# design 1

### Metal 3, design 1

Scale bar: 20 um.
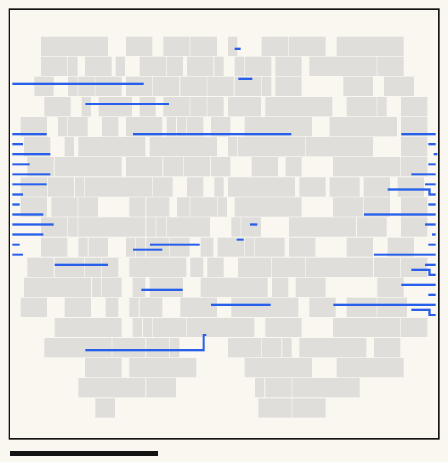

$ cat config.mk
export PLATFORM = sky130hd
export DESIGN_NAME = ram_slot_arbiter
export DESIGN_NICKNAME = d
export VERILOG_FILES = /design/src/rtl/ram_slot_arbiter.sv
export SDC_FILE = /design/constraint.sdc
export NUM_CORES = 1
export LEC_CHECK = 0
export ABC_CLOCK_PERIOD_IN_PS = 3500
export CORE_UTILIZATION = 49
export CTS_BUF_LIST = sky130_fd_sc_hd__clkbuf_8
export DETAILED_ROUTE_END_ITERATION = 10
export PLACE_DENSITY = 0.91
export RECOVER_POWER = 100
export REMOVE_ABC_BUFFERS = 1
export SLEW_MARGIN = 0
export SYNTH_ARGS = -nofsm -noshare
export SYNTH_HDL_FRONTEND = slang
export SYNTH_SLANG_ARGS = --single-unit
$ cat constraint.sdc
create_clock -name clk -period 3.5 [get_ports clk]
set_input_delay 0.7 -clock clk [delete_from_list [all_inputs] [get_ports clk]]
set_output_delay 0.7 -clock clk [all_outputs]
set_load 0.01 [all_outputs]
$ cat src/rtl/ram_slot_arbiter.sv
// Time-slot arbiter for the shared 64x4 scratch RAM: one owner (core or host) per 8-clk machine cycle.
// The slot decision is taken on the edge that wraps phase 7->0, so the new owner is visible from phase 0.
module ram_slot_arbiter #(
    parameter int unsigned AW           = 6,
    parameter int unsigned DW           = 4,
    parameter int unsigned STARVE_LIMIT = 4
) (
    input  logic          clk,
    input  logic          RESET,
    input  logic          core_req,
    input  logic          core_we,
    input  logic [AW-1:0] core_addr,
    input  logic [DW-1:0] core_wdata,
    output logic [DW-1:0] core_rdata,
    output logic          core_stall,
    input  logic          host_req,
    input  logic          host_we,
    input  logic [AW-1:0] host_addr,
    input  logic [DW-1:0] host_wdata,
    output logic          host_ack,
    output logic [DW-1:0] host_rdata,
    output logic [AW-1:0] mem_addr,
    output logic          mem_we,
    output logic [DW-1:0] mem_wdata,
    input  logic [DW-1:0] mem_rdata,
    output logic [2:0]    phase,
    output logic [1:0]    owner
);

    typedef enum logic [1:0] {
        StIdle = 2'b00,
        StCore = 2'b01,
        StHost = 2'b10
    } slot_e;

    localparam logic [3:0] StarveMax = 4'(STARVE_LIMIT);

    slot_e      state_q;
    slot_e      state_d;
    logic [2:0] phase_q;
    logic [3:0] starve_q;
    logic [3:0] starve_d;
    logic       we_q;
    logic       grant_host;
    logic       grant_core;

    always_comb begin
        grant_host = host_req && (!core_req || (starve_q == StarveMax));
        grant_core = !grant_host && core_req;

        state_d = StIdle;
        if (grant_host) begin
            state_d = StHost;
        end else if (grant_core) begin
            state_d = StCore;
        end

        starve_d = starve_q;
        if (grant_host || !host_req) begin
            starve_d = '0;
        end else if (grant_core && (starve_q < StarveMax)) begin
            starve_d = starve_q + 4'd1;
        end
    end

    always_ff @(posedge clk or negedge RESET) begin
        if (!RESET) begin
            phase_q    <= '0;
            state_q    <= StIdle;
            starve_q   <= '0;
            we_q       <= 1'b0;
            core_stall <= 1'b0;
            host_ack   <= 1'b0;
            mem_we     <= 1'b0;
            host_rdata <= '0;
            core_rdata <= '0;
            mem_addr   <= '0;
            mem_wdata  <= '0;
        end else begin
            phase_q  <= phase_q + 3'd1;
            mem_we   <= 1'b0;
            host_ack <= 1'b0;

            unique case (phase_q)
                3'd7: begin
                    state_q    <= state_d;
                    starve_q   <= starve_d;
                    core_stall <= grant_host && core_req;
                    unique case (state_d)
                        StHost: begin
                            we_q      <= host_we;
                            mem_addr  <= host_addr;
                            mem_wdata <= host_wdata;
                        end
                        StCore: begin
                            we_q      <= core_we;
                            mem_addr  <= core_addr;
                            mem_wdata <= core_wdata;
                        end
                        default: begin
                            // Address and data bus hold their last value while idle
                            we_q <= 1'b0;
                        end
                    endcase
                end
                3'd4: begin
                    if (state_q == StCore) begin
                        core_rdata <= mem_rdata;
                    end
                end
                3'd5: begin
                    mem_we <= (state_q != StIdle) && we_q;
                end
                3'd6: begin
                    if (state_q == StHost) begin
                        host_ack <= 1'b1;
                        if (!we_q) begin
                            host_rdata <= mem_rdata;
                        end
                    end
                end
                default: begin
                end
            endcase
        end
    end

    assign phase = phase_q;
    assign owner = state_q;

    mem_we_in_slot_a: assert property (@(posedge clk) disable iff (!RESET)
        mem_we |-> (phase_q == 3'd6) && (state_q != StIdle));

    host_ack_in_slot_a: assert property (@(posedge clk) disable iff (!RESET)
        host_ack |-> (phase_q == 3'd7) && (state_q == StHost));

endmodule

# design 2

--- config.mk ---
export PLATFORM = sky130hd
export DESIGN_NAME = pacemaker_sense_frontend
export DESIGN_NICKNAME = d
export VERILOG_FILES = /design/src/rtl/pacemaker_sense_frontend.sv
export SDC_FILE = /design/constraint.sdc
export NUM_CORES = 1
export LEC_CHECK = 0
export ABC_CLOCK_PERIOD_IN_PS = 5950
export CORE_MARGIN = 4
export CORE_UTILIZATION = 60
export DETAILED_ROUTE_END_ITERATION = 10
export GPL_TIMING_DRIVEN = 0
export HOLD_SLACK_MARGIN = 0.02
export PLACE_DENSITY = 0.88
export SETUP_SLACK_MARGIN = 0.5
export SLEW_MARGIN = 15
export SYNTH_ARGS = -nofsm -noshare
export SYNTH_HDL_FRONTEND = slang
export SYNTH_SLANG_ARGS = --single-unit
--- constraint.sdc ---
create_clock -name clk -period 5.95 [get_ports clk]
set_input_delay 0.595 -clock clk [delete_from_list [all_inputs] [get_ports clk]]
set_output_delay 0.595 -clock clk [all_outputs]
set_load 0.02 [all_outputs]
--- src/rtl/pacemaker_sense_frontend.sv ---
// Three-chamber electrogram sense front end. Each channel runs ARMED -> CONFIRM -> REFRACT -> REARM,
// with BLANK forced by pacing pulses. All outputs are registered.
module pacemaker_sense_frontend #(
  parameter int SAMPLE_W        = 8,
  parameter int TH_SHIFT        = 2,
  parameter int CONFIRM_N       = 3,
  parameter int REFRACT_SAMPLES = 50,
  parameter int BLANK_SAMPLES   = 10
) (
  input  logic                       clk,
  input  logic                       rst,
  input  logic                       sample_valid,
  input  logic signed [SAMPLE_W-1:0] samp_a,
  input  logic signed [SAMPLE_W-1:0] samp_v,
  input  logic signed [SAMPLE_W-1:0] samp_lv,
  input  logic                       sense_pol_a,
  input  logic                       sense_pol_v,
  input  logic                       sense_pol_lv,
  input  logic [4:0]                 sense_a_th,
  input  logic [4:0]                 sense_v_th,
  input  logic [4:0]                 sense_lv_th,
  input  logic [4:0]                 sense_er_th,
  input  logic                       pace_a,
  input  logic                       pace_rv,
  input  logic                       pace_lv,
  output logic                       sense_a,
  output logic                       sense_v,
  output logic                       sense_lv,
  output logic [2:0]                 sense_event
);

  localparam int MAG_W = SAMPLE_W - 1;
  localparam int THR_W = 5 + TH_SHIFT;
  localparam int CMP_W = (MAG_W > THR_W) ? MAG_W : THR_W;
  localparam int SPAN  = (REFRACT_SAMPLES > BLANK_SAMPLES) ? REFRACT_SAMPLES : BLANK_SAMPLES;
  localparam int TMR_W = $clog2(SPAN + 1);
  localparam int CNF_W = $clog2(CONFIRM_N + 1);

  localparam logic [CNF_W-1:0] CNF_LAST     = CNF_W'(CONFIRM_N - 1);
  localparam logic [TMR_W-1:0] REFRACT_LAST = TMR_W'(REFRACT_SAMPLES - 1);
  localparam logic [TMR_W-1:0] BLANK_LAST   = TMR_W'(BLANK_SAMPLES - 1);
  localparam logic signed [SAMPLE_W-1:0] S_MIN = {1'b1, {MAG_W{1'b0}}};

  typedef enum logic [2:0] {ARMED, CONFIRM, REFRACT, REARM, BLANK} state_t;

  function automatic logic [MAG_W-1:0] magnitude(input logic signed [SAMPLE_W-1:0] s,
                                                 input logic pol);
    logic [SAMPLE_W-1:0] neg;
    logic [MAG_W-1:0]    m;
    neg = -s;
    m   = '0;
    if (!pol) begin
      if (s > 0) m = s[MAG_W-1:0];
    end else if (s < 0) begin
      // The most negative sample has no positive twin; clamp it to full scale.
      m = (s == S_MIN) ? '1 : neg[MAG_W-1:0];
    end
    return m;
  endfunction

  function automatic logic at_least(input logic [MAG_W-1:0] mag, input logic [4:0] th);
    return CMP_W'(mag) >= (CMP_W'(th) << TH_SHIFT);
  endfunction

  logic signed [SAMPLE_W-1:0] samp [3];
  logic [4:0]                 th   [3];
  logic [MAG_W-1:0]           mag  [3];
  logic [2:0]                 pol, blank, hit, quiet;

  always_comb begin
    // NOTE: every combinational output gets a value on every path, so no latch can be inferred.
    samp = '{samp_a, samp_v, samp_lv};
    th   = '{sense_a_th, sense_v_th, sense_lv_th};
    pol  = {sense_pol_lv, sense_pol_v, sense_pol_a};
    blank = {pace_rv | pace_lv, pace_rv | pace_lv, pace_a};
    hit   = '0;
    quiet = '0;
    for (int i = 0; i < 3; i++) begin
      mag[i]   = magnitude(samp[i], pol[i]);
      hit[i]   = (th[i] != '0) && at_least(mag[i], th[i]);
      quiet[i] = !at_least(mag[i], sense_er_th);
    end
  end

  state_t           state [3];
  logic [CNF_W-1:0] cnf   [3];
  logic [TMR_W-1:0] tmr   [3];
  logic [2:0]       sense_q, event_q;

  always_ff @(posedge clk) begin
    // NOTE: state registers use non-blocking assignments so every channel sees pre-edge values.
    if (rst) begin
      for (int i = 0; i < 3; i++) begin
        state[i] <= ARMED;
        cnf[i]   <= '0;
        tmr[i]   <= '0;
      end
      sense_q <= '0;
      event_q <= '0;
    end else begin
      for (int i = 0; i < 3; i++) begin
        event_q[i] <= 1'b0;
        // Pacing outranks any strobe in the same cycle, including a confirming one.
        if (blank[i]) begin
          state[i]   <= BLANK;
          cnf[i]     <= '0;
          tmr[i]     <= '0;
          sense_q[i] <= 1'b0;
        end else if (sample_valid) begin
          case (state[i])
            ARMED: begin
              if (hit[i]) begin
                if (CONFIRM_N == 1) begin
                  state[i]   <= REFRACT;
                  tmr[i]     <= '0;
                  sense_q[i] <= 1'b1;
                  event_q[i] <= 1'b1;
                end else begin
                  state[i] <= CONFIRM;
                  cnf[i]   <= CNF_W'(1);
                end
              end
            end
            CONFIRM: begin
              if (!hit[i]) begin
                state[i] <= ARMED;
                cnf[i]   <= '0;
              end else if (cnf[i] == CNF_LAST) begin
                state[i]   <= REFRACT;
                cnf[i]     <= '0;
                tmr[i]     <= '0;
                sense_q[i] <= 1'b1;
                event_q[i] <= 1'b1;
              end else begin
                cnf[i] <= cnf[i] + 1'b1;
              end
            end
            REFRACT: begin
              if (tmr[i] == REFRACT_LAST) begin
                state[i]   <= REARM;
                tmr[i]     <= '0;
                sense_q[i] <= 1'b0;
              end else begin
                tmr[i] <= tmr[i] + 1'b1;
              end
            end
            BLANK: begin
              if (tmr[i] == BLANK_LAST) begin
                state[i] <= REARM;
                tmr[i]   <= '0;
              end else begin
                tmr[i] <= tmr[i] + 1'b1;
              end
            end
            REARM: begin
              if (quiet[i]) state[i] <= ARMED;
            end
            default: state[i] <= ARMED;
          endcase
        end
      end
    end
  end

  assign sense_a     = sense_q[0];
  assign sense_v     = sense_q[1];
  assign sense_lv    = sense_q[2];
  assign sense_event = event_q;

endmodule

# design 3

**src/rtl/reaction_timer_ctrl.sv**
```systemverilog
// Reaction timer controller: random wait, GO lamp, ms reaction count.
// Ports: clk, reset(n), tick_1ms, start, btn -> div_clr, led_go, busy,
//   result_ms, result_valid, foul, timeout, state.
module reaction_timer_ctrl #(
  parameter int MIN_DELAY_MS = 1000,
  parameter int RAND_EN      = 1,
  parameter int MAX_MS       = 9999
) (
  input  logic        clk,
  input  logic        reset,
  input  logic        tick_1ms,
  input  logic        start,
  input  logic        btn,
  output logic        div_clr,
  output logic        led_go,
  output logic        busy,
  output logic [13:0] result_ms,
  output logic        result_valid,
  output logic        foul,
  output logic        timeout,
  output logic [2:0]  state
);

  typedef enum logic [2:0] {
    S_IDLE  = 3'd0,
    S_DELAY = 3'd1,
    S_GO    = 3'd2,
    S_DONE  = 3'd3,
    S_FOUL  = 3'd4
  } st_t;

  localparam logic [15:0] MIN_C = 16'(MIN_DELAY_MS);
  localparam logic [13:0] MAX_C = 14'(MAX_MS);
  localparam logic [15:0] SEED  = 16'hACE1;

  st_t         st_q;
  st_t         st_d;
  logic        btn_q;
  logic        btn_rise;
  logic [15:0] lfsr;
  logic [15:0] lfsr_nx;
  logic [15:0] delay_cnt;
  logic [15:0] dly_load;
  logic [13:0] ms_cnt;

  logic launch;
  logic dly_dec;
  logic to_go;
  logic ms_inc;
  logic hit;
  logic ms_max;

  assign btn_rise = btn & ~btn_q;

  // Fibonacci taps 16,14,13,11 (1-based)
  assign lfsr_nx = {lfsr[14:0],
                    lfsr[15] ^ lfsr[13] ^ lfsr[12] ^ lfsr[10]};

  assign dly_load = (RAND_EN != 0)
                  ? MIN_C + {5'd0, lfsr[10:0]}
                  : MIN_C;

  always_ff @(posedge clk or negedge reset) begin
    if (!reset) begin
      st_q <= S_IDLE;
    end else begin
      st_q <= st_d;
    end
  end

  always_comb begin
    st_d    = st_q;
    launch  = 1'b0;
    dly_dec = 1'b0;
    to_go   = 1'b0;
    ms_inc  = 1'b0;
    hit     = 1'b0;
    ms_max  = 1'b0;
    unique case (st_q)
      S_IDLE, S_DONE, S_FOUL: begin
        if (start) begin
          st_d   = S_DELAY;
          launch = 1'b1;
        end
      end
      S_DELAY: begin
        // early press beats a coincident tick
        if (btn_rise) begin
          st_d = S_FOUL;
        end else if (tick_1ms) begin
          if (delay_cnt <= 16'd1) begin
            st_d  = S_GO;
            to_go = 1'b1;
          end else begin
            dly_dec = 1'b1;
          end
        end
      end
      S_GO: begin
        // press wins; result is the pre-tick count
        if (btn_rise) begin
          st_d = S_DONE;
          hit  = 1'b1;
        end else if (tick_1ms) begin
          if (ms_cnt == MAX_C) begin
            st_d   = S_DONE;
            ms_max = 1'b1;
          end else begin
            ms_inc = 1'b1;
          end
        end
      end
      default: st_d = S_IDLE;
    endcase
  end

  always_ff @(posedge clk or negedge reset) begin
    if (!reset) begin
      btn_q     <= 1'b0;
      lfsr      <= SEED;
      delay_cnt <= 16'd0;
      ms_cnt    <= 14'd0;
      result_ms <= 14'd0;
      timeout   <= 1'b0;
    end else begin
      btn_q <= btn;
      lfsr  <= lfsr_nx;
      unique case (1'b1)
        launch: begin
          delay_cnt <= dly_load;
          ms_cnt    <= 14'd0;
          result_ms <= 14'd0;
          timeout   <= 1'b0;
        end
        dly_dec: begin
          delay_cnt <= delay_cnt - 16'd1;
        end
        to_go: begin
          delay_cnt <= 16'd0;
          ms_cnt    <= 14'd0;
        end
        ms_inc: begin
          ms_cnt <= ms_cnt + 14'd1;
        end
        hit: begin
          result_ms <= ms_cnt;
        end
        ms_max: begin
          result_ms <= MAX_C;
          timeout   <= 1'b1;
        end
        default: begin
        end
      endcase
    end
  end

  always_comb begin
    led_go       = 1'b0;
    busy         = 1'b0;
    result_valid = 1'b0;
    foul         = 1'b0;
    state        = st_q;
    // only output with a path from inputs; quiet while in reset
    div_clr      = launch & reset;
    unique case (st_q)
      S_DELAY: busy = 1'b1;
      S_GO: begin
        busy   = 1'b1;
        led_go = 1'b1;
      end
      S_DONE:  result_valid = 1'b1;
      S_FOUL:  foul = 1'b1;
      default: begin
      end
    endcase
  end

endmodule

```
**config.mk**
```make
export PLATFORM = sky130hd
export DESIGN_NAME = reaction_timer_ctrl
export DESIGN_NICKNAME = d
export VERILOG_FILES = /design/src/rtl/reaction_timer_ctrl.sv
export SDC_FILE = /design/constraint.sdc
export NUM_CORES = 1
export LEC_CHECK = 0
export ABC_AREA = 1
export CORE_MARGIN = 2
export CORE_UTILIZATION = 49
export DETAILED_ROUTE_END_ITERATION = 12
export GPL_ROUTABILITY_DRIVEN = 1
export HOLD_SLACK_MARGIN = 0.06
export MAX_ROUTING_LAYER = met4
export PLACE_DENSITY = 0.76
export SETUP_SLACK_MARGIN = 0.02
export SLEW_MARGIN = 15
export SYNTH_ARGS = -nofsm -noshare
export SYNTH_HDL_FRONTEND = slang
export SYNTH_SLANG_ARGS = --single-unit
```
**constraint.sdc**
```tcl
create_clock -name clk -period 4 [get_ports clk]
set_clock_uncertainty 0.15 [all_clocks]
set_input_delay 0.6 -clock clk [delete_from_list [all_inputs] [get_ports clk]]
set_output_delay 0.6 -clock clk [all_outputs]
set_load 0.01 [all_outputs]
```
# design 4

### src/rtl/fp_op_arbiter.sv
// Round-robin arbiter sharing one variable-latency FP unit among NUM_REQ requesters.
// One operation in flight at a time; result routed back to its owner, watchdog aborts hung ops.
module fp_op_arbiter #(
  parameter int NUM_REQ        = 4,
  parameter int DBL_WIDTH      = 64,
  parameter int TIMEOUT_CYCLES = 255
) (
  input  logic                         clk,
  input  logic                         rst_n,
  input  logic [NUM_REQ-1:0]           req_valid,
  input  logic [NUM_REQ*DBL_WIDTH-1:0] req_a,
  input  logic [NUM_REQ*DBL_WIDTH-1:0] req_b,
  output logic [NUM_REQ-1:0]           req_ready,
  output logic [NUM_REQ-1:0]           resp_valid,
  output logic [DBL_WIDTH-1:0]         resp_result,
  output logic                         unit_valid,
  output logic [DBL_WIDTH-1:0]         unit_a,
  output logic [DBL_WIDTH-1:0]         unit_b,
  input  logic                         unit_finish,
  input  logic [DBL_WIDTH-1:0]         unit_result,
  output logic                         busy,
  output logic                         timeout_err,
  output logic [15:0]                  op_count
);

  localparam int IDX_W = $clog2(NUM_REQ);
  localparam int WD_W  = (TIMEOUT_CYCLES > 0) ? $clog2(TIMEOUT_CYCLES + 1) : 1;
  localparam logic [WD_W-1:0]      WD_LAST  = WD_W'(TIMEOUT_CYCLES - 1);
  localparam logic [IDX_W-1:0]     IDX_INIT = IDX_W'(NUM_REQ - 1);
  localparam logic [DBL_WIDTH-1:0] QNAN     = DBL_WIDTH'(64'h7FF8_0000_0000_0000);

  typedef enum logic {S_IDLE, S_WAIT} state_t;

  state_t               r_state, w_state_nxt;
  logic [IDX_W-1:0]     r_last;
  logic [WD_W-1:0]      r_wd;
  logic [NUM_REQ-1:0]   r_req_ready, r_resp_valid;
  logic [DBL_WIDTH-1:0] r_resp_result, r_unit_a, r_unit_b;
  logic                 r_unit_valid, r_busy, r_timeout_err;
  logic [15:0]          r_op_count;

  logic                 w_found, w_grant, w_done, w_abort;
  logic [IDX_W-1:0]     w_gnt;
  logic [DBL_WIDTH-1:0] w_a_arr [NUM_REQ];
  logic [DBL_WIDTH-1:0] w_b_arr [NUM_REQ];

  for (genvar gi = 0; gi < NUM_REQ; gi++) begin : g_unpack
    assign w_a_arr[gi] = req_a[gi*DBL_WIDTH +: DBL_WIDTH];
    assign w_b_arr[gi] = req_b[gi*DBL_WIDTH +: DBL_WIDTH];
  end

  // Scan downwards so the candidate closest after 'last' is written last and wins.
  function automatic logic [IDX_W:0] rr_pick(input logic [NUM_REQ-1:0] v,
                                             input logic [IDX_W-1:0]   last);
    logic [IDX_W:0]   res;
    logic [IDX_W-1:0] idx;
    res = '0;
    for (int k = NUM_REQ; k >= 1; k--) begin
      idx = IDX_W'((int'(last) + k) % NUM_REQ);
      if (v[idx]) res = {1'b1, idx};
    end
    return res;
  endfunction

  assign {w_found, w_gnt} = rr_pick(req_valid, r_last);

  always_comb begin
    w_state_nxt = r_state;
    w_grant     = 1'b0;
    w_done      = 1'b0;
    w_abort     = 1'b0;
    case (r_state)
      S_IDLE: begin
        if (w_found) begin
          w_grant     = 1'b1;
          w_state_nxt = S_WAIT;
        end
      end
      S_WAIT: begin
        // A finish on the final watchdog cycle still counts as a normal completion.
        if (unit_finish) begin
          w_done      = 1'b1;
          w_state_nxt = S_IDLE;
        end else if (TIMEOUT_CYCLES != 0 && r_wd == WD_LAST) begin
          w_abort     = 1'b1;
          w_state_nxt = S_IDLE;
        end
      end
      default: w_state_nxt = S_IDLE;
    endcase
  end

  // r_last doubles as the owner of the in-flight operation.
  always_ff @(posedge clk or negedge rst_n) begin
    if (!rst_n) begin
      r_state       <= S_IDLE;
      r_last        <= IDX_INIT;
      r_wd          <= '0;
      r_req_ready   <= '0;
      r_resp_valid  <= '0;
      r_resp_result <= '0;
      r_unit_valid  <= 1'b0;
      r_unit_a      <= '0;
      r_unit_b      <= '0;
      r_busy        <= 1'b0;
      r_timeout_err <= 1'b0;
      r_op_count    <= '0;
    end else begin
      r_state      <= w_state_nxt;
      r_req_ready  <= '0;
      r_unit_valid <= 1'b0;
      r_resp_valid <= '0;
      if (w_grant) begin
        r_unit_a           <= w_a_arr[w_gnt];
        r_unit_b           <= w_b_arr[w_gnt];
        r_unit_valid       <= 1'b1;
        r_req_ready[w_gnt] <= 1'b1;
        r_last             <= w_gnt;
        r_busy             <= 1'b1;
        r_wd               <= '0;
      end
      if (w_done || w_abort) begin
        r_resp_valid[r_last] <= 1'b1;
        r_resp_result        <= w_done ? unit_result : QNAN;
        r_op_count           <= r_op_count + 16'd1;
        r_busy               <= 1'b0;
      end
      if (w_abort) r_timeout_err <= 1'b1;
      if (r_state == S_WAIT && !unit_finish) r_wd <= r_wd + WD_W'(1);
    end
  end

  assign req_ready   = r_req_ready;
  assign resp_valid  = r_resp_valid;
  assign resp_result = r_resp_result;
  assign unit_valid  = r_unit_valid;
  assign unit_a      = r_unit_a;
  assign unit_b      = r_unit_b;
  assign busy        = r_busy;
  assign timeout_err = r_timeout_err;
  assign op_count    = r_op_count;

endmodule

### config.mk
export PLATFORM = sky130hd
export DESIGN_NAME = fp_op_arbiter
export DESIGN_NICKNAME = d
export VERILOG_FILES = /design/src/rtl/fp_op_arbiter.sv
export SDC_FILE = /design/constraint.sdc
export NUM_CORES = 1
export LEC_CHECK = 0
export CAP_MARGIN = 30
export CORE_AREA = 2 2 316 318
export DETAILED_ROUTE_END_ITERATION = 7
export DIE_AREA = 0 0 318 320
export GPL_ROUTABILITY_DRIVEN = 1
export PLACE_DENSITY = 0.35
export RECOVER_POWER = 100
export SETUP_SLACK_MARGIN = 0.2
export SYNTH_ARGS = -nofsm -noshare
export SYNTH_HDL_FRONTEND = slang
export SYNTH_SLANG_ARGS = --single-unit
### constraint.sdc
create_clock -name clk -period 4.8 [get_ports clk]
set_input_delay 1.44 -clock clk [delete_from_list [all_inputs] [get_ports clk]]
set_output_delay 1.44 -clock clk [all_outputs]
set_load 0.005 [all_outputs]

==> screenshots <==
Metal 3.
Plate I
Scale bar: 20 um.
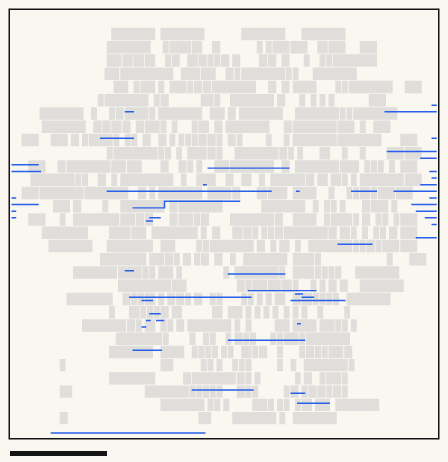
Plate II
Scale bar: 20 um.
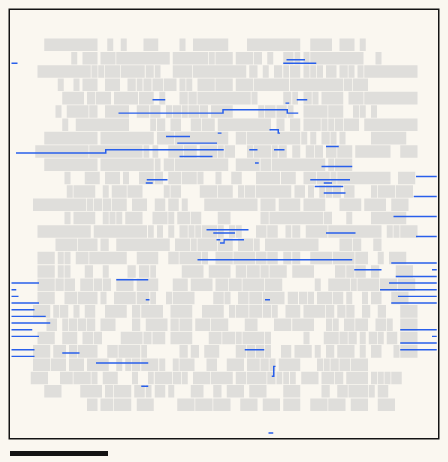
Plate III
Scale bar: 100 um.
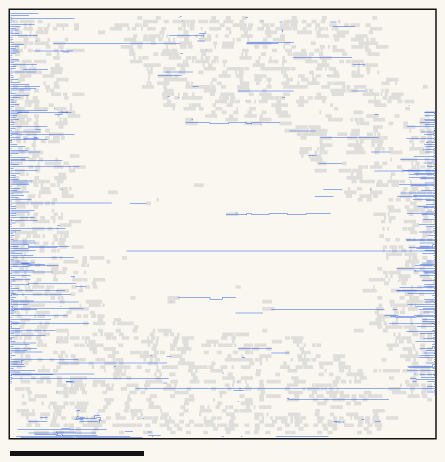
For design 3, see Plate I.
For design 4, see Plate III.
For design 2, see Plate II.
Of these, largest die: Plate III

### Congestion heat map, design 3

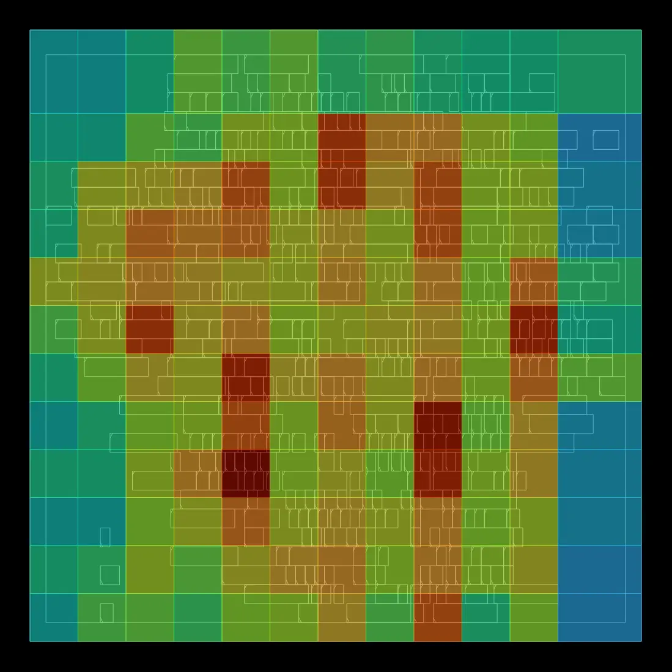
fin util: 59.24%
met2 track demand over resource: 29.13%

==> impl_metrics.ini, design 3 <==
; yosys + openroad results
[status]
outcome = complete, no violations

[flow_run]
log.warning_count = 27

[worst_setup_path]
cp-end-kind = output port
endpoint = div_clr
path_buffers = 2
cpMostUsedCell = clkdlybuf4s50_1
r2r_start = state[1]$_DFFE_PN0P_
cp_cell_sequence = clkdlybuf4s50_1 -> nand2_1 -> nor2_1 -> clkdlybuf4s50_1
crit_type = in2out
critical_path.max_fanout = 11

[power]
swShare_pct = 36.23
internal_power_mw = 1.391
power_leakage_nw = 1.969
combPwrFrac_pct = 30.9

[synth]
syn_area_um2 = 3448
synthAdderAreaFrac_pct = 1.451
aoi_share_pct = 7.620
postSynthSeqShare_pct = 47.46
ys_sh_simple_pct = 31.35
logic_family = simple AND/OR/NAND/NOR gates
synthCells = 429
yosysChipArea_um2 = 3448

[route]
totalWireLength_mm = 7.165
detail-route-antenna-nets = 0

[die]
chipArea_um2 = 7725
core_area_um2 = 6794

[final_layout]
clkCellAreaFrac_pct = 6.030
inverters = 46
layout-drive-gt1-share_pct = 13.09
sh_comb_area_pct = 39.20
layout_top_cells = nand2_1, dfrtp_1, nor2_1

[worst_hold_path]
min_delay_path_depth = 0

[clock_tree]
post_cts_buffers = 0
cts.root.buffer_cell = clkbuf_8
ctsHoldBuffers = 0
path_clk_slew_ns = 0.07

[global_route]
antenna_found_initial = 0

[timing]
tns_ns = 0
setup_violations = 0
fin_crit_sh_pct = 70.06
maxSlewHeadroom_pct = 45.77
worst_slack_ns = 1.197

[placed_design]
place_inst = 546
postPlaceCellArea_um2 = 3782
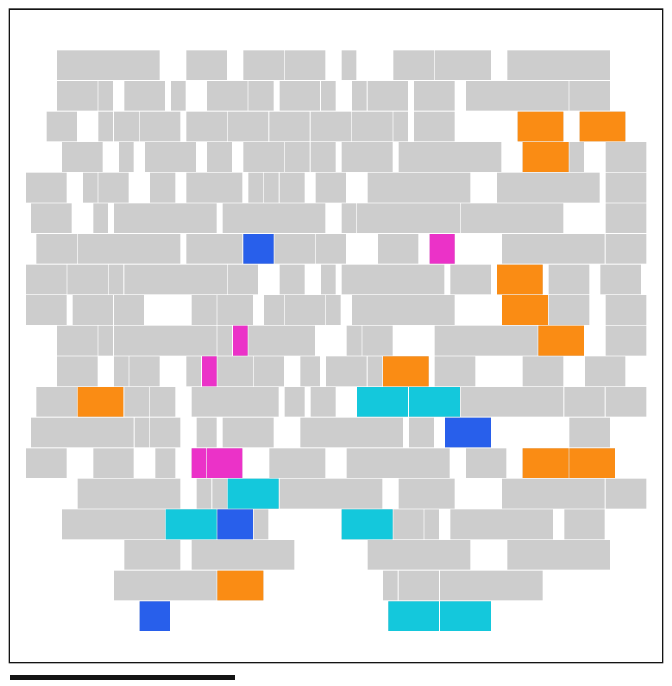
*Gate-type map, design 1*
Scale bar: 20 um.
AND-OR and OR-AND gates -> blue  # cells 4, most used o21a_1
NOR gates -> magenta  # cells 5, most used nor2_1
multiplexers -> orange  # cells 11, most used mux2_2
adder and majority cells -> cyan  # cells 7, most used ha_1
Comb/total area: 29.91%
most used logic cell in the final layout: dfrtp_1

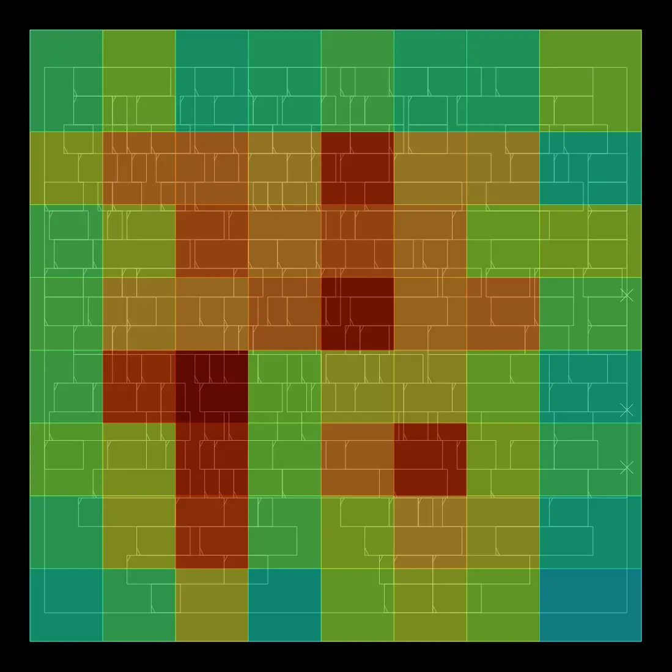
*Congestion heat map, design 1*
fin util: 74.34%
total track usage: 25.10%
GR Util met1: 28.76%
met3 Use GR: 7.366%
WL/cell: 16.66 um

About 'Metal 3' of design 1:
main direction = horizontal
share of all routed wire = 5.7%
longest straight run = 21.2 um
routed vias: 1,225
final WL: 3.599 mm

==> impl_metrics.ini, design 1 <==
; yosys + openroad results
[final_layout]
multi_input_comb_cells = 84
clkCellAreaFrac_pct = 4.130
clock_buffers = 6
largest_cell_class = registers
regMostFlops = mem_addr

[flow_run]
cap_violations = 1
log.warning_count = 29

[power]
p_sw_mw = 0.1917
pg_clk_mw = 0.281
pwr-share-clk_pct = 35.0
power_leakage_nw = 0.9417

[timing]
maxSlewHeadroom_pct = -6.126
final_max_slew_viol_count = 32
min_period_ns = 2.514

[synth]
ys_sh_simple_pct = 16.15
mux_share_pct = 8.320
yosys_cells = 128
synth_top_cell_by_count = dfrtp_1
synth_cell_types = 32

[status]
violations = design-rule violations, max-capacitance violations, max-slew violations
outcome = complete, but fails checks

[worst_setup_path]
cp.required_ns = 3.69
critical_path.max_fanout = 15
r2r-end = mem_addr[0]$_DFFE_PN0P_
endpoint = mem_addr[0]$_DFFE_PN0P_
cp-end-kind = flip-flop

[route]
wl_met2_mm = 1.870
top_layer = met4
route.detailed.drc = 3
drt_first_pass_iters = 11

[clock_tree]
cts_resized = 0
clock_path_buffers = 2
ctsHtreeMaxLevel = 2

[die]
die_x_um = 57.95

[worst_hold_path]
min_path_type = reg2reg

[placed_design]
postPlaceCellArea_um2 = 2095
place_inst = 209

[global_route]
grt_overflow = 0
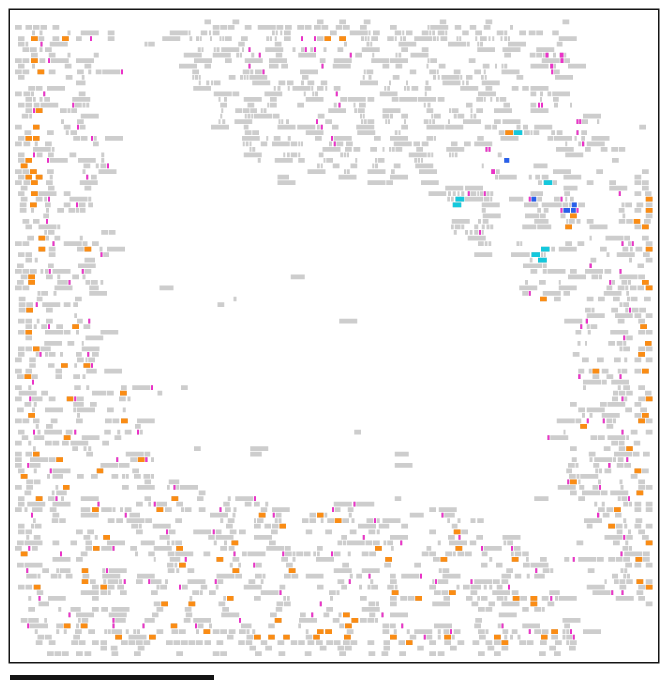
*Gate-type map, design 4*
Scale bar: 100 um.
NOR gates -> magenta  # cells 165, most used nor2_1, where all over the die
adder and majority cells -> cyan  # cells 7, most used ha_1
AND-OR and OR-AND gates -> blue  # cells 5, most used o21a_1
multiplexers -> orange  # cells 131, most used mux2i_1, where all over the die
Finished Layout Cells: 3,394
most used logic cell in the final layout: clkdlybuf4s50_1

==> impl_metrics.ini, design 4 <==
; yosys + openroad results
[clock_tree]
ctsHoldBuffers = 0
path_clk_slew_ns = 0.06
clock_path_buffers = 3
tritoncts = done

[synth]
numSynthFlops = 230
synth.area.top_cells = dfrtp_1, mux2i_1, a221oi_2

[timing]
min_period_ns = 3.997
fin_crit_sh_pct = 83.26
final_max_slew_viol_count = 68
hold_viol_final = 0

[power]
power_leakage_nw = 9.333

[worst_setup_path]
cp.required_ns = 5.22
crit_type = in2reg

[status]
violations = max-capacitance violations, max-slew violations
outcome = complete, but fails checks

[final_layout]
utilization_pct = 23.46
clkCellAreaFrac_pct = 4.539
largest_cell_class = buffers

[die]
num_rows = 115

[flow_run]
cap_violations = 1
log.warning_count = 39
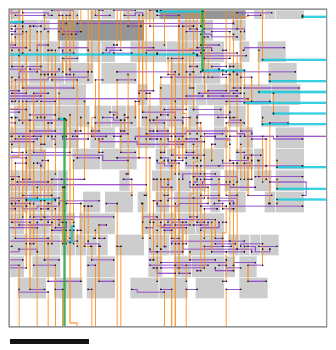
*Close-up of the layout, design 2*
Scale bar: 10 um. Window x 46 to 86, y 2 to 42 um. Cells in gray, sequential cells in the stronger gray; small squares are vias.
met4 -> green
met2 -> orange
met3 -> cyan
met1 -> purple
most frequent = clkdlybuf4s50_1 (25), inv_1 (14), o21ai_0 (13)
cells with their middle in the window = 133
sequential cells in the window = 1
netlist names of flops here include = cnf (1)

==> impl_metrics.ini, design 2 <==
; yosys + openroad results
[worst_setup_path]
path_buffers = 2
reg2reg_slack_ns = 3.45
reg2reg_depth = 8
arrival_ns = 4.00
cp.required_ns = 5.86

[synth]
logic_family = simple AND/OR/NAND/NOR gates
synth_cell_types = 67
synthAdderAreaFrac_pct = 13.91
yosys_warnings = 0

[die]
num_rows = 28

[status]
outcome = complete, no violations

[timing]
rsz0062_at_grt = false

[flow_run]
log.warning_count = 29

[clock_tree]
ctsHtreeMaxLevel = 2
clock_latency_ns = 0.28

[final_layout]
seq_share_pct = 24.29
largest_register_ffs = 18
regMostFlops = tmr

[route]
drt_iter0_drc = 202
wl_met2_mm = 4.580

[power]
seq_power_share_pct = 46.0

[global_route]
gr-usage-met2_pct = 43.63
grt_pass1_wl_mm = 14.62

# design 5

### Congestion heat map, design 5

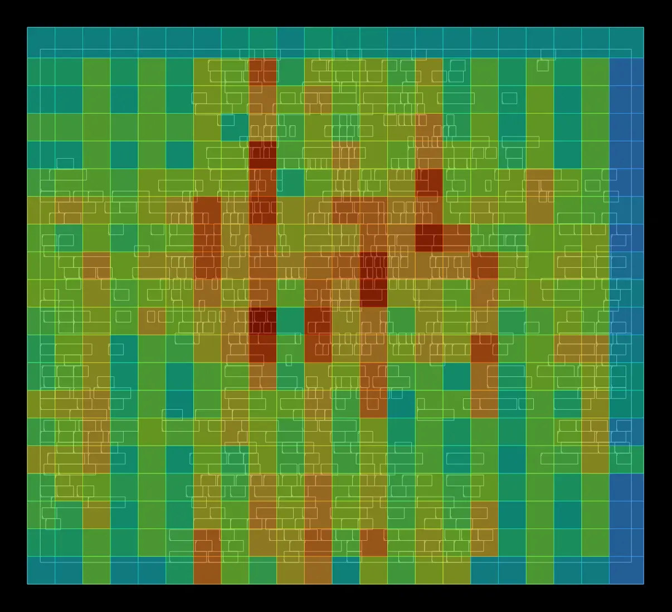

==> src/rtl/instr_fetch_unit_if.sv <==
// Fetch-stage bus: ROM address/data, branch redirect, IF/ID register outputs.
// Optional perf counters appear when FETCH_PERF_EN is defined.
interface instr_fetch_unit_if #(
  parameter int D_ANCHO = 32,
  parameter int A_ANCHO = 10
);
  logic               START;
  logic [A_ANCHO-1:0] ADDR;
  logic [D_ANCHO-1:0] DOUT;
  logic               BR_TAKEN;
  logic [31:0]        BR_TARGET;
  logic               ID_READY;
  logic [D_ANCHO-1:0] INSTR_ID;
  logic [31:0]        PC_ID;
  logic               VALID_ID;
  logic               FAULT;
  logic [31:0]        PC;
`ifdef FETCH_PERF_EN
  logic [31:0]        CNT_FETCH;
  logic [31:0]        CNT_STALL;
`endif

  modport master (
    input  START, DOUT, BR_TAKEN, BR_TARGET, ID_READY,
`ifdef FETCH_PERF_EN
    output CNT_FETCH, CNT_STALL,
`endif
    output ADDR, INSTR_ID, PC_ID, VALID_ID, FAULT, PC
  );

  modport slave (
    output START, DOUT, BR_TAKEN, BR_TARGET, ID_READY,
`ifdef FETCH_PERF_EN
    input  CNT_FETCH, CNT_STALL,
`endif
    input  ADDR, INSTR_ID, PC_ID, VALID_ID, FAULT, PC
  );
endinterface

==> src/rtl/instr_fetch_unit.sv <==
// Instruction fetch stage: PC, ROM addressing, IF/ID register, redirect and fault halt.
// Define FETCH_PERF_EN to add the CNT_FETCH/CNT_STALL performance counters.
module instr_fetch_unit #(
  parameter int          D_ANCHO  = 32,
  parameter int          A_ANCHO  = 10,
  parameter logic [31:0] RESET_PC = 32'h0000_0000
) (
  input logic                 CLK,
  input logic                 RST_N,
  instr_fetch_unit_if.master  fetch
);

  typedef enum logic [1:0] {
    IDLE,
    RUN,
    HALT
  } state_e;

  state_e             state_q;
  logic [31:0]        pc_q;
  logic [D_ANCHO-1:0] instr_q;
  logic [31:0]        pc_id_q;
  logic               valid_q;
  logic               fault_q;

  logic [32:0]        pc_d;
  logic               range_fault;
  logic               misaligned;
  logic               advance;
  logic               stalled;

  // PC+4 kept one bit wider so a wrap past 2^32 still counts as out of range.
  always_comb begin
    pc_d        = {1'b0, pc_q} + 33'd4;
    range_fault = |pc_d[32:A_ANCHO+2];
    misaligned  = |fetch.BR_TARGET[1:0];
    advance     = (state_q == RUN) && !fetch.BR_TAKEN && (!valid_q || fetch.ID_READY);
    stalled     = (state_q == RUN) && valid_q && !fetch.ID_READY;
  end

  always_ff @(posedge CLK or negedge RST_N) begin
    if (!RST_N) begin
      state_q <= IDLE;
      pc_q    <= RESET_PC;
      instr_q <= '0;
      pc_id_q <= '0;
      valid_q <= 1'b0;
      fault_q <= 1'b0;
    end else begin
      unique case (state_q)
        IDLE: begin
          if (fetch.START) state_q <= RUN;
        end
        RUN: begin
          if (fetch.BR_TAKEN) begin
            pc_q    <= fetch.BR_TARGET;
            valid_q <= 1'b0;
            if (misaligned) begin
              state_q <= HALT;
              fault_q <= 1'b1;
            end
          end else if (advance) begin
            instr_q <= fetch.DOUT;
            pc_id_q <= pc_q;
            valid_q <= 1'b1;
            pc_q    <= pc_d[31:0];
            // The last in-range word is still delivered before halting.
            if (range_fault) begin
              state_q <= HALT;
              fault_q <= 1'b1;
            end
          end
        end
        HALT: begin
          if (fetch.ID_READY) valid_q <= 1'b0;
        end
        default: state_q <= HALT;
      endcase
    end
  end

`ifdef FETCH_PERF_EN
  logic [31:0] cnt_fetch_q;
  logic [31:0] cnt_stall_q;

  always_ff @(posedge CLK or negedge RST_N) begin
    if (!RST_N) begin
      cnt_fetch_q <= '0;
      cnt_stall_q <= '0;
    end else begin
      if (advance) cnt_fetch_q <= cnt_fetch_q + 32'd1;
      if (stalled) cnt_stall_q <= cnt_stall_q + 32'd1;
    end
  end

  assign fetch.CNT_FETCH = cnt_fetch_q;
  assign fetch.CNT_STALL = cnt_stall_q;
`else
  logic unused_stall;
  assign unused_stall = stalled;
`endif

  assign fetch.ADDR     = pc_q[A_ANCHO+1:2];
  assign fetch.PC       = pc_q;
  assign fetch.INSTR_ID = instr_q;
  assign fetch.PC_ID    = pc_id_q;
  assign fetch.VALID_ID = valid_q;
  assign fetch.FAULT    = fault_q;

endmodule

==> src/flat_wrapper.sv <==
// flat-port wrapper written by rule: the top's interface ports become plain ports
module instr_fetch_unit_flat 
#(
  parameter int          D_ANCHO  = 32,
  parameter int          A_ANCHO  = 10,
  parameter logic [31:0] RESET_PC = 32'h0000_0000
)
  (CLK, RST_N, fetch_START, fetch_DOUT, fetch_BR_TAKEN, fetch_BR_TARGET, fetch_ID_READY, fetch_ADDR, fetch_INSTR_ID, fetch_PC_ID, fetch_VALID_ID, fetch_FAULT, fetch_PC);
  instr_fetch_unit_if #(.D_ANCHO(D_ANCHO), .A_ANCHO(A_ANCHO)) fetch_i ();
  input logic CLK;
  input logic RST_N;
  input wire logic [$bits(fetch_i.START)-1:0] fetch_START;
  input wire logic [$bits(fetch_i.DOUT)-1:0] fetch_DOUT;
  input wire logic [$bits(fetch_i.BR_TAKEN)-1:0] fetch_BR_TAKEN;
  input wire logic [$bits(fetch_i.BR_TARGET)-1:0] fetch_BR_TARGET;
  input wire logic [$bits(fetch_i.ID_READY)-1:0] fetch_ID_READY;
  output wire logic [$bits(fetch_i.ADDR)-1:0] fetch_ADDR;
  output wire logic [$bits(fetch_i.INSTR_ID)-1:0] fetch_INSTR_ID;
  output wire logic [$bits(fetch_i.PC_ID)-1:0] fetch_PC_ID;
  output wire logic [$bits(fetch_i.VALID_ID)-1:0] fetch_VALID_ID;
  output wire logic [$bits(fetch_i.FAULT)-1:0] fetch_FAULT;
  output wire logic [$bits(fetch_i.PC)-1:0] fetch_PC;
  assign fetch_i.START = fetch_START;
  assign fetch_i.DOUT = fetch_DOUT;
  assign fetch_i.BR_TAKEN = fetch_BR_TAKEN;
  assign fetch_i.BR_TARGET = fetch_BR_TARGET;
  assign fetch_i.ID_READY = fetch_ID_READY;
  assign fetch_ADDR = fetch_i.ADDR;
  assign fetch_INSTR_ID = fetch_i.INSTR_ID;
  assign fetch_PC_ID = fetch_i.PC_ID;
  assign fetch_VALID_ID = fetch_i.VALID_ID;
  assign fetch_FAULT = fetch_i.FAULT;
  assign fetch_PC = fetch_i.PC;
  instr_fetch_unit #(.D_ANCHO(D_ANCHO), .A_ANCHO(A_ANCHO), .RESET_PC(RESET_PC)) u_core (.CLK(CLK), .RST_N(RST_N), .fetch(fetch_i));
endmodule
==> config.mk <==
export PLATFORM = sky130hd
export DESIGN_NAME = instr_fetch_unit_flat
export DESIGN_NICKNAME = d
export VERILOG_FILES = /design/src/rtl/instr_fetch_unit_if.sv /design/src/rtl/instr_fetch_unit.sv /design/src/flat_wrapper.sv
export SDC_FILE = /design/constraint.sdc
export NUM_CORES = 1
export LEC_CHECK = 0
export ABC_CLOCK_PERIOD_IN_PS = 3100
export CAP_MARGIN = 5
export CORE_ASPECT_RATIO = 0.9
export CORE_MARGIN = 3
export CORE_UTILIZATION = 26
export CTS_CLUSTER_DIAMETER = 30
export DETAILED_ROUTE_END_ITERATION = 12
export PLACE_DENSITY = 0.56
export SYNTH_ARGS = -nofsm -noshare
export SYNTH_HDL_FRONTEND = slang
export SYNTH_SLANG_ARGS = --single-unit
==> constraint.sdc <==
create_clock -name CLK -period 3.1 [get_ports CLK]
set_clock_uncertainty 0.2 [all_clocks]
set_input_delay 0.31 -clock CLK [delete_from_list [all_inputs] [get_ports CLK]]
set_output_delay 0.31 -clock CLK [all_outputs]
set_load 0.01 [all_outputs]
# design 6

[src/rtl/rs_alu_pkg.sv]
// Shared types for the integer-ALU reservation station: decoded micro-op fields.
// Build option: RS_ALU_OLDEST_FIRST_EN selects oldest-first issue via an age matrix.
package rs_alu_pkg;

  typedef enum logic [6:0] {
    OPC_OP_IMM = 7'b0010011,
    OPC_OP     = 7'b0110011,
    OPC_LUI    = 7'b0110111,
    OPC_AUIPC  = 7'b0010111
  } opcode_e;

  typedef struct packed {
    opcode_e     opcode;
    logic [2:0]  funct3;
    logic [6:0]  funct7;
    logic [4:0]  rd;
    logic [31:0] i_imm;
  } decode_info_t;

  function automatic int occ_bits(input int depth);
    return $clog2(depth) + 1;
  endfunction

endpackage

[src/rtl/rs_alu_if.sv]
// Dispatch, CDB snoop and issue bundle for rs_alu; master drives dispatch/CDB/issue_ready.
interface rs_alu_if #(
  parameter int DEPTH         = 8,
  parameter int PHYS_REG_BITS = 6,
  parameter int ROB_IDX_BITS  = 5
);
  import rs_alu_pkg::*;

  localparam int OCC_BITS = occ_bits(DEPTH);

  logic                     dispatch_valid;
  logic                     dispatch_ready;
  decode_info_t             dispatch_info;
  logic [PHYS_REG_BITS-1:0] dispatch_ps1;
  logic [PHYS_REG_BITS-1:0] dispatch_ps2;
  logic                     dispatch_ps1_rdy;
  logic                     dispatch_ps2_rdy;
  logic [PHYS_REG_BITS-1:0] dispatch_pd;
  logic [ROB_IDX_BITS-1:0]  dispatch_rob;

  logic                     cdb_valid;
  logic [PHYS_REG_BITS-1:0] cdb_pd;

  logic                     issue_valid;
  logic                     issue_ready;
  decode_info_t             issue_info;
  logic [PHYS_REG_BITS-1:0] issue_ps1;
  logic [PHYS_REG_BITS-1:0] issue_ps2;
  logic [PHYS_REG_BITS-1:0] issue_pd;
  logic [ROB_IDX_BITS-1:0]  issue_rob;

  logic [OCC_BITS-1:0]      occupancy;

  modport master (
    output dispatch_valid, dispatch_info, dispatch_ps1, dispatch_ps2,
           dispatch_ps1_rdy, dispatch_ps2_rdy, dispatch_pd, dispatch_rob,
           cdb_valid, cdb_pd, issue_ready,
    input  dispatch_ready, issue_valid, issue_info, issue_ps1, issue_ps2,
           issue_pd, issue_rob, occupancy
  );

  modport slave (
    input  dispatch_valid, dispatch_info, dispatch_ps1, dispatch_ps2,
           dispatch_ps1_rdy, dispatch_ps2_rdy, dispatch_pd, dispatch_rob,
           cdb_valid, cdb_pd, issue_ready,
    output dispatch_ready, issue_valid, issue_info, issue_ps1, issue_ps2,
           issue_pd, issue_rob, occupancy
  );

endinterface

[src/rtl/rs_alu_select.sv]
// Issue arbiter: one-hot grant among ready entries. Lowest index by default,
// oldest-first when RS_ALU_OLDEST_FIRST_EN is defined (age[i][j] = entry j older than i).
module rs_select #(
  parameter int DEPTH = 8
) (
  input  logic [DEPTH-1:0] cand,
`ifdef RS_ALU_OLDEST_FIRST_EN
  input  logic [DEPTH-1:0] age [DEPTH],
`endif
  output logic [DEPTH-1:0] grant,
  output logic             any_grant
);

`ifdef RS_ALU_OLDEST_FIRST_EN
  always_comb begin
    grant = '0;
    for (int i = 0; i < DEPTH; i++) begin
      grant[i] = cand[i] && ((age[i] & cand) == '0);
    end
  end
`else
  assign grant = cand & (~cand + DEPTH'(1));
`endif

  assign any_grant = |cand;

endmodule

[src/rtl/rs_alu.sv]
// Integer-ALU reservation station: holds renamed micro-ops until both sources are
// ready (CDB snoop), issues one per cycle. RS_ALU_OLDEST_FIRST_EN enables age-ordered issue.
module rs_alu
  import rs_alu_pkg::*;
#(
  parameter int DEPTH         = 8,
  parameter int PHYS_REG_BITS = 6,
  parameter int ROB_IDX_BITS  = 5
) (
  input  logic     clk,
  input  logic     rst_n,
  input  logic     flush,
  rs_alu_if.slave  bus
);

  localparam int OCC_BITS = occ_bits(DEPTH);

  typedef struct packed {
    decode_info_t             info;
    logic [PHYS_REG_BITS-1:0] ps1;
    logic [PHYS_REG_BITS-1:0] ps2;
    logic                     rdy1;
    logic                     rdy2;
    logic [PHYS_REG_BITS-1:0] pd;
    logic [ROB_IDX_BITS-1:0]  rob;
  } rs_entry_t;

  rs_entry_t           ent_q [DEPTH];
  logic [DEPTH-1:0]    valid_q;
  logic [DEPTH-1:0]    free_oh;
  logic [DEPTH-1:0]    cand;
  logic [DEPTH-1:0]    grant;
  logic                any_grant;
  logic [OCC_BITS-1:0] occ;
  logic                dispatch_fire;
  logic                issue_fire;
  rs_entry_t           new_ent;
  rs_entry_t           sel_ent;

  always_comb begin
    occ = '0;
    for (int i = 0; i < DEPTH; i++) begin
      occ = occ + OCC_BITS'(valid_q[i]);
    end
  end

  // Lowest-index free slot; never empty when dispatch fires.
  always_comb begin
    logic found;
    found   = 1'b0;
    free_oh = '0;
    for (int i = 0; i < DEPTH; i++) begin
      if (!valid_q[i] && !found) begin
        free_oh[i] = 1'b1;
        found      = 1'b1;
      end
    end
  end

  assign bus.dispatch_ready = ~(&valid_q);
  assign bus.occupancy      = occ;
  assign dispatch_fire      = bus.dispatch_valid && bus.dispatch_ready;
  assign issue_fire         = any_grant && bus.issue_ready;

  always_comb begin
    new_ent      = '0;
    new_ent.info = bus.dispatch_info;
    new_ent.ps1  = bus.dispatch_ps1;
    new_ent.ps2  = bus.dispatch_ps2;
    new_ent.pd   = bus.dispatch_pd;
    new_ent.rob  = bus.dispatch_rob;
    // Same-cycle CDB hit is folded in so the op is not left waiting forever.
    new_ent.rdy1 = bus.dispatch_ps1_rdy || (bus.dispatch_ps1 == '0) ||
                   (bus.cdb_valid && (bus.cdb_pd == bus.dispatch_ps1));
    new_ent.rdy2 = bus.dispatch_ps2_rdy || (bus.dispatch_ps2 == '0) ||
                   (bus.cdb_valid && (bus.cdb_pd == bus.dispatch_ps2));
  end

  always_comb begin
    for (int i = 0; i < DEPTH; i++) begin
      cand[i] = valid_q[i] && ent_q[i].rdy1 && ent_q[i].rdy2;
    end
  end

`ifdef RS_ALU_OLDEST_FIRST_EN
  logic [DEPTH-1:0] age_q [DEPTH];

  // Writing slot s clears column s so a reused slot never looks older than its peers.
  always_ff @(posedge clk or negedge rst_n) begin
    if (!rst_n) begin
      for (int k = 0; k < DEPTH; k++) age_q[k] <= '0;
    end else if (flush) begin
      for (int k = 0; k < DEPTH; k++) age_q[k] <= '0;
    end else if (dispatch_fire) begin
      for (int k = 0; k < DEPTH; k++) begin
        if (free_oh[k]) age_q[k] <= valid_q;
        else            age_q[k] <= age_q[k] & ~free_oh;
      end
    end
  end

  rs_select #(.DEPTH(DEPTH)) u_select (
    .cand      (cand),
    .age       (age_q),
    .grant     (grant),
    .any_grant (any_grant)
  );
`else
  rs_select #(.DEPTH(DEPTH)) u_select (
    .cand      (cand),
    .grant     (grant),
    .any_grant (any_grant)
  );
`endif

  always_comb begin
    sel_ent = '0;
    for (int i = 0; i < DEPTH; i++) begin
      if (grant[i]) sel_ent = ent_q[i];
    end
  end

  assign bus.issue_valid = any_grant;
  assign bus.issue_info  = sel_ent.info;
  assign bus.issue_ps1   = sel_ent.ps1;
  assign bus.issue_ps2   = sel_ent.ps2;
  assign bus.issue_pd    = sel_ent.pd;
  assign bus.issue_rob   = sel_ent.rob;

  always_ff @(posedge clk or negedge rst_n) begin
    if (!rst_n) begin
      valid_q <= '0;
      for (int i = 0; i < DEPTH; i++) ent_q[i] <= '0;
    end else if (flush) begin
      valid_q <= '0;
    end else begin
      for (int i = 0; i < DEPTH; i++) begin
        if (dispatch_fire && free_oh[i]) begin
          valid_q[i] <= 1'b1;
          ent_q[i]   <= new_ent;
        end else begin
          if (issue_fire && grant[i]) valid_q[i] <= 1'b0;
          if (bus.cdb_valid && valid_q[i]) begin
            if (ent_q[i].ps1 == bus.cdb_pd) ent_q[i].rdy1 <= 1'b1;
            if (ent_q[i].ps2 == bus.cdb_pd) ent_q[i].rdy2 <= 1'b1;
          end
        end
      end
    end
  end

endmodule

[src/flat_wrapper.sv]
// flat-port wrapper written by rule: the top's interface ports become plain ports
module rs_alu_flat import rs_alu_pkg::*;
#(
  parameter int DEPTH         = 8,
  parameter int PHYS_REG_BITS = 6,
  parameter int ROB_IDX_BITS  = 5
)
  (clk, rst_n, flush, bus_dispatch_valid, bus_dispatch_info, bus_dispatch_ps1, bus_dispatch_ps2, bus_dispatch_ps1_rdy, bus_dispatch_ps2_rdy, bus_dispatch_pd, bus_dispatch_rob, bus_cdb_valid, bus_cdb_pd, bus_issue_ready, bus_dispatch_ready, bus_issue_valid, bus_issue_info, bus_issue_ps1, bus_issue_ps2, bus_issue_pd, bus_issue_rob, bus_occupancy);
  rs_alu_if #(.DEPTH(DEPTH), .PHYS_REG_BITS(PHYS_REG_BITS), .ROB_IDX_BITS(ROB_IDX_BITS)) bus_i ();
  input  logic clk;
  input  logic rst_n;
  input  logic flush;
  input wire logic [$bits(bus_i.dispatch_valid)-1:0] bus_dispatch_valid;
  input wire logic [$bits(bus_i.dispatch_info)-1:0] bus_dispatch_info;
  input wire logic [$bits(bus_i.dispatch_ps1)-1:0] bus_dispatch_ps1;
  input wire logic [$bits(bus_i.dispatch_ps2)-1:0] bus_dispatch_ps2;
  input wire logic [$bits(bus_i.dispatch_ps1_rdy)-1:0] bus_dispatch_ps1_rdy;
  input wire logic [$bits(bus_i.dispatch_ps2_rdy)-1:0] bus_dispatch_ps2_rdy;
  input wire logic [$bits(bus_i.dispatch_pd)-1:0] bus_dispatch_pd;
  input wire logic [$bits(bus_i.dispatch_rob)-1:0] bus_dispatch_rob;
  input wire logic [$bits(bus_i.cdb_valid)-1:0] bus_cdb_valid;
  input wire logic [$bits(bus_i.cdb_pd)-1:0] bus_cdb_pd;
  input wire logic [$bits(bus_i.issue_ready)-1:0] bus_issue_ready;
  output wire logic [$bits(bus_i.dispatch_ready)-1:0] bus_dispatch_ready;
  output wire logic [$bits(bus_i.issue_valid)-1:0] bus_issue_valid;
  output wire logic [$bits(bus_i.issue_info)-1:0] bus_issue_info;
  output wire logic [$bits(bus_i.issue_ps1)-1:0] bus_issue_ps1;
  output wire logic [$bits(bus_i.issue_ps2)-1:0] bus_issue_ps2;
  output wire logic [$bits(bus_i.issue_pd)-1:0] bus_issue_pd;
  output wire logic [$bits(bus_i.issue_rob)-1:0] bus_issue_rob;
  output wire logic [$bits(bus_i.occupancy)-1:0] bus_occupancy;
  assign bus_i.dispatch_valid = bus_dispatch_valid;
  assign bus_i.dispatch_info = bus_dispatch_info;
  assign bus_i.dispatch_ps1 = bus_dispatch_ps1;
  assign bus_i.dispatch_ps2 = bus_dispatch_ps2;
  assign bus_i.dispatch_ps1_rdy = bus_dispatch_ps1_rdy;
  assign bus_i.dispatch_ps2_rdy = bus_dispatch_ps2_rdy;
  assign bus_i.dispatch_pd = bus_dispatch_pd;
  assign bus_i.dispatch_rob = bus_dispatch_rob;
  assign bus_i.cdb_valid = bus_cdb_valid;
  assign bus_i.cdb_pd = bus_cdb_pd;
  assign bus_i.issue_ready = bus_issue_ready;
  assign bus_dispatch_ready = bus_i.dispatch_ready;
  assign bus_issue_valid = bus_i.issue_valid;
  assign bus_issue_info = bus_i.issue_info;
  assign bus_issue_ps1 = bus_i.issue_ps1;
  assign bus_issue_ps2 = bus_i.issue_ps2;
  assign bus_issue_pd = bus_i.issue_pd;
  assign bus_issue_rob = bus_i.issue_rob;
  assign bus_occupancy = bus_i.occupancy;
  rs_alu #(.DEPTH(DEPTH), .PHYS_REG_BITS(PHYS_REG_BITS), .ROB_IDX_BITS(ROB_IDX_BITS)) u_core (.clk(clk), .rst_n(rst_n), .flush(flush), .bus(bus_i));
endmodule
[config.mk]
export PLATFORM = sky130hd
export DESIGN_NAME = rs_alu_flat
export DESIGN_NICKNAME = d
export VERILOG_FILES = /design/src/rtl/rs_alu_pkg.sv /design/src/rtl/rs_alu_if.sv /design/src/rtl/rs_alu_select.sv /design/src/rtl/rs_alu.sv /design/src/flat_wrapper.sv
export SDC_FILE = /design/constraint.sdc
export NUM_CORES = 1
export LEC_CHECK = 0
export CAP_MARGIN = 25
export CORE_ASPECT_RATIO = 1.2
export CORE_UTILIZATION = 54
export DETAILED_ROUTE_END_ITERATION = 12
export PLACE_DENSITY = 0.76
export SYNTH_ARGS = -nofsm -noshare
export SYNTH_HDL_FRONTEND = slang
export SYNTH_HIERARCHICAL = 1
export SYNTH_SLANG_ARGS = --single-unit
[constraint.sdc]
create_clock -name clk -period 3.1 [get_ports clk]
set_input_delay 0.465 -clock clk [delete_from_list [all_inputs] [get_ports clk]]
set_output_delay 0.465 -clock clk [all_outputs]
set_load 0.05 [all_outputs]
# design 7

## src/rtl/port_sext_pkg.sv

```systemverilog
// Shared types and helpers for the port sign-extension accumulator.
// State encoding, the signed-overflow test and two's-complement limits.
package port_sext_pkg;

  typedef enum logic {
    ACC  = 1'b0,
    HOLD = 1'b1
  } state_t;

  // Signed overflow: operands share a sign and the sum's sign differs from it.
  function automatic logic ovf_add(input logic a, input logic b, input logic sum);
    return (a == b) && (sum != a);
  endfunction

  function automatic logic [63:0] smax(input int w);
    return (64'd1 << (w - 1)) - 64'd1;
  endfunction

  function automatic logic [63:0] smin(input int w);
    return 64'd1 << (w - 1);
  endfunction

endpackage

```

## src/rtl/port_sext_ext.sv

```systemverilog
// Combinational IN_W -> OUT_W widener; sign-extends when IN_SIGNED=1, else zero-extends.
module port_sext_ext
  import port_sext_pkg::*;
#(
  parameter int IN_W      = 4,
  parameter int OUT_W     = 8,
  parameter int IN_SIGNED = 1
) (
  input  logic [IN_W-1:0]         in_data,
  output logic signed [OUT_W-1:0] ext_data
);

  if (IN_SIGNED != 0) begin : g_sext
    assign ext_data = {{(OUT_W - IN_W){in_data[IN_W-1]}}, in_data};
  end else begin : g_zext
    assign ext_data = {{(OUT_W - IN_W){1'b0}}, in_data};
  end

endmodule

```

## src/rtl/port_sext_accum.sv

```systemverilog
// Accumulates COUNT widened samples and offers the signed total on a valid/ready port.
// Build option PORT_SEXT_SAT_EN: saturate the accumulator on signed overflow instead of wrapping.
//
// state | meaning
// ACC   | accepting samples, summing into acc
// HOLD  | result presented, waiting for out_ready
module port_sext_accum
  import port_sext_pkg::*;
#(
  parameter int IN_W      = 4,
  parameter int OUT_W     = 8,
  parameter int IN_SIGNED = 1,
  parameter int COUNT     = 4
) (
  input  logic             clk,
  input  logic             rst_n,
  input  logic             in_valid,
  output logic             in_ready,
  input  logic [IN_W-1:0]  in_data,
  output logic             out_valid,
  input  logic             out_ready,
  output logic [OUT_W-1:0] out_data,
  output logic             out_ovf
);

  localparam int CNT_W = $clog2(COUNT + 1);
  localparam logic [CNT_W-1:0] LAST_CNT = CNT_W'(COUNT - 1);

  state_t           state, state_nx;
  logic [OUT_W-1:0] acc, ext, sum, acc_nx;
  logic [CNT_W-1:0] cnt;
  logic             sticky, accept, last_beat, beat_ovf;

  port_sext_ext #(
    .IN_W      (IN_W),
    .OUT_W     (OUT_W),
    .IN_SIGNED (IN_SIGNED)
  ) u_ext (
    .in_data  (in_data),
    .ext_data (ext)
  );

  assign sum      = acc + ext;
  assign beat_ovf = ovf_add(acc[OUT_W-1], ext[OUT_W-1], sum[OUT_W-1]);

`ifdef PORT_SEXT_SAT_EN
  localparam logic [OUT_W-1:0] SAT_MAX = OUT_W'(smax(OUT_W));
  localparam logic [OUT_W-1:0] SAT_MIN = OUT_W'(smin(OUT_W));
  // Overflow direction follows the addend's sign, since both operands agree.
  assign acc_nx = beat_ovf ? (ext[OUT_W-1] ? SAT_MIN : SAT_MAX) : sum;
`else
  assign acc_nx = sum;
`endif

  assign in_ready  = (state == ACC);
  assign out_valid = (state == HOLD);
  assign accept    = in_valid && in_ready;
  assign last_beat = (cnt == LAST_CNT);

  always_comb begin
    state_nx = state;
    case (state)
      ACC:     if (accept && last_beat) state_nx = HOLD;
      HOLD:    if (out_ready) state_nx = ACC;
      default: state_nx = ACC;
    endcase
  end

  always_ff @(posedge clk or negedge rst_n) begin
    if (!rst_n) begin
      state    <= ACC;
      acc      <= '0;
      cnt      <= '0;
      sticky   <= 1'b0;
      out_data <= '0;
      out_ovf  <= 1'b0;
    end else begin
      state <= state_nx;
      case (state)
        ACC: begin
          if (accept) begin
            acc    <= acc_nx;
            cnt    <= cnt + CNT_W'(1);
            sticky <= sticky | beat_ovf;
            if (last_beat) begin
              out_data <= acc_nx;
              out_ovf  <= sticky | beat_ovf;
            end
          end
        end
        HOLD: begin
          // Output registers keep the last result; only the running sum restarts.
          if (out_ready) begin
            acc    <= '0;
            cnt    <= '0;
            sticky <= 1'b0;
          end
        end
        default: ;
      endcase
    end
  end

endmodule

```

## config.mk

```make
export PLATFORM = sky130hd
export DESIGN_NAME = port_sext_accum
export DESIGN_NICKNAME = d
export VERILOG_FILES = /design/src/rtl/port_sext_pkg.sv /design/src/rtl/port_sext_ext.sv /design/src/rtl/port_sext_accum.sv
export SDC_FILE = /design/constraint.sdc
export NUM_CORES = 1
export LEC_CHECK = 0
export CELL_PAD_IN_SITES_DETAIL_PLACEMENT = 0
export CELL_PAD_IN_SITES_GLOBAL_PLACEMENT = 1
export CORE_MARGIN = 1.5
export CORE_UTILIZATION = 37
export CTS_CLUSTER_SIZE = 10
export DETAILED_ROUTE_END_ITERATION = 12
export MAX_ROUTING_LAYER = met4
export PLACE_DENSITY = 0.74
export RECOVER_POWER = 100
export REMOVE_ABC_BUFFERS = 1
export SLEW_MARGIN = 20
export SYNTH_ARGS = -nofsm -noshare
export SYNTH_HDL_FRONTEND = slang
export SYNTH_SLANG_ARGS = --single-unit
```

## constraint.sdc

```tcl
create_clock -name clk -period 1.7 [get_ports clk]
set_input_delay 0.34 -clock clk [delete_from_list [all_inputs] [get_ports clk]]
set_output_delay 0.34 -clock clk [all_outputs]
set_load 0.05 [all_outputs]
```

# design 8

===== src/rtl/branch_target_lut.sv =====
// Branch-target lookup table: N programmable PC targets with per-entry valid bits,
// a registered one-cycle lookup with write bypass, and a sequential table-clear sweep.
module branch_target_lut #(
  parameter int D = 9,
  parameter int A = 5
) (
  input  logic         clk,
  input  logic         rst_n,
  input  logic         init_req,
  output logic         init_busy,
  input  logic         wr_en,
  input  logic [A-1:0] wr_addr,
  input  logic [D-1:0] wr_data,
  input  logic         rd_req,
  input  logic [A-1:0] rd_addr,
  output logic         rd_valid,
  output logic [D-1:0] target,
  output logic         miss
);

  localparam int N = 1 << A;

  typedef enum logic {READY, INIT} state_t;

  state_t         state, state_nxt;
  logic [A-1:0]   sweep, sweep_nxt;
  logic [N-1:0]   valid;
  logic [D-1:0]   mem [N];
  logic           wr_ok;
  logic [D-1:0]   target_p0;
  logic           miss_p0;
  logic           vld_p1;
  logic [D-1:0]   target_p1;
  logic           miss_p1;

  assign wr_ok     = (state == READY) && wr_en;
  assign init_busy = (state == INIT);

  always_ff @(posedge clk or negedge rst_n) begin
    if (!rst_n) begin
      state <= READY;
      sweep <= '0;
    end else begin
      state <= state_nxt;
      sweep <= sweep_nxt;
    end
  end

  // The sweep counter parks at N-1 after a sweep and is re-zeroed on INIT entry.
  always_comb begin
    state_nxt = state;
    sweep_nxt = sweep;
    case (state)
      READY: begin
        if (init_req) begin
          state_nxt = INIT;
          sweep_nxt = '0;
        end
      end
      INIT: begin
        if (sweep == {A{1'b1}}) state_nxt = READY;
        else                    sweep_nxt = sweep + 1'b1;
      end
      default: state_nxt = READY;
    endcase
  end

  always_ff @(posedge clk or negedge rst_n) begin
    if (!rst_n) begin
      valid <= '0;
    end else if (state == INIT) begin
      valid[sweep] <= 1'b0;
    end else if (wr_ok) begin
      valid[wr_addr] <= 1'b1;
    end
  end

  // Target storage is not reset; stale data stays hidden behind the valid bits.
  always_ff @(posedge clk) begin
    if (state == INIT)  mem[sweep]   <= '0;
    else if (wr_ok)     mem[wr_addr] <= wr_data;
  end

  // Stage p0: combinational lookup with write-through bypass
  always_comb begin
    target_p0 = '0;
    miss_p0   = 1'b1;
    if (state == READY) begin
      if (wr_ok && (wr_addr == rd_addr)) begin
        target_p0 = wr_data;
        miss_p0   = 1'b0;
      end else if (valid[rd_addr]) begin
        target_p0 = mem[rd_addr];
        miss_p0   = 1'b0;
      end
    end
  end

  // Stage p1: registered result, held while no lookup is requested
  always_ff @(posedge clk or negedge rst_n) begin
    if (!rst_n) begin
      vld_p1    <= 1'b0;
      target_p1 <= '0;
      miss_p1   <= 1'b0;
    end else begin
      vld_p1 <= rd_req;
      if (rd_req) begin
        target_p1 <= target_p0;
        miss_p1   <= miss_p0;
      end
    end
  end

  assign rd_valid = vld_p1;
  assign target   = target_p1;
  assign miss     = miss_p1;

endmodule

===== config.mk =====
export PLATFORM = sky130hd
export DESIGN_NAME = branch_target_lut
export DESIGN_NICKNAME = d
export VERILOG_FILES = /design/src/rtl/branch_target_lut.sv
export SDC_FILE = /design/constraint.sdc
export NUM_CORES = 1
export LEC_CHECK = 0
export CORE_UTILIZATION = 50
export CTS_BUF_LIST = sky130_fd_sc_hd__clkbuf_4
export DETAILED_ROUTE_END_ITERATION = 8
export DONT_BUFFER_PORTS = 1
export HOLD_SLACK_MARGIN = 0.08
export PLACE_DENSITY_LB_ADDON = 0.2
export SLEW_MARGIN = 20
export SYNTH_ARGS = -nofsm -noshare
export SYNTH_HDL_FRONTEND = slang
export SYNTH_SLANG_ARGS = --single-unit

===== constraint.sdc =====
create_clock -name clk -period 6.5 [get_ports clk]
set_input_delay 1.95 -clock clk [delete_from_list [all_inputs] [get_ports clk]]
set_output_delay 1.95 -clock clk [all_outputs]
set_load 0.02 [all_outputs]

### Metal 3, design 6

Scale bar: 50 um.
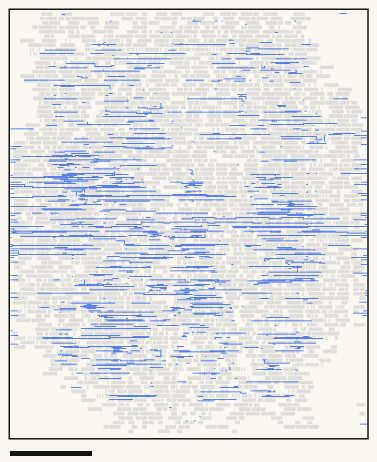
longest straight run = 82.6 um
wire length on this layer = 8,010 um
share of all routed wire = 8.2%
main direction = horizontal
routed vias: 24,760
final WL: 98.14 mm
met3 Use GR: 6.191%

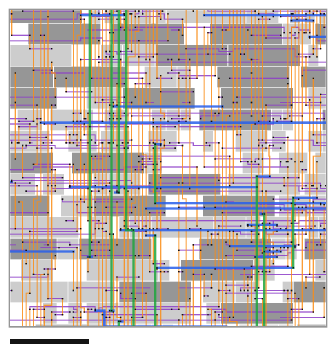
*Close-up of the layout, design 6*
Scale bar: 10 um. Window x 144 to 184, y 46 to 86 um. Cells in gray, sequential cells in the stronger gray; small squares are vias.
met1 -> purple
met3 -> blue
met2 -> orange
met4 -> green
most frequent = dfrtp_1 (25), nand2_1 (13), mux2_2 (11)
cells with their middle in the window = 101
sequential cells in the window = 25
netlist names of flops here include = u_core/ent_q (25)

==> impl_metrics.ini, design 6 <==
; yosys + openroad results
[clock_tree]
cts_sinks = 640
cts.root.buffer_cell = clkbuf_16

[power]
power_leakage_nw = 17.72
combPwrFrac_pct = 15.3
internal_power_mw = 15.14
seq_power_share_pct = 46.5

[worst_setup_path]
cp.depth = 10
cp-end-kind = output port
arrival_ns = 3.63
slowest_stage = fa_1
r2r_start = u_core/valid_q[0]$_DFFE_PN0P_
cp_slowest_stage_delay_ns = 0.55

[synth]
numSynthFlops = 640
synth-edff-count = 0
async_flop_share_pct = 100.0

[final_layout]
layout-drive-gt1-share_pct = 28.62
inverters = 170
largest_register_ffs = 632
syn_to_final_growth_pct = 30.18

[route]
top_layer = met5
routedWlPerCell_um = 25.68
routed-wl-met3_mm = 8.010

[timing]
clock.fmax_ghz = 0.2441
tightest_slew_ns = 0.9045
final_max_slew_viol_count = 0
setup_violations = 81
worst_slack_ns = -0.9960

[status]
outcome = complete, but fails checks
violations = negative setup slack

[placed_design]
place_inst = 3620

[flow_run]
cap_violations = 0

[die]
io_pins = 174
dieHeight_um = 262.2
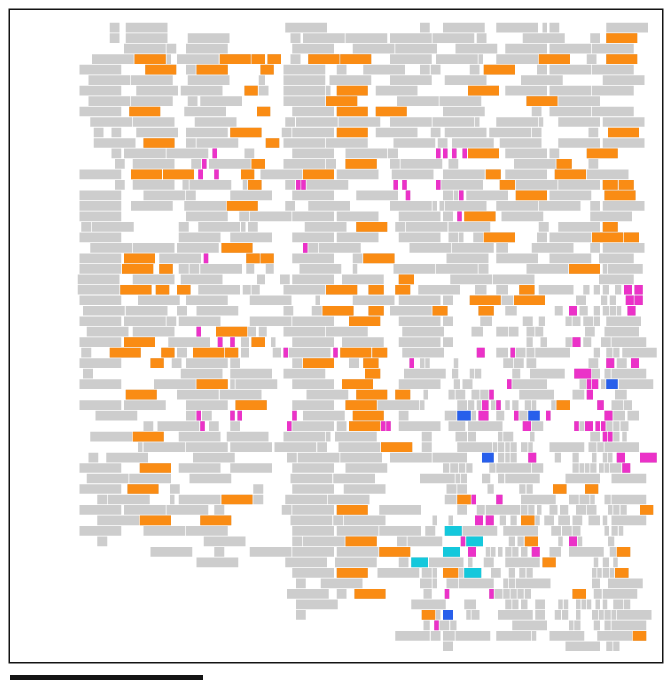
*Gate-type map, design 8*
Scale bar: 50 um.
AND-OR and OR-AND gates -> blue  # cells 5, most used a22o_1
multiplexers -> orange  # cells 122, most used mux4_2, where all over the die
adder and majority cells -> cyan  # cells 5, most used ha_1
NOR gates -> magenta  # cells 78, most used nor2_1
Finished Layout Cells: 1,306
most used logic cell in the final layout: edfxtp_1

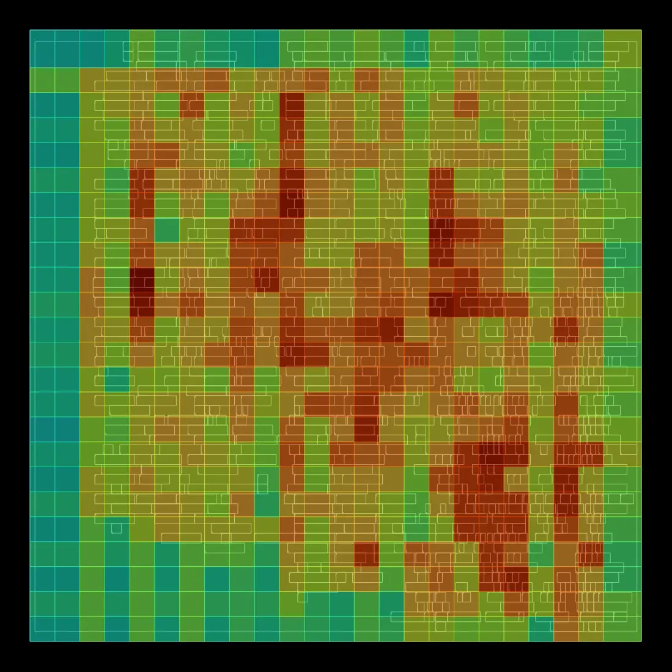
*Congestion heat map, design 8*
GR Util met1: 32.19%
WL/cell: 24.86 um

==> impl_metrics.ini, design 8 <==
; yosys + openroad results
[die]
taps = 372
chipArea_um2 = 28610

[synth]
numSynthFlops = 337
synth_top_cell_by_count = edfxtp_1
synth_nets = 853
synth_area_leader_cell = edfxtp_1

[timing]
hold_viol_final = 0

[final_layout]
antenna_cells = 1
buffer_area_share_pct = 0.5390
seq_share_pct = 64.45

[power]
total_power_mw = 5.394
internal_power_mw = 3.846

[route]
drt_iter0_drc = 898
vias = 7861

[worst_setup_path]
cpLargestDelayFamily = simple AND/OR/NAND/NOR gates
critical_path.max_fanout = 12

[worst_hold_path]
min_from = valid[16]$_DFFE_PN0P_

[status]
outcome = complete, no violations
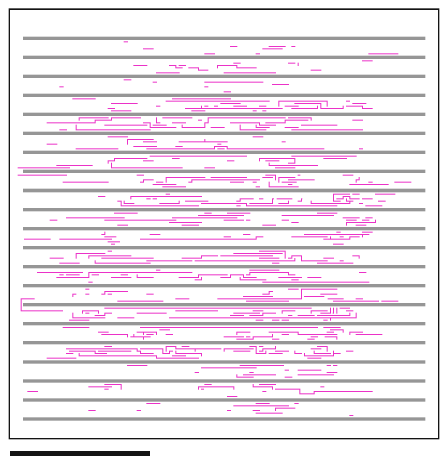
*The metal 1 layer, design 7*
Scale bar: 20 um. Supply wires on this layer in gray.
share of all routed wire = 41%
main direction = horizontal
wire length on this layer = 1,350 um
longest straight run = 29.4 um
final WL: 3.318 mm
GR Util met1: 23.44%
routed vias: 1,182

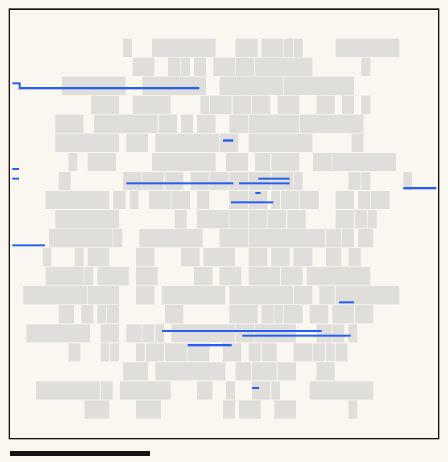
*Metal 3, design 7*
Scale bar: 20 um.
wire length on this layer = 117 um
nets with wire on the layer = 13
share of all routed wire = 3.5%
main direction = horizontal
longest straight run = 25.5 um
met3 Use GR: 3.992%

==> impl_metrics.ini, design 7 <==
; yosys + openroad results
[clock_tree]
cts_resized = 18
cts_sinks = 22
cts.root.buffer_cell = clkbuf_4
ctsHtreeMaxLevel = 1

[power]
total_power_mw = 3.792
power_leader = combinational cells

[global_route]
grt_pass1_vias = 1257
grt_usage_pct = 19.90
grt_max_degree = 23
gr-usage-met2_pct = 34.95

[worst_setup_path]
crit_type = reg2reg
cpLargestDelayFamily = AND-OR/OR-AND gates
reg2reg_slack_ns = -0.22
crit_path_start = acc[4]$_DFFE_PN0P_
startpoint_type = flip-flop
critical_path.max_fanout = 4
slowest_stage = or4_1
r2r-end = out_data[7]$_DFFE_PN0P_
r2r_start = acc[4]$_DFFE_PN0P_
cp-end-kind = flip-flop

[final_layout]
seq_area_um2 = 550.5
largest_cell_class = logic gates
clock_buffers = 3
multi_input_comb_cells = 92
inverters = 6
utilization_pct = 60.00

[timing]
setup_violations = 12
min_period_ns = 1.923
tns_ns = -1.263
hold_viol_final = 0
worst_slack_ns = -0.2234

[synth]
syn_avg_cell_area_um2 = 10.09
postSynthSeqShare_pct = 44.00
synth.area.top_cells = dfrtp_1, ha_1, a22o_1
synth-edff-count = 0

[status]
violations = negative setup slack
outcome = complete, but fails checks

[worst_hold_path]
whs_endpoint = out_data[2]$_DFFE_PN0P_

[route]
route.detailed.drc = 0

[placed_design]
dp_hpwl_mm = 2.381
postPlaceCellArea_um2 = 1738
portBuffers = 18

[die]
chipArea_um2 = 3739
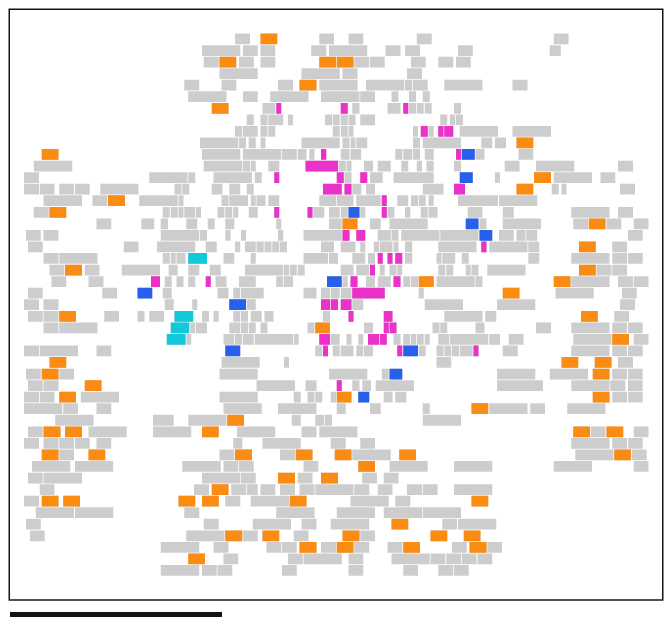
*Gate-type map, design 5*
Scale bar: 50 um.
multiplexers -> orange  # cells 68, most used mux2_2, where all over the die
AND-OR and OR-AND gates -> blue  # cells 12, most used a22o_1
adder and majority cells -> cyan  # cells 4, most used ha_1, where middle left
NOR gates -> magenta  # cells 45, most used nor2_1
Comb/total area: 31.42%
most used logic cell in the final layout: clkdlybuf4s50_1
Finished Layout Cells: 918

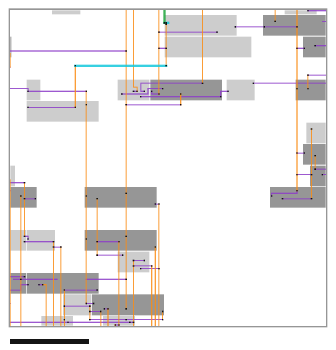
*Close-up of the layout, design 5*
Scale bar: 10 um. Window x 95 to 135, y 15 to 55 um. Cells in gray, sequential cells in the stronger gray; small squares are vias.
met3 -> cyan
met4 -> green
met1 -> purple
met2 -> orange
netlist names of flops here include = u_core.fetch.INSTR_ID (5), u_core.fetch.PC_ID (2)
most frequent = dfrtp_1 (7), clkdlybuf4s50_1 (4), mux2_2 (3)
sequential cells in the window = 7
cells with their middle in the window = 18

## Picture notes: 'Congestion heat map' of design 5
fin util: 40.00%
most used routing layer: met2
met2 track demand over resource: 23.12%

==> impl_metrics.ini, design 5 <==
; yosys + openroad results
[global_route]
grt_pass1_wl_mm = 25.83
met1_usage_pct = 21.10

[final_layout]
final_area_um2 = 7527
syn_to_final_growth_pct = 47.89
layout.nets = 741
largest_cell_class = registers
buffers = 208
layout-drive-gt1-share_pct = 19.17

[route]
drt_iter0_drc = 287
routedWlPerCell_um = 17.94
drt_first_pass_iters = 5
vias_per_cell = 4.960

[power]
p_sw_mw = 2.639
seq-power_mw = 2.43

[worst_setup_path]
crit_path_start = u_core.fetch.PC[14]$_DFFE_PN0P_
r2r-end = u_core.state_q[0]$_DFFE_PN0P_
cp_cell_sequence = nand4_1 -> or4_4 -> or2_4 -> nor3b_1 -> o22ai_1 -> and4bb_4 -> a2111o_1 -> nand3_1
startpoint_type = flip-flop

[synth]
synth_top_cell_by_count = dfrtp_1
logic_family = multiplexers
yosysChipArea_um2 = 5090
xor_share_pct = 1.524

[status]
outcome = complete, no violations

[timing]
rsz0062_at_grt = false

[die]
io_pins = 177
core_area_um2 = 18820

[clock_tree]
clock_path_buffers = 2

# design 9

### The metal 1 layer, design 9

Scale bar: 20 um. Supply wires on this layer in gray.
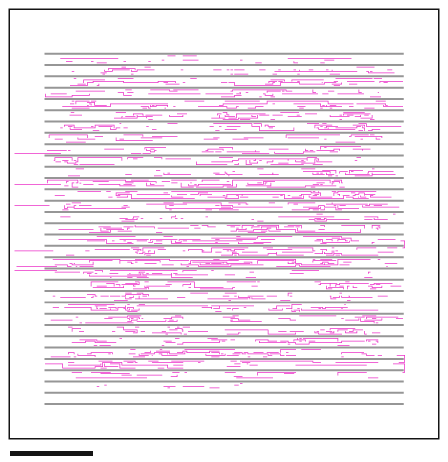

### src/rtl/spi_ram_pkg.sv
// Shared definitions for the SPI RAM master: frame command codes, widths and FSM states.
package spi_ram_pkg;

  localparam int FRAME_W = 10;
  localparam int DATA_W  = 8;

  localparam logic [1:0] CMD_WR_ADDR = 2'b00;
  localparam logic [1:0] CMD_WR_DATA = 2'b01;
  localparam logic [1:0] CMD_RD_ADDR = 2'b10;
  localparam logic [1:0] CMD_RD_DATA = 2'b11;

  typedef enum logic [2:0] {
    ST_IDLE,
    ST_SEL,
    ST_SHIFT,
    ST_TURN,
    ST_RDATA,
    ST_GAP
  } state_e;

  function automatic logic [FRAME_W-1:0] make_frame(input logic [1:0]        cmd,
                                                     input logic [DATA_W-1:0] payload);
    return {cmd, payload};
  endfunction

endpackage

### src/rtl/spi_frame_shifter.sv
// 10-bit parallel-in/serial-out command shifter and 8-bit serial-in read-data shifter.
module spi_frame_shifter
  import spi_ram_pkg::*;
(
  input  logic               clk,
  input  logic               rst_n,
  input  logic               i_load,
  input  logic [FRAME_W-1:0] i_frame,
  input  logic               i_shift,
  input  logic               i_sample,
  input  logic               i_miso,
  output logic               o_mosi,
  output logic [DATA_W-1:0]  o_rdata,
  output logic               o_done
);

  localparam logic [3:0] TX_LAST = 4'(FRAME_W - 1);
  localparam logic [2:0] RX_LAST = 3'(DATA_W - 1);

  logic [FRAME_W-1:0] r_piso;
  logic [3:0]         r_tx_cnt;
  logic [DATA_W-1:0]  r_sipo;
  logic [2:0]         r_rx_cnt;

  // NOTE: sequential state uses non-blocking assignments so every register
  // samples pre-edge values, independent of the order the blocks execute in.
  always_ff @(posedge clk or negedge rst_n) begin
    if (!rst_n) begin
      r_piso   <= '0;
      r_tx_cnt <= '0;
      r_sipo   <= '0;
      r_rx_cnt <= '0;
    end else if (i_load) begin
      r_piso   <= i_frame;
      r_tx_cnt <= '0;
      r_rx_cnt <= '0;
    end else begin
      if (i_shift) begin
        r_piso   <= {r_piso[FRAME_W-2:0], 1'b0};
        r_tx_cnt <= r_tx_cnt + 4'd1;
      end
      // MISO is only looked at while sampling, so an undriven line never reaches r_sipo.
      if (i_sample) begin
        r_sipo   <= {r_sipo[DATA_W-2:0], i_miso};
        r_rx_cnt <= r_rx_cnt + 3'd1;
      end
    end
  end

  assign o_mosi  = r_piso[FRAME_W-1];
  assign o_rdata = r_sipo;
  assign o_done  = (i_shift  && (r_tx_cnt == TX_LAST)) ||
                   (i_sample && (r_rx_cnt == RX_LAST));

endmodule

### src/rtl/spi_ram_master.sv
// Host-side SPI master: turns one read/write request into 10-bit command frames
// for the SPI RAM slave and returns the read byte as a one-cycle response.
module spi_ram_master
  import spi_ram_pkg::*;
#(
  parameter int PRE_CYC   = 2,
  parameter int TURN_CYC  = 1,
  parameter int GAP_CYC   = 1,
  parameter bit ADDR_SKIP = 1'b1
) (
  input  logic              clk,
  input  logic              rst_n,
  input  logic              req_valid,
  output logic              req_ready,
  input  logic              req_write,
  input  logic [DATA_W-1:0] req_addr,
  input  logic [DATA_W-1:0] req_wdata,
  output logic              rsp_valid,
  output logic [DATA_W-1:0] rsp_rdata,
  output logic              SS_n,
  output logic              MOSI,
  input  logic              MISO
);

  localparam logic [3:0] PRE_LAST  = 4'(PRE_CYC - 1);
  localparam logic [3:0] TURN_LAST = 4'(TURN_CYC - 1);
  localparam logic [3:0] GAP_LAST  = 4'(GAP_CYC - 1);

  state_e             r_state;
  state_e             w_state_nxt;
  logic [3:0]         r_cyc;
  logic [FRAME_W-1:0] r_frame0;
  logic [FRAME_W-1:0] r_frame1;
  logic               r_fidx;
  logic               r_is_read;
  logic [DATA_W-1:0]  r_wr_cache;
  logic               r_wr_vld;
  logic [DATA_W-1:0]  r_rd_cache;
  logic               r_rd_vld;

  logic [FRAME_W-1:0] w_cur_frame;
  logic [1:0]         w_cur_cmd;
  logic               w_accept;
  logic               w_skip;
  logic               w_load;
  logic               w_shift;
  logic               w_sample;
  logic               w_done;
  logic               w_mosi;
  logic [DATA_W-1:0]  w_rdata;
  logic               w_gap_end;

  // r_fidx=1 selects the data frame, which is always the last one of a request.
  assign w_cur_frame = r_fidx ? r_frame1 : r_frame0;
  assign w_cur_cmd   = w_cur_frame[FRAME_W-1 -: 2];
  assign w_accept    = req_valid && (r_state == ST_IDLE);
  assign w_skip      = ADDR_SKIP &&
                       (req_write ? (r_wr_vld && (r_wr_cache == req_addr))
                                  : (r_rd_vld && (r_rd_cache == req_addr)));

  // Shifter controls decode straight from the state register to keep the
  // done flag out of a combinational loop with the next-state logic.
  assign w_load    = (r_state == ST_SEL);
  assign w_shift   = (r_state == ST_SHIFT);
  assign w_sample  = (r_state == ST_RDATA);
  assign w_gap_end = (r_state == ST_GAP) && (r_cyc == GAP_LAST);

  spi_frame_shifter u_shifter (
    .clk      (clk),
    .rst_n    (rst_n),
    .i_load   (w_load),
    .i_frame  (w_cur_frame),
    .i_shift  (w_shift),
    .i_sample (w_sample),
    .i_miso   (MISO),
    .o_mosi   (w_mosi),
    .o_rdata  (w_rdata),
    .o_done   (w_done)
  );

  // NOTE: the default assignment ahead of the case keeps every path assigned,
  // so no latch is inferred for the next-state value.
  always_comb begin
    w_state_nxt = r_state;
    case (r_state)
      ST_IDLE:  if (req_valid) w_state_nxt = ST_SEL;
      ST_SEL:   if (r_cyc == PRE_LAST) w_state_nxt = ST_SHIFT;
      ST_SHIFT: if (w_done) w_state_nxt = ST_TURN;
      ST_TURN:  if (r_cyc == TURN_LAST)
                  w_state_nxt = (w_cur_cmd == CMD_RD_DATA) ? ST_RDATA : ST_GAP;
      ST_RDATA: if (w_done) w_state_nxt = ST_GAP;
      ST_GAP:   if (w_gap_end) w_state_nxt = r_fidx ? ST_IDLE : ST_SEL;
      default:  w_state_nxt = ST_IDLE;
    endcase
  end

  always_ff @(posedge clk or negedge rst_n) begin
    if (!rst_n) begin
      r_state   <= ST_IDLE;
      r_cyc     <= '0;
      r_frame0  <= '0;
      r_frame1  <= '0;
      r_fidx    <= 1'b0;
      r_is_read <= 1'b0;
      rsp_valid <= 1'b0;
      rsp_rdata <= '0;
    end else begin
      r_state   <= w_state_nxt;
      r_cyc     <= (w_state_nxt != r_state) ? 4'd0 : r_cyc + 4'd1;
      rsp_valid <= w_gap_end && r_fidx;
      if (w_gap_end && r_fidx && r_is_read) rsp_rdata <= w_rdata;
      if (w_gap_end && !r_fidx) r_fidx <= 1'b1;
      if (w_accept) begin
        r_is_read <= !req_write;
        r_fidx    <= w_skip;
        if (req_write) begin
          r_frame0 <= make_frame(CMD_WR_ADDR, req_addr);
          r_frame1 <= make_frame(CMD_WR_DATA, req_wdata);
        end else begin
          r_frame0 <= make_frame(CMD_RD_ADDR, req_addr);
          r_frame1 <= make_frame(CMD_RD_DATA, '0);
        end
      end
    end
  end

  // Caches mirror the slave's separate write/read address registers and
  // only change once an address frame has been fully shifted out.
  always_ff @(posedge clk or negedge rst_n) begin
    if (!rst_n) begin
      r_wr_cache <= '0;
      r_wr_vld   <= 1'b0;
      r_rd_cache <= '0;
      r_rd_vld   <= 1'b0;
    end else if (w_shift && w_done) begin
      if (w_cur_cmd == CMD_WR_ADDR) begin
        r_wr_cache <= w_cur_frame[DATA_W-1:0];
        r_wr_vld   <= 1'b1;
      end
      if (w_cur_cmd == CMD_RD_ADDR) begin
        r_rd_cache <= w_cur_frame[DATA_W-1:0];
        r_rd_vld   <= 1'b1;
      end
    end
  end

  assign req_ready = (r_state == ST_IDLE);
  assign SS_n      = (r_state == ST_IDLE) || (r_state == ST_GAP);
  assign MOSI      = w_shift && w_mosi;

endmodule

### config.mk
export PLATFORM = sky130hd
export DESIGN_NAME = spi_ram_master
export DESIGN_NICKNAME = d
export VERILOG_FILES = /design/src/rtl/spi_ram_pkg.sv /design/src/rtl/spi_frame_shifter.sv /design/src/rtl/spi_ram_master.sv
export SDC_FILE = /design/constraint.sdc
export NUM_CORES = 1
export LEC_CHECK = 0
export ABC_AREA = 1
export CORE_MARGIN = 8
export CORE_UTILIZATION = 50
export CTS_CLUSTER_DIAMETER = 60
export DETAILED_ROUTE_END_ITERATION = 8
export PLACE_DENSITY = 0.67
export SETUP_SLACK_MARGIN = 0.1
export SLEW_MARGIN = 40
export SYNTH_ARGS = -nofsm -noshare
export SYNTH_HDL_FRONTEND = slang
export SYNTH_SLANG_ARGS = --single-unit
### constraint.sdc
create_clock -name clk -period 1.97 [get_ports clk]
set_clock_uncertainty 0.05 [all_clocks]
set_input_delay 0.2955 -clock clk [delete_from_list [all_inputs] [get_ports clk]]
set_output_delay 0.2955 -clock clk [all_outputs]
set_load 0.02 [all_outputs]
# design 10

==> config.mk <==
export PLATFORM = sky130hd
export DESIGN_NAME = ps2_rx
export DESIGN_NICKNAME = d
export VERILOG_FILES = /design/src/rtl/ps2_pkg.sv /design/src/rtl/ps2_clk_filter.sv /design/src/rtl/ps2_rx.sv
export SDC_FILE = /design/constraint.sdc
export NUM_CORES = 1
export LEC_CHECK = 0
export CAP_MARGIN = 30
export CORE_MARGIN = 8
export CORE_UTILIZATION = 53
export CTS_CLUSTER_DIAMETER = 50
export CTS_CLUSTER_SIZE = 40
export DETAILED_ROUTE_END_ITERATION = 10
export PLACE_DENSITY = 0.8
export REMOVE_ABC_BUFFERS = 1
export SKIP_LAST_GASP = 1
export SYNTH_ARGS = -nofsm -noshare
export SYNTH_HDL_FRONTEND = slang
export SYNTH_SLANG_ARGS = --single-unit
==> constraint.sdc <==
create_clock -name clk -period 1.88 [get_ports clk]
set_input_delay 0.188 -clock clk [delete_from_list [all_inputs] [get_ports clk]]
set_output_delay 0.188 -clock clk [all_outputs]
set_load 0.005 [all_outputs]
==> src/rtl/ps2_pkg.sv <==
// ps2_pkg: constants and state encoding shared by the PS/2 receive path
// (ps2_rx, ps2_clk_filter) and keyboard_ctrl.
//   ps2_state_t   receiver FSM states
//   PS2_BREAK     break prefix byte (0xF0)
//   PS2_EXT       extended-code prefix byte (0xE0)
//   PS2_DATA_BITS data bits per frame
//   odd_par_ok()  1 when data plus parity bit holds an odd number of ones
package ps2_pkg;
  typedef enum logic [1:0] {ST_IDLE, ST_DATA, ST_PARITY, ST_STOP} ps2_state_t;

  localparam logic [7:0] PS2_BREAK     = 8'hF0;
  localparam logic [7:0] PS2_EXT       = 8'hE0;
  localparam int         PS2_DATA_BITS = 8;

  function automatic logic odd_par_ok(input logic [PS2_DATA_BITS-1:0] d, input logic p);
    return ^{d, p};
  endfunction
endpackage

==> src/rtl/ps2_clk_filter.sv <==
// ps2_clk_filter: brings kb_clk / kb_data into the clk domain and debounces
// the keyboard clock.
//   clk, rst    system clock, async active-low reset
//   kb_clk      raw PS/2 clock (async, idle high)
//   kb_data     raw PS/2 data  (async, idle high)
//   fall_tick   1-cycle pulse on a 1->0 transition of the filtered clock
//   data_sync   synchronised kb_data, sampled by the FSM on fall_tick
module ps2_clk_filter #(
  parameter int SYNC_STAGES = 2,
  parameter int FILTER_LEN  = 8
) (
  input  logic clk,
  input  logic rst,
  input  logic kb_clk,
  input  logic kb_data,
  output logic fall_tick,
  output logic data_sync
);
  localparam int CW = $clog2(FILTER_LEN + 1);

  logic [SYNC_STAGES-1:0] clk_sr, data_sr;
  logic                   clk_s, filt;
  logic [CW-1:0]          cnt;

  always_ff @(posedge clk or negedge rst) begin
    if (!rst) begin
      clk_sr  <= '1;
      data_sr <= '1;
    end else begin
      clk_sr  <= {clk_sr[SYNC_STAGES-2:0], kb_clk};
      data_sr <= {data_sr[SYNC_STAGES-2:0], kb_data};
    end
  end

  assign clk_s     = clk_sr[SYNC_STAGES-1];
  assign data_sync = data_sr[SYNC_STAGES-1];

  // cnt tracks how many consecutive samples have disagreed with filt; any
  // agreeing sample restarts the run, so short glitches never get through.
  always_ff @(posedge clk or negedge rst) begin
    if (!rst) begin
      filt      <= 1'b1;
      cnt       <= '0;
      fall_tick <= 1'b0;
    end else begin
      fall_tick <= 1'b0;
      if (clk_s == filt) begin
        cnt <= '0;
      end else if (cnt == CW'(FILTER_LEN - 1)) begin
        filt      <= clk_s;
        cnt       <= '0;
        fall_tick <= filt;  // old value 1 means this change is a fall
      end else begin
        cnt <= cnt + CW'(1);
      end
    end
  end
endmodule

==> src/rtl/ps2_rx.sv <==
// ps2_rx: PS/2 keyboard receiver. Deserialises 11-bit frames (start, 8 data
// LSB first, odd parity, stop) and hands checked bytes to keyboard_ctrl.
//   clk, rst       system clock, async active-low reset
//   kb_clk         PS/2 clock from keyboard (async, idle high)
//   kb_data        PS/2 data from keyboard (async, idle high)
//   scan_code_out  last good byte, held until the next good frame
//   valid_code     1-cycle pulse, scan_code_out updated
//   parity_err     1-cycle pulse, frame dropped on bad parity
//   frame_err      1-cycle pulse, frame dropped on bad stop bit or timeout
module ps2_rx
  import ps2_pkg::*;
#(
  parameter int SYNC_STAGES    = 2,
  parameter int FILTER_LEN     = 8,
  parameter int TIMEOUT_CYCLES = 20000
) (
  input  logic       clk,
  input  logic       rst,
  input  logic       kb_clk,
  input  logic       kb_data,
  output logic [7:0] scan_code_out,
  output logic       valid_code,
  output logic       parity_err,
  output logic       frame_err
);
  localparam int TW = $clog2(TIMEOUT_CYCLES);

  logic                     fall, data_s;
  ps2_state_t               state, state_nxt;
  logic [2:0]               bit_cnt;
  logic [PS2_DATA_BITS-1:0] shreg;
  logic                     par_q;
  logic [TW-1:0]            tcnt;
  logic                     good_nxt, perr_nxt, ferr_nxt, timeout;

  ps2_clk_filter #(
    .SYNC_STAGES(SYNC_STAGES),
    .FILTER_LEN (FILTER_LEN)
  ) u_filt (
    .clk      (clk),
    .rst      (rst),
    .kb_clk   (kb_clk),
    .kb_data  (kb_data),
    .fall_tick(fall),
    .data_sync(data_s)
  );

  // A fall in the same cycle as the timeout wins.
  assign timeout = (state != ST_IDLE) && !fall && (tcnt == TW'(TIMEOUT_CYCLES - 1));

  always_comb begin
    state_nxt = state;
    good_nxt  = 1'b0;
    perr_nxt  = 1'b0;
    ferr_nxt  = 1'b0;
    unique case (state)
      ST_IDLE:   if (fall && !data_s) state_nxt = ST_DATA;
      ST_DATA:   if (fall && bit_cnt == 3'(PS2_DATA_BITS - 1)) state_nxt = ST_PARITY;
      ST_PARITY: if (fall) state_nxt = ST_STOP;
      ST_STOP: begin
        if (fall) begin
          state_nxt = ST_IDLE;
          if (!data_s)                       ferr_nxt = 1'b1;
          else if (odd_par_ok(shreg, par_q)) good_nxt = 1'b1;
          else                               perr_nxt = 1'b1;
        end
      end
    endcase
    if (timeout) begin
      state_nxt = ST_IDLE;
      ferr_nxt  = 1'b1;
    end
  end

  always_ff @(posedge clk or negedge rst) begin
    if (!rst) state <= ST_IDLE;
    else      state <= state_nxt;
  end

  always_ff @(posedge clk or negedge rst) begin
    if (!rst) begin
      bit_cnt <= '0;
      shreg   <= '0;
      par_q   <= 1'b0;
    end else if (fall) begin
      unique case (state)
        ST_IDLE: begin
          bit_cnt <= '0;
          shreg   <= '0;
        end
        ST_DATA: begin
          shreg[bit_cnt] <= data_s;
          bit_cnt        <= bit_cnt + 3'd1;
        end
        ST_PARITY: par_q <= data_s;
        ST_STOP:   ;
      endcase
    end
  end

  // Idle-time counter: held at 0 outside a frame, saturating inside one.
  always_ff @(posedge clk or negedge rst) begin
    if (!rst)                            tcnt <= '0;
    else if (state_nxt == ST_IDLE || fall) tcnt <= '0;
    else if (tcnt != '1)                 tcnt <= tcnt + TW'(1);
  end

  always_ff @(posedge clk or negedge rst) begin
    if (!rst) begin
      scan_code_out <= '0;
      valid_code    <= 1'b0;
      parity_err    <= 1'b0;
      frame_err     <= 1'b0;
    end else begin
      valid_code <= good_nxt;
      parity_err <= perr_nxt;
      frame_err  <= ferr_nxt;
      if (good_nxt) scan_code_out <= shreg;
    end
  end
endmodule

# design 11

**src/rtl/ram_4x3_pkg.sv**
```systemverilog
// ram_4x3_pkg
//   Shared constants and types for the 4-word x 3-bit register-file RAM.
//   ADDR_W : address width (depth = 2**ADDR_W)
//   DATA_W : word width in bits
//   DEPTH  : number of words
//   word_t : one stored word
package ram_4x3_pkg;

  localparam int ADDR_W = 2;
  localparam int DATA_W = 3;
  localparam int DEPTH  = 2 ** ADDR_W;

  typedef logic [DATA_W-1:0] word_t;

endpackage : ram_4x3_pkg

```
**src/rtl/ram_4x3_word.sv**
```systemverilog
// ram_4x3_word
//   One storage word: a W-bit register with asynchronous active-high clear
//   and a synchronous write enable.
//   clk : write clock (rising edge)
//   rst : asynchronous active-high clear, dominates any write
//   we  : write enable, loads d at the rising edge of clk
//   d   : write data
//   q   : stored word
module ram_4x3_word #(
  parameter int W = ram_4x3_pkg::DATA_W
) (
  input  logic         clk,
  input  logic         rst,
  input  logic         we,
  input  logic [W-1:0] d,
  output logic [W-1:0] q
);

  // NOTE: non-blocking assignment for clocked state so every register
  // samples the pre-edge values regardless of evaluation order.
  // NOTE: storage is built from flops rather than an SRAM macro because the
  // whole array must clear asynchronously; a RAM macro cannot be reset.
  always_ff @(posedge clk or posedge rst) begin
    if (rst) begin
      q <= '0;
    end else if (we) begin
      // An unknown enable does not take this branch, so the word holds.
      q <= d;
    end
  end

endmodule : ram_4x3_word

```
**src/rtl/ram_4x3.sv**
```systemverilog
// ram_4x3
//   Four-word x three-bit RAM with synchronous write and combinational read.
//   Clk     : clock; writes happen on its rising edge
//   Reset   : asynchronous active-high reset, clears every word to 0
//   Addr    : word address shared by write and read
//   DataIn  : write data
//   Write   : 1 = store DataIn into word Addr at the rising edge of Clk
//   DataOut : combinational read of word Addr (write-through after the edge)
module ram_4x3 #(
  parameter int ADDR_W = ram_4x3_pkg::ADDR_W,
  parameter int DATA_W = ram_4x3_pkg::DATA_W
) (
  input  logic              Clk,
  input  logic              Reset,
  input  logic [ADDR_W-1:0] Addr,
  input  logic [DATA_W-1:0] DataIn,
  input  logic              Write,
  output logic [DATA_W-1:0] DataOut
);

  localparam int DEPTH = 2 ** ADDR_W;

  logic [DATA_W-1:0] word_q [DEPTH];
  logic [DEPTH-1:0]  word_we;

  for (genvar i = 0; i < DEPTH; i++) begin : g_word
    // One-hot write decode: only the addressed word can be loaded.
    assign word_we[i] = Write && (Addr == ADDR_W'(i));

    ram_4x3_word #(
      .W (DATA_W)
    ) u_word (
      .clk (Clk),
      .rst (Reset),
      .we  (word_we[i]),
      .d   (DataIn),
      .q   (word_q[i])
    );
  end

  // Every ADDR_W-bit address selects a real word, so the mux is complete.
  assign DataOut = word_q[Addr];

endmodule : ram_4x3

```
**config.mk**
```make
export PLATFORM = sky130hd
export DESIGN_NAME = ram_4x3
export DESIGN_NICKNAME = d
export VERILOG_FILES = /design/src/rtl/ram_4x3_pkg.sv /design/src/rtl/ram_4x3_word.sv /design/src/rtl/ram_4x3.sv
export SDC_FILE = /design/constraint.sdc
export NUM_CORES = 1
export LEC_CHECK = 0
export ABC_AREA = 1
export ABC_CLOCK_PERIOD_IN_PS = 800
export CAP_MARGIN = 40
export CORE_MARGIN = 2
export CORE_UTILIZATION = 50
export DETAILED_ROUTE_END_ITERATION = 6
export MAX_ROUTING_LAYER = met4
export PLACE_DENSITY = 0.75
export SYNTH_ARGS = -nofsm -noshare
export SYNTH_HDL_FRONTEND = slang
export SYNTH_SLANG_ARGS = --single-unit
```
**constraint.sdc**
```tcl
create_clock -name Clk -period 0.8 [get_ports Clk]
set_input_delay 0.12 -clock Clk [delete_from_list [all_inputs] [get_ports Clk]]
set_output_delay 0.12 -clock Clk [all_outputs]
set_load 0.02 [all_outputs]
```
# design 12

## config.mk

```make
export PLATFORM = sky130hd
export DESIGN_NAME = sbox_lut_loader
export DESIGN_NICKNAME = d
export VERILOG_FILES = /design/src/rtl/ascon_sbox_lut_pkg.sv /design/src/rtl/sbox_lut_loader_if.sv /design/src/rtl/sbox_lut_loader_reg_bus_xfer.sv /design/src/rtl/sbox_lut_loader.sv
export SDC_FILE = /design/constraint.sdc
export NUM_CORES = 1
export LEC_CHECK = 0
export CAP_MARGIN = 20
export CELL_PAD_IN_SITES_DETAIL_PLACEMENT = 1
export CELL_PAD_IN_SITES_GLOBAL_PLACEMENT = 1
export CORE_MARGIN = 2
export CORE_UTILIZATION = 44
export CTS_CLUSTER_SIZE = 24
export DETAILED_ROUTE_END_ITERATION = 12
export PLACE_DENSITY = 0.84
export RECOVER_POWER = 50
export REMOVE_ABC_BUFFERS = 1
export SKIP_CTS_REPAIR_TIMING = 1
export SLEW_MARGIN = 20
export SYNTH_ARGS = -nofsm -noshare
export SYNTH_HDL_FRONTEND = slang
export SYNTH_HIERARCHICAL = 1
export SYNTH_SLANG_ARGS = --single-unit
```

## constraint.sdc

```tcl
create_clock -name clk_i -period 5.85 [get_ports clk_i]
set_clock_uncertainty 0.05 [all_clocks]
set_input_delay 0.585 -clock clk_i [delete_from_list [all_inputs] [get_ports clk_i]]
set_output_delay 0.585 -clock clk_i [all_outputs]
set_load 0.05 [all_outputs]
```

## src/rtl/ascon_sbox_lut_pkg.sv

```systemverilog
// Shared types, constants and the row packing helper for the ASCON S-box table loader.
package ascon_sbox_lut_pkg;

  localparam int          SBOX_ROWS      = 8;
  localparam int          SBOX_ENTRIES   = 32;
  localparam logic [31:0] ENTRY_PAD_MASK = 32'h1F1F1F1F;

  typedef logic [SBOX_ENTRIES-1:0][4:0] sbox_table_t;

  // Listed from entry 31 down to entry 0, so ASCON_SBOX[i] = S(i).
  localparam sbox_table_t ASCON_SBOX = {
    5'h17, 5'h0F, 5'h0A, 5'h16, 5'h19, 5'h01, 5'h0C, 5'h10,
    5'h18, 5'h11, 5'h0D, 5'h00, 5'h0E, 5'h07, 5'h13, 5'h1E,
    5'h1C, 5'h06, 5'h03, 5'h1D, 5'h12, 5'h08, 5'h05, 5'h1B,
    5'h02, 5'h09, 5'h15, 5'h1A, 5'h14, 5'h1F, 5'h0B, 5'h04
  };

  typedef enum logic [1:0] {
    ST_IDLE,
    ST_WRITE,
    ST_READ,
    ST_DONE
  } loader_state_e;

  typedef struct packed {
    logic [31:0] addr;
    logic        write;
    logic [31:0] wdata;
    logic [3:0]  wstrb;
    logic        valid;
  } reg_req_t;

  typedef struct packed {
    logic [31:0] rdata;
    logic        error;
    logic        ready;
  } reg_rsp_t;

  // Entry k of the row lands in bits [8k+4:8k]; the three pad bits above it are zero.
  function automatic logic [31:0] pack_row(input sbox_table_t tbl, input logic [2:0] row);
    logic [31:0] word;
    word = '0;
    for (int k = 0; k < 4; k++) begin
      word[8*k +: 8] = {3'b000, tbl[{row, 2'(k)}]};
    end
    return word;
  endfunction

endpackage

```

## src/rtl/sbox_lut_loader_if.sv

```systemverilog
// Register bus between the loader (master) and the S-box register block (slave).
interface sbox_lut_loader_if;
  import ascon_sbox_lut_pkg::*;

  reg_req_t req;
  reg_rsp_t rsp;

  modport master (output req, input rsp);
  modport slave  (input req, output rsp);
endinterface

```

## src/rtl/sbox_lut_loader_reg_bus_xfer.sv

```systemverilog
// Single-transfer engine: holds a request until accepted or timed out, then pulses ack for one cycle.
module reg_bus_xfer
  import ascon_sbox_lut_pkg::*;
#(
  parameter int TIMEOUT = 16
) (
  input  logic                      clk_i,
  input  logic                      rst_n_i,
  input  logic                      req_i,
  input  logic [31:0]               addr_i,
  input  logic                      write_i,
  input  logic [31:0]               wdata_i,
  sbox_lut_loader_if.master         bus,
  output logic                      busy_o,
  output logic                      ack_o,
  output logic                      err_o,
  output logic [31:0]               rdata_o
);

  localparam int TW = $clog2(TIMEOUT + 1);

  reg_req_t    req_q, req_d;
  logic [TW-1:0] tmo_q, tmo_d;
  logic        ack_q, ack_d;
  logic        err_q, err_d;
  logic [31:0] rdata_q, rdata_d;

  always_comb begin
    // NOTE: every variable gets a default before any branch, so no path can infer a latch.
    req_d   = req_q;
    tmo_d   = tmo_q;
    ack_d   = 1'b0;
    err_d   = 1'b0;
    rdata_d = rdata_q;
    if (req_q.valid) begin
      if (bus.rsp.ready) begin
        req_d.valid = 1'b0;
        ack_d       = 1'b1;
        err_d       = bus.rsp.error;
        rdata_d     = bus.rsp.rdata;
      end else if (tmo_q == TW'(TIMEOUT - 1)) begin
        req_d.valid = 1'b0;
        ack_d       = 1'b1;
        err_d       = 1'b1;
      end else begin
        tmo_d = tmo_q + 1'b1;
      end
    end else if (req_i) begin
      req_d.addr  = addr_i;
      req_d.write = write_i;
      req_d.wdata = write_i ? wdata_i : '0;
      req_d.wstrb = write_i ? 4'hF : 4'h0;
      req_d.valid = 1'b1;
      tmo_d       = '0;
    end
  end

  // NOTE: state registers use non-blocking assignments so all flops update together at the edge.
  always_ff @(posedge clk_i or negedge rst_n_i) begin
    if (!rst_n_i) begin
      req_q   <= '0;
      tmo_q   <= '0;
      ack_q   <= 1'b0;
      err_q   <= 1'b0;
      rdata_q <= '0;
    end else begin
      req_q   <= req_d;
      tmo_q   <= tmo_d;
      ack_q   <= ack_d;
      err_q   <= err_d;
      rdata_q <= rdata_d;
    end
  end

  assign bus.req = req_q;
  assign busy_o  = req_q.valid;
  assign ack_o   = ack_q;
  assign err_o   = err_q;
  assign rdata_o = rdata_q;

endmodule

```

## src/rtl/sbox_lut_loader.sv

```systemverilog
// Programs the 32-entry ASCON S-box table row by row over the register bus, with optional read-back check.
module sbox_lut_loader
  import ascon_sbox_lut_pkg::*;
#(
  parameter logic [31:0] BASE_ADDR = 32'h0000_0000,
  parameter int          TIMEOUT   = 16
) (
  input  logic             clk_i,
  input  logic             rst_n_i,
  input  logic             start_i,
  input  logic             use_ext_i,
  input  logic             verify_i,
  input  logic [31:0][4:0] table_i,
  output reg_req_t         reg_req_o,
  input  reg_rsp_t         reg_rsp_i,
  output logic             busy_o,
  output logic             done_o,
  output logic             err_o,
  output logic [2:0]       err_row_o
);

  loader_state_e state_q, state_d;
  logic [2:0]    row_q, row_d;
  sbox_table_t   tbl_q, tbl_d;
  logic          verify_q, verify_d;
  logic          err_q, err_d;
  logic [2:0]    err_row_q, err_row_d;

  logic          xfer_req, xfer_write, xfer_busy, xfer_ack, xfer_err;
  logic [31:0]   xfer_addr, xfer_wdata, xfer_rdata;
  logic          fail;

  sbox_lut_loader_if bus_if ();

  reg_bus_xfer #(.TIMEOUT(TIMEOUT)) u_xfer (
    .clk_i   (clk_i),
    .rst_n_i (rst_n_i),
    .req_i   (xfer_req),
    .addr_i  (xfer_addr),
    .write_i (xfer_write),
    .wdata_i (xfer_wdata),
    .bus     (bus_if),
    .busy_o  (xfer_busy),
    .ack_o   (xfer_ack),
    .err_o   (xfer_err),
    .rdata_o (xfer_rdata)
  );

  assign reg_req_o  = bus_if.req;
  assign bus_if.rsp = reg_rsp_i;

  always_comb begin
    state_d   = state_q;
    row_d     = row_q;
    tbl_d     = tbl_q;
    verify_d  = verify_q;
    err_d     = err_q;
    err_row_d = err_row_q;
    fail      = 1'b0;
    unique case (state_q)
      ST_IDLE: begin
        if (start_i) begin
          tbl_d     = use_ext_i ? table_i : ASCON_SBOX;
          verify_d  = verify_i;
          row_d     = '0;
          err_d     = 1'b0;
          err_row_d = '0;
          state_d   = ST_WRITE;
        end
      end
      ST_WRITE, ST_READ: begin
        if (xfer_ack) begin
          fail = xfer_err ||
                 (state_q == ST_READ &&
                  (xfer_rdata & ENTRY_PAD_MASK) != pack_row(tbl_q, row_q));
          if (fail) begin
            err_d     = 1'b1;
            err_row_d = row_q;
            state_d   = ST_DONE;
          end else begin
            row_d = row_q + 3'd1;
            if (row_q == 3'(SBOX_ROWS - 1)) begin
              state_d = (state_q == ST_WRITE && verify_q) ? ST_READ : ST_DONE;
            end
          end
        end
      end
      ST_DONE: state_d = ST_IDLE;
      default: state_d = ST_IDLE;
    endcase

    // The next request is launched in the cycle after acceptance, addressed by the updated row.
    xfer_req   = !xfer_busy &&
                 (state_q == ST_WRITE || state_q == ST_READ) &&
                 (state_d == ST_WRITE || state_d == ST_READ);
    xfer_write = (state_d == ST_WRITE);
    xfer_addr  = BASE_ADDR + {27'd0, row_d, 2'b00};
    xfer_wdata = pack_row(tbl_q, row_d);
  end

  always_ff @(posedge clk_i or negedge rst_n_i) begin
    if (!rst_n_i) begin
      state_q   <= ST_IDLE;
      row_q     <= '0;
      // NOTE: the latched table is small and is reset with everything else, so no stale entries survive.
      tbl_q     <= '0;
      verify_q  <= 1'b0;
      err_q     <= 1'b0;
      err_row_q <= '0;
    end else begin
      state_q   <= state_d;
      row_q     <= row_d;
      tbl_q     <= tbl_d;
      verify_q  <= verify_d;
      err_q     <= err_d;
      err_row_q <= err_row_d;
    end
  end

  assign busy_o    = (state_q == ST_WRITE || state_q == ST_READ);
  assign done_o    = (state_q == ST_DONE);
  assign err_o     = err_q;
  assign err_row_o = err_row_q;

endmodule

```

### Gate-type map, design 12

Scale bar: 50 um.
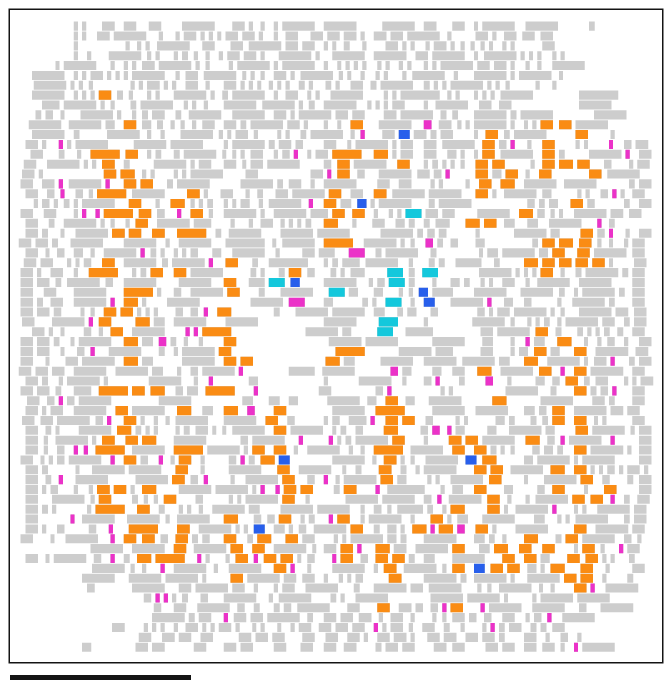
multiplexers -> orange  # cells 233, most used mux2i_1
adder and majority cells -> cyan  # cells 9, most used ha_1, where center
NOR gates -> magenta  # cells 91, most used nor2_1, where all over the die
AND-OR and OR-AND gates -> blue  # cells 9, most used a22o_1
most used logic cell in the final layout: nand2_1
Finished Layout Cells: 2,093

==> impl_metrics.ini, design 12 <==
; yosys + openroad results
[worst_setup_path]
cp_cell_sequence = mux4_2 -> mux2i_1 -> xnor2_1 -> nor4_1 -> nand4_1 -> a21o_1 -> o21ai_0 -> a21oi_1 -> a21oi_1 -> ha_2 -> nor3b_2 -> and2b_2 -> buf_4 -> nand3_1 -> nand2_1
crit_path_start = row_q[0]$_DFF_PN0_
reg2reg_depth = 15
slowest_stage = dfrtp_4
critical_path.max_fanout = 28
crit_type = reg2reg
cpLargestDelayFamily = simple AND/OR/NAND/NOR gates
arrival_ns = 5.82

[status]
violations = max-capacitance violations, max-slew violations
outcome = complete, but fails checks

[route]
totalWireLength_mm = 43.53
wl_met1_mm = 18.06
vias_per_cell = 5.425

[final_layout]
utilization_pct = 57.82
logic_area_um2 = 6345
buffers = 287
antenna_cells = 1
seq_area_um2 = 6585

[power]
total_power_mw = 9.955
power_density_nw_per_um2 = 564.4
power_leakage_nw = 7.921
combPwrFrac_pct = 46.6
ir_drop_v = 0.0002887

[clock_tree]
cts_buffers = 30
cts.root.buffer_cell = clkbuf_16

[flow_run]
cap_violations = 3

[worst_hold_path]
whs_endpoint = u_xfer/bus.req[13]$_DFFE_PN0P_

[die]
dieHeight_um = 179.9
io_pins = 275

[timing]
final_max_slew_viol_count = 351

[global_route]
antenna_found_initial = 1
grt_max_degree = 151
grt_pass1_vias = 12450

[synth]
yosys_warnings = 6

[placed_design]
place_inst = 2036
portBuffers = 262
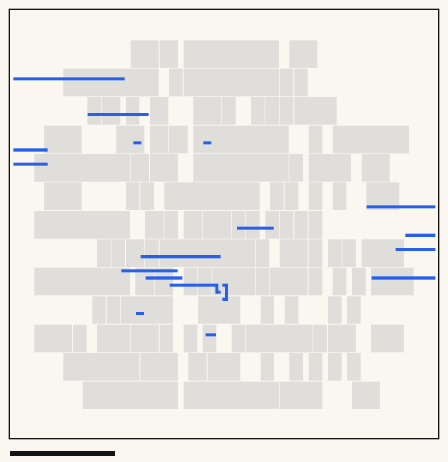
*Metal 3, design 11*
Scale bar: 10 um.
share of all routed wire = 4.3%
wire length on this layer = 67.3 um
main direction = horizontal
nets with wire on the layer = 16
routed vias: 630
final WL: 1.564 mm
met3 Use GR: 1.630%

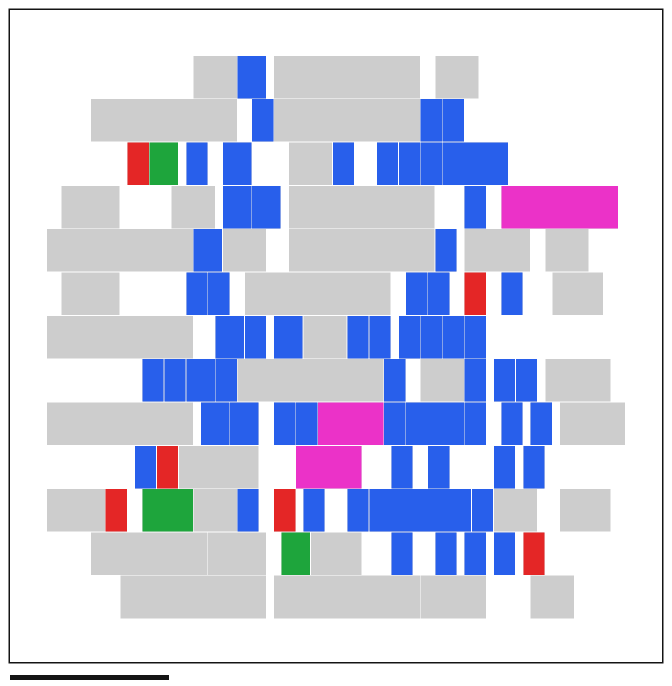
*Gate-type map, design 11*
Scale bar: 10 um.
inverters -> red  # cells 6, most used inv_1
NOR gates -> magenta  # cells 3, most used nor2_4
NAND gates -> blue  # cells 61, most used nand2_1
inverting AOI/OAI gates -> green  # cells 3, most used o21ai_1
Comb/total area: 36.72%
most used logic cell in the final layout: nand2_1
Finished Layout Cells: 124

==> impl_metrics.ini, design 11 <==
; yosys + openroad results
[status]
outcome = complete, but fails checks
violations = negative setup slack

[worst_setup_path]
reg2reg_depth = 3
r2r-end = g_word[3].u_word.q[1]$_DFFE_PP0P_
startpoint_type = flip-flop
path_buffers = 1

[die]
num_rows = 13
fp_util_pct = 53.07
chipArea_um2 = 1675
dieHeight_um = 40.93
io_pins = 11

[placed_design]
portBuffers = 10

[final_layout]
layout.nets = 118
inverters = 6
largest_register_ffs = 12
final_area_um2 = 899.6

[synth]
synth_top_cell_by_count = nand2_1
xor_share_pct = 0
yosys_cells = 88

[power]
p_comb_mw = 0.459
power_leader = registers
pwr-share-clk_pct = 28.1

[route]
drt_iter0_drc = 16
drt_first_pass_iters = 4

[global_route]
grt_usage_pct = 21.80
grt.busiest_layer = met2

[timing]
maxSlewHeadroom_pct = 80.46
worst_slack_ns = -0.3526
hold_viol_final = 0
setup_violations = 4

[clock_tree]
clock_path_buffers = 2
clock_latency_ns = 0.27
cts_sinks = 12
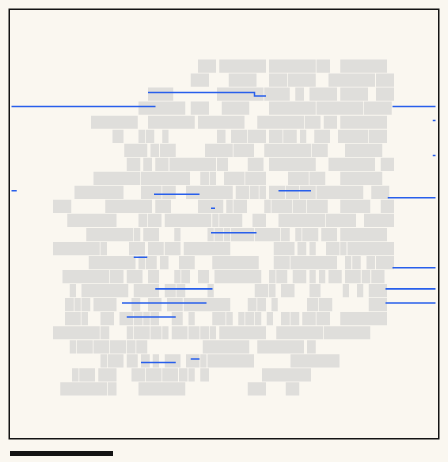
*Metal 3, design 10*
Scale bar: 20 um.
nets with wire on the layer = 16
main direction = horizontal
wire length on this layer = 165 um
final WL: 4.376 mm
met3 Use GR: 4.199%

==> impl_metrics.ini, design 10 <==
; yosys + openroad results
[synth]
numSynthFlops = 50
synth-edff-count = 0
synthCells = 222
logic_family = simple AND/OR/NAND/NOR gates
ff_type = dfrtp_1
yosysChipArea_um2 = 2376
xor_share_pct = 7.688
mux_share_pct = 8.057

[power]
pg_clk_mw = 0.633
power_density_nw_per_um2 = 666.9
power_leakage_nw = 1.230

[final_layout]
layout_top_cell = dfrtp_1
final_area_um2 = 2846
multi_input_comb_cells = 157
inverters = 2
clkCellAreaFrac_pct = 3.165

[placed_design]
postPlaceCellArea_um2 = 2670

[route]
detail-route-antenna-nets = 0
routedWlPerCell_um = 14.35
wl_met2_mm = 2.177

[timing]
final_max_slew_viol_count = 0
whs_ns = 0.2735
worst_slack_ns = 0.02466

[worst_setup_path]
critical_path.max_fanout = 8

[flow_run]
cap_violations = 0

[clock_tree]
cts_resized = 0
cts_sinks = 50

[status]
outcome = complete, no violations

[global_route]
grt_overflow = 0
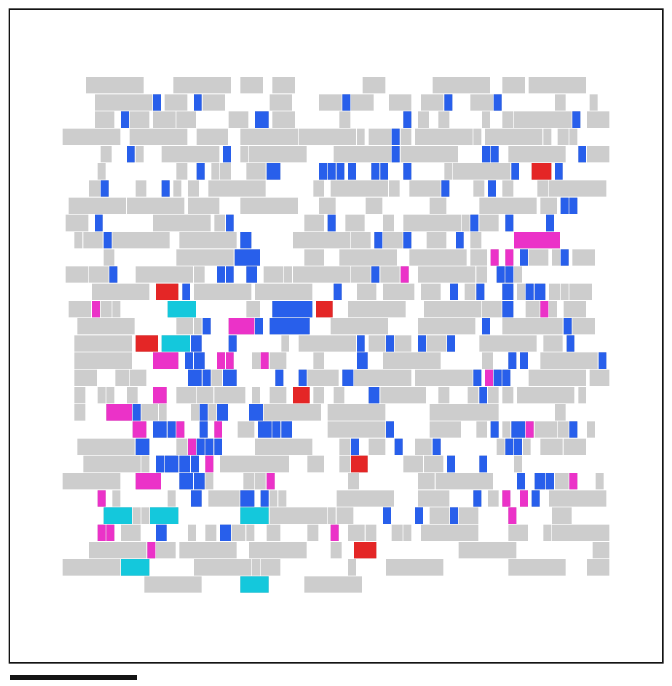
*Gate-type map, design 9*
Scale bar: 20 um.
AND-OR and OR-AND gates -> red  # cells 7, where center
NOR gates -> magenta  # cells 31, most used nor2_1
adder and majority cells -> cyan  # cells 7, most used ha_1
NAND gates -> blue  # cells 136, most used nand2_1
Comb/total area: 34.32%
Finished Layout Cells: 566
most used logic cell in the final layout: nand2_1

## Picture notes: 'The metal 1 layer' of design 9
longest straight run = 33.6 um
nets with wire on the layer = 452
wire length on this layer = 3,570 um
main direction = horizontal
routed vias: 2,796
GR Util met1: 20.81%

==> impl_metrics.ini, design 9 <==
; yosys + openroad results
[status]
outcome = complete, no violations

[final_layout]
layout-drive-gt1-share_pct = 17.77
largest_register_ffs = 10
clkCellAreaFrac_pct = 4.730
utilization_pct = 60.95
antenna_cells = 0

[timing]
worst_slack_ns = 0.2287
hold_viol_final = 0
rsz0062_at_grt = false
tightest_slew_ns = 0.5957

[synth]
top_cell_area_share_pct = 51.57
yosys_cells = 419
yosys_warnings = 0
synthCells = 419

[global_route]
antenna_found_initial = 0
gr-usage-met2_pct = 25.51
grt_pass1_wl_mm = 13.36
grt_pass1_vias = 2812

[flow_run]
cap_violations = 0
log.warning_count = 30

[worst_setup_path]
r2r_start = r_cyc[0]$_DFF_PN0_
critical_path.max_fanout = 4
startpoint_type = flip-flop
cp.required_ns = 1.62
path_buffers = 3

[route]
detail-route-antenna-nets = 0
totalWireLength_mm = 7.668
drt_first_pass_iters = 4
routedWlPerCell_um = 13.55
top_layer = met4

[power]
seq_power_share_pct = 38.7
combPwrFrac_pct = 40.5
power_leader = combinational cells
pwr-share-clk_pct = 20.7

[worst_hold_path]
min_path_type = in2async

[clock_tree]
cts_resized = 3
tritoncts = done
cts.root.buffer_cell = clkbuf_8

[die]
core_area_um2 = 7292

[placed_design]
place_ws_ns = 0.1331


==> gallery <==
Congestion heat map.
panel A
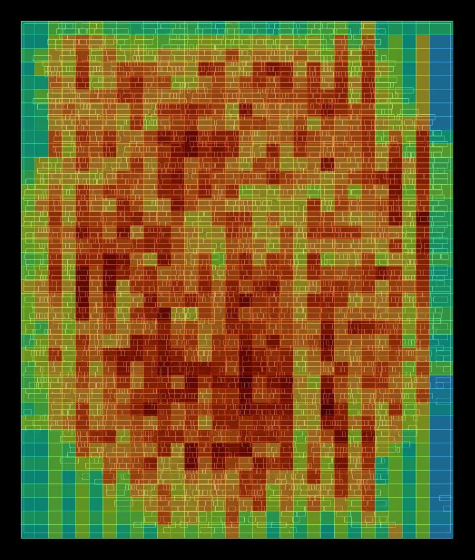
panel B
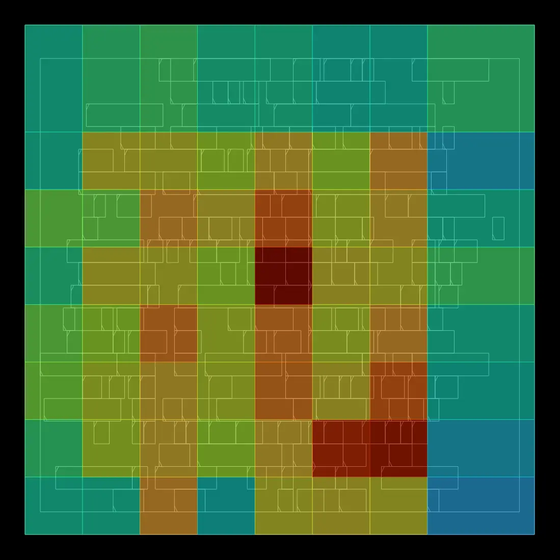
panel C
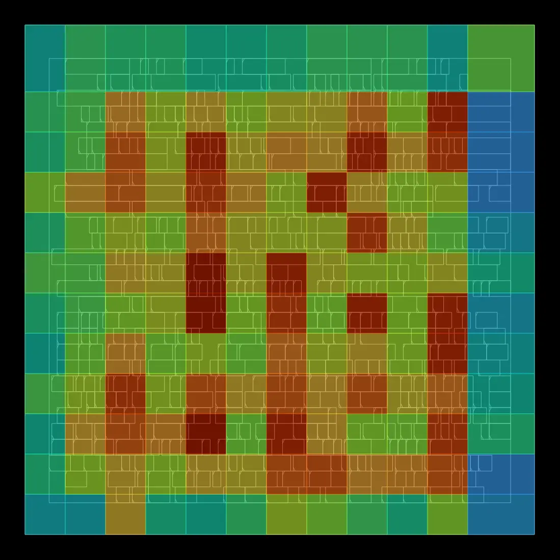
panel D
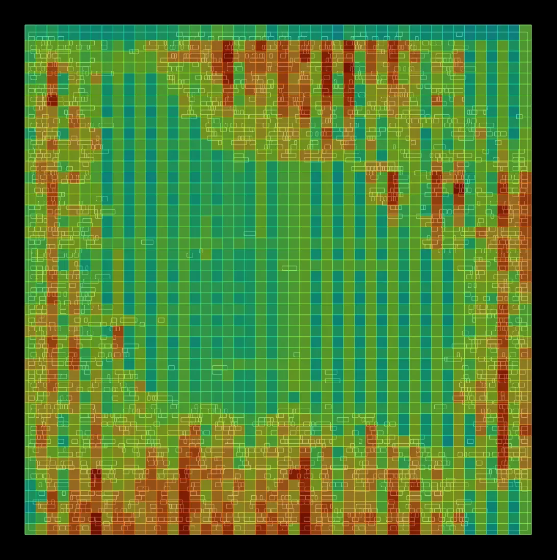
panel E
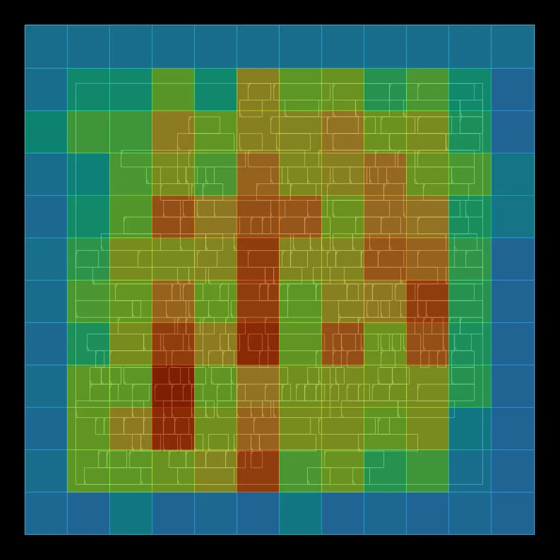
panel F
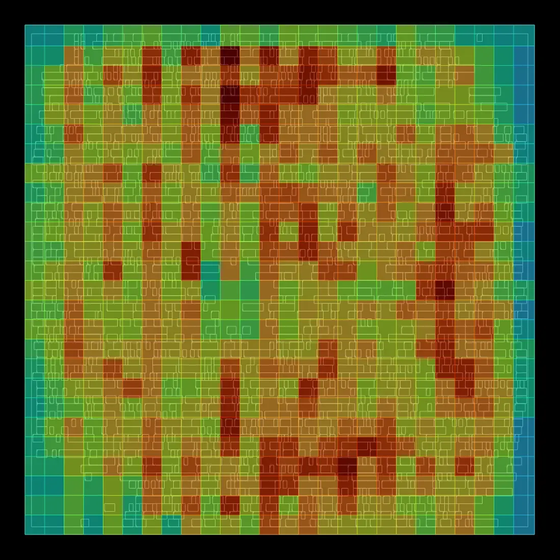
The one with the highest track usage is panel A.
The one with the lowest utilization is panel D.
| from | picture |
|---|---|
| design 10 | panel E |
| design 7 | panel B |
| design 4 | panel D |
| design 2 | panel C |
| design 12 | panel F |
| design 6 | panel A |


==> screenshots <==
Metal 3.
image #1
Scale bar: 50 um.
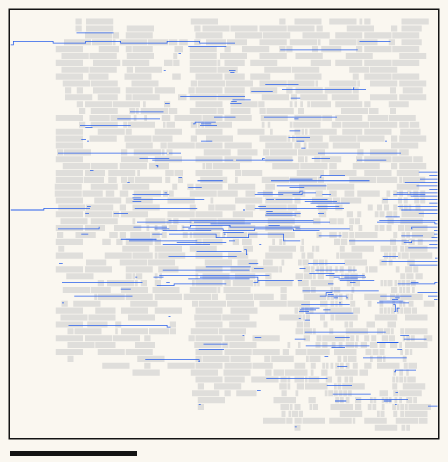
image #2
Scale bar: 20 um.
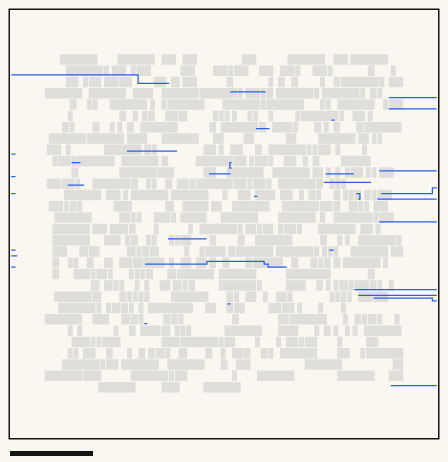
image #3
Scale bar: 50 um.
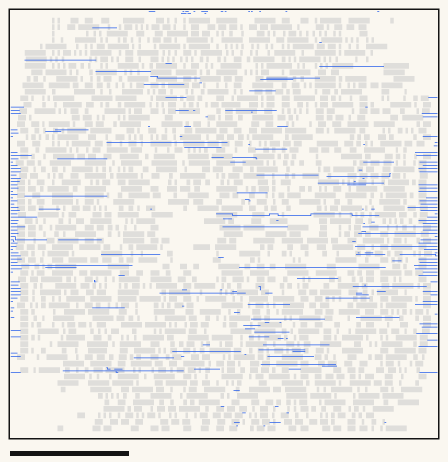
image #4
Scale bar: 50 um.
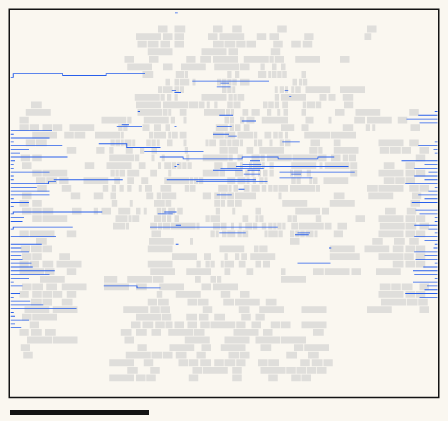
- image #4 = design 5
- image #3 = design 12
- image #1 = design 8
- image #2 = design 9

Power is estimated from default activity; no workload was simulated.
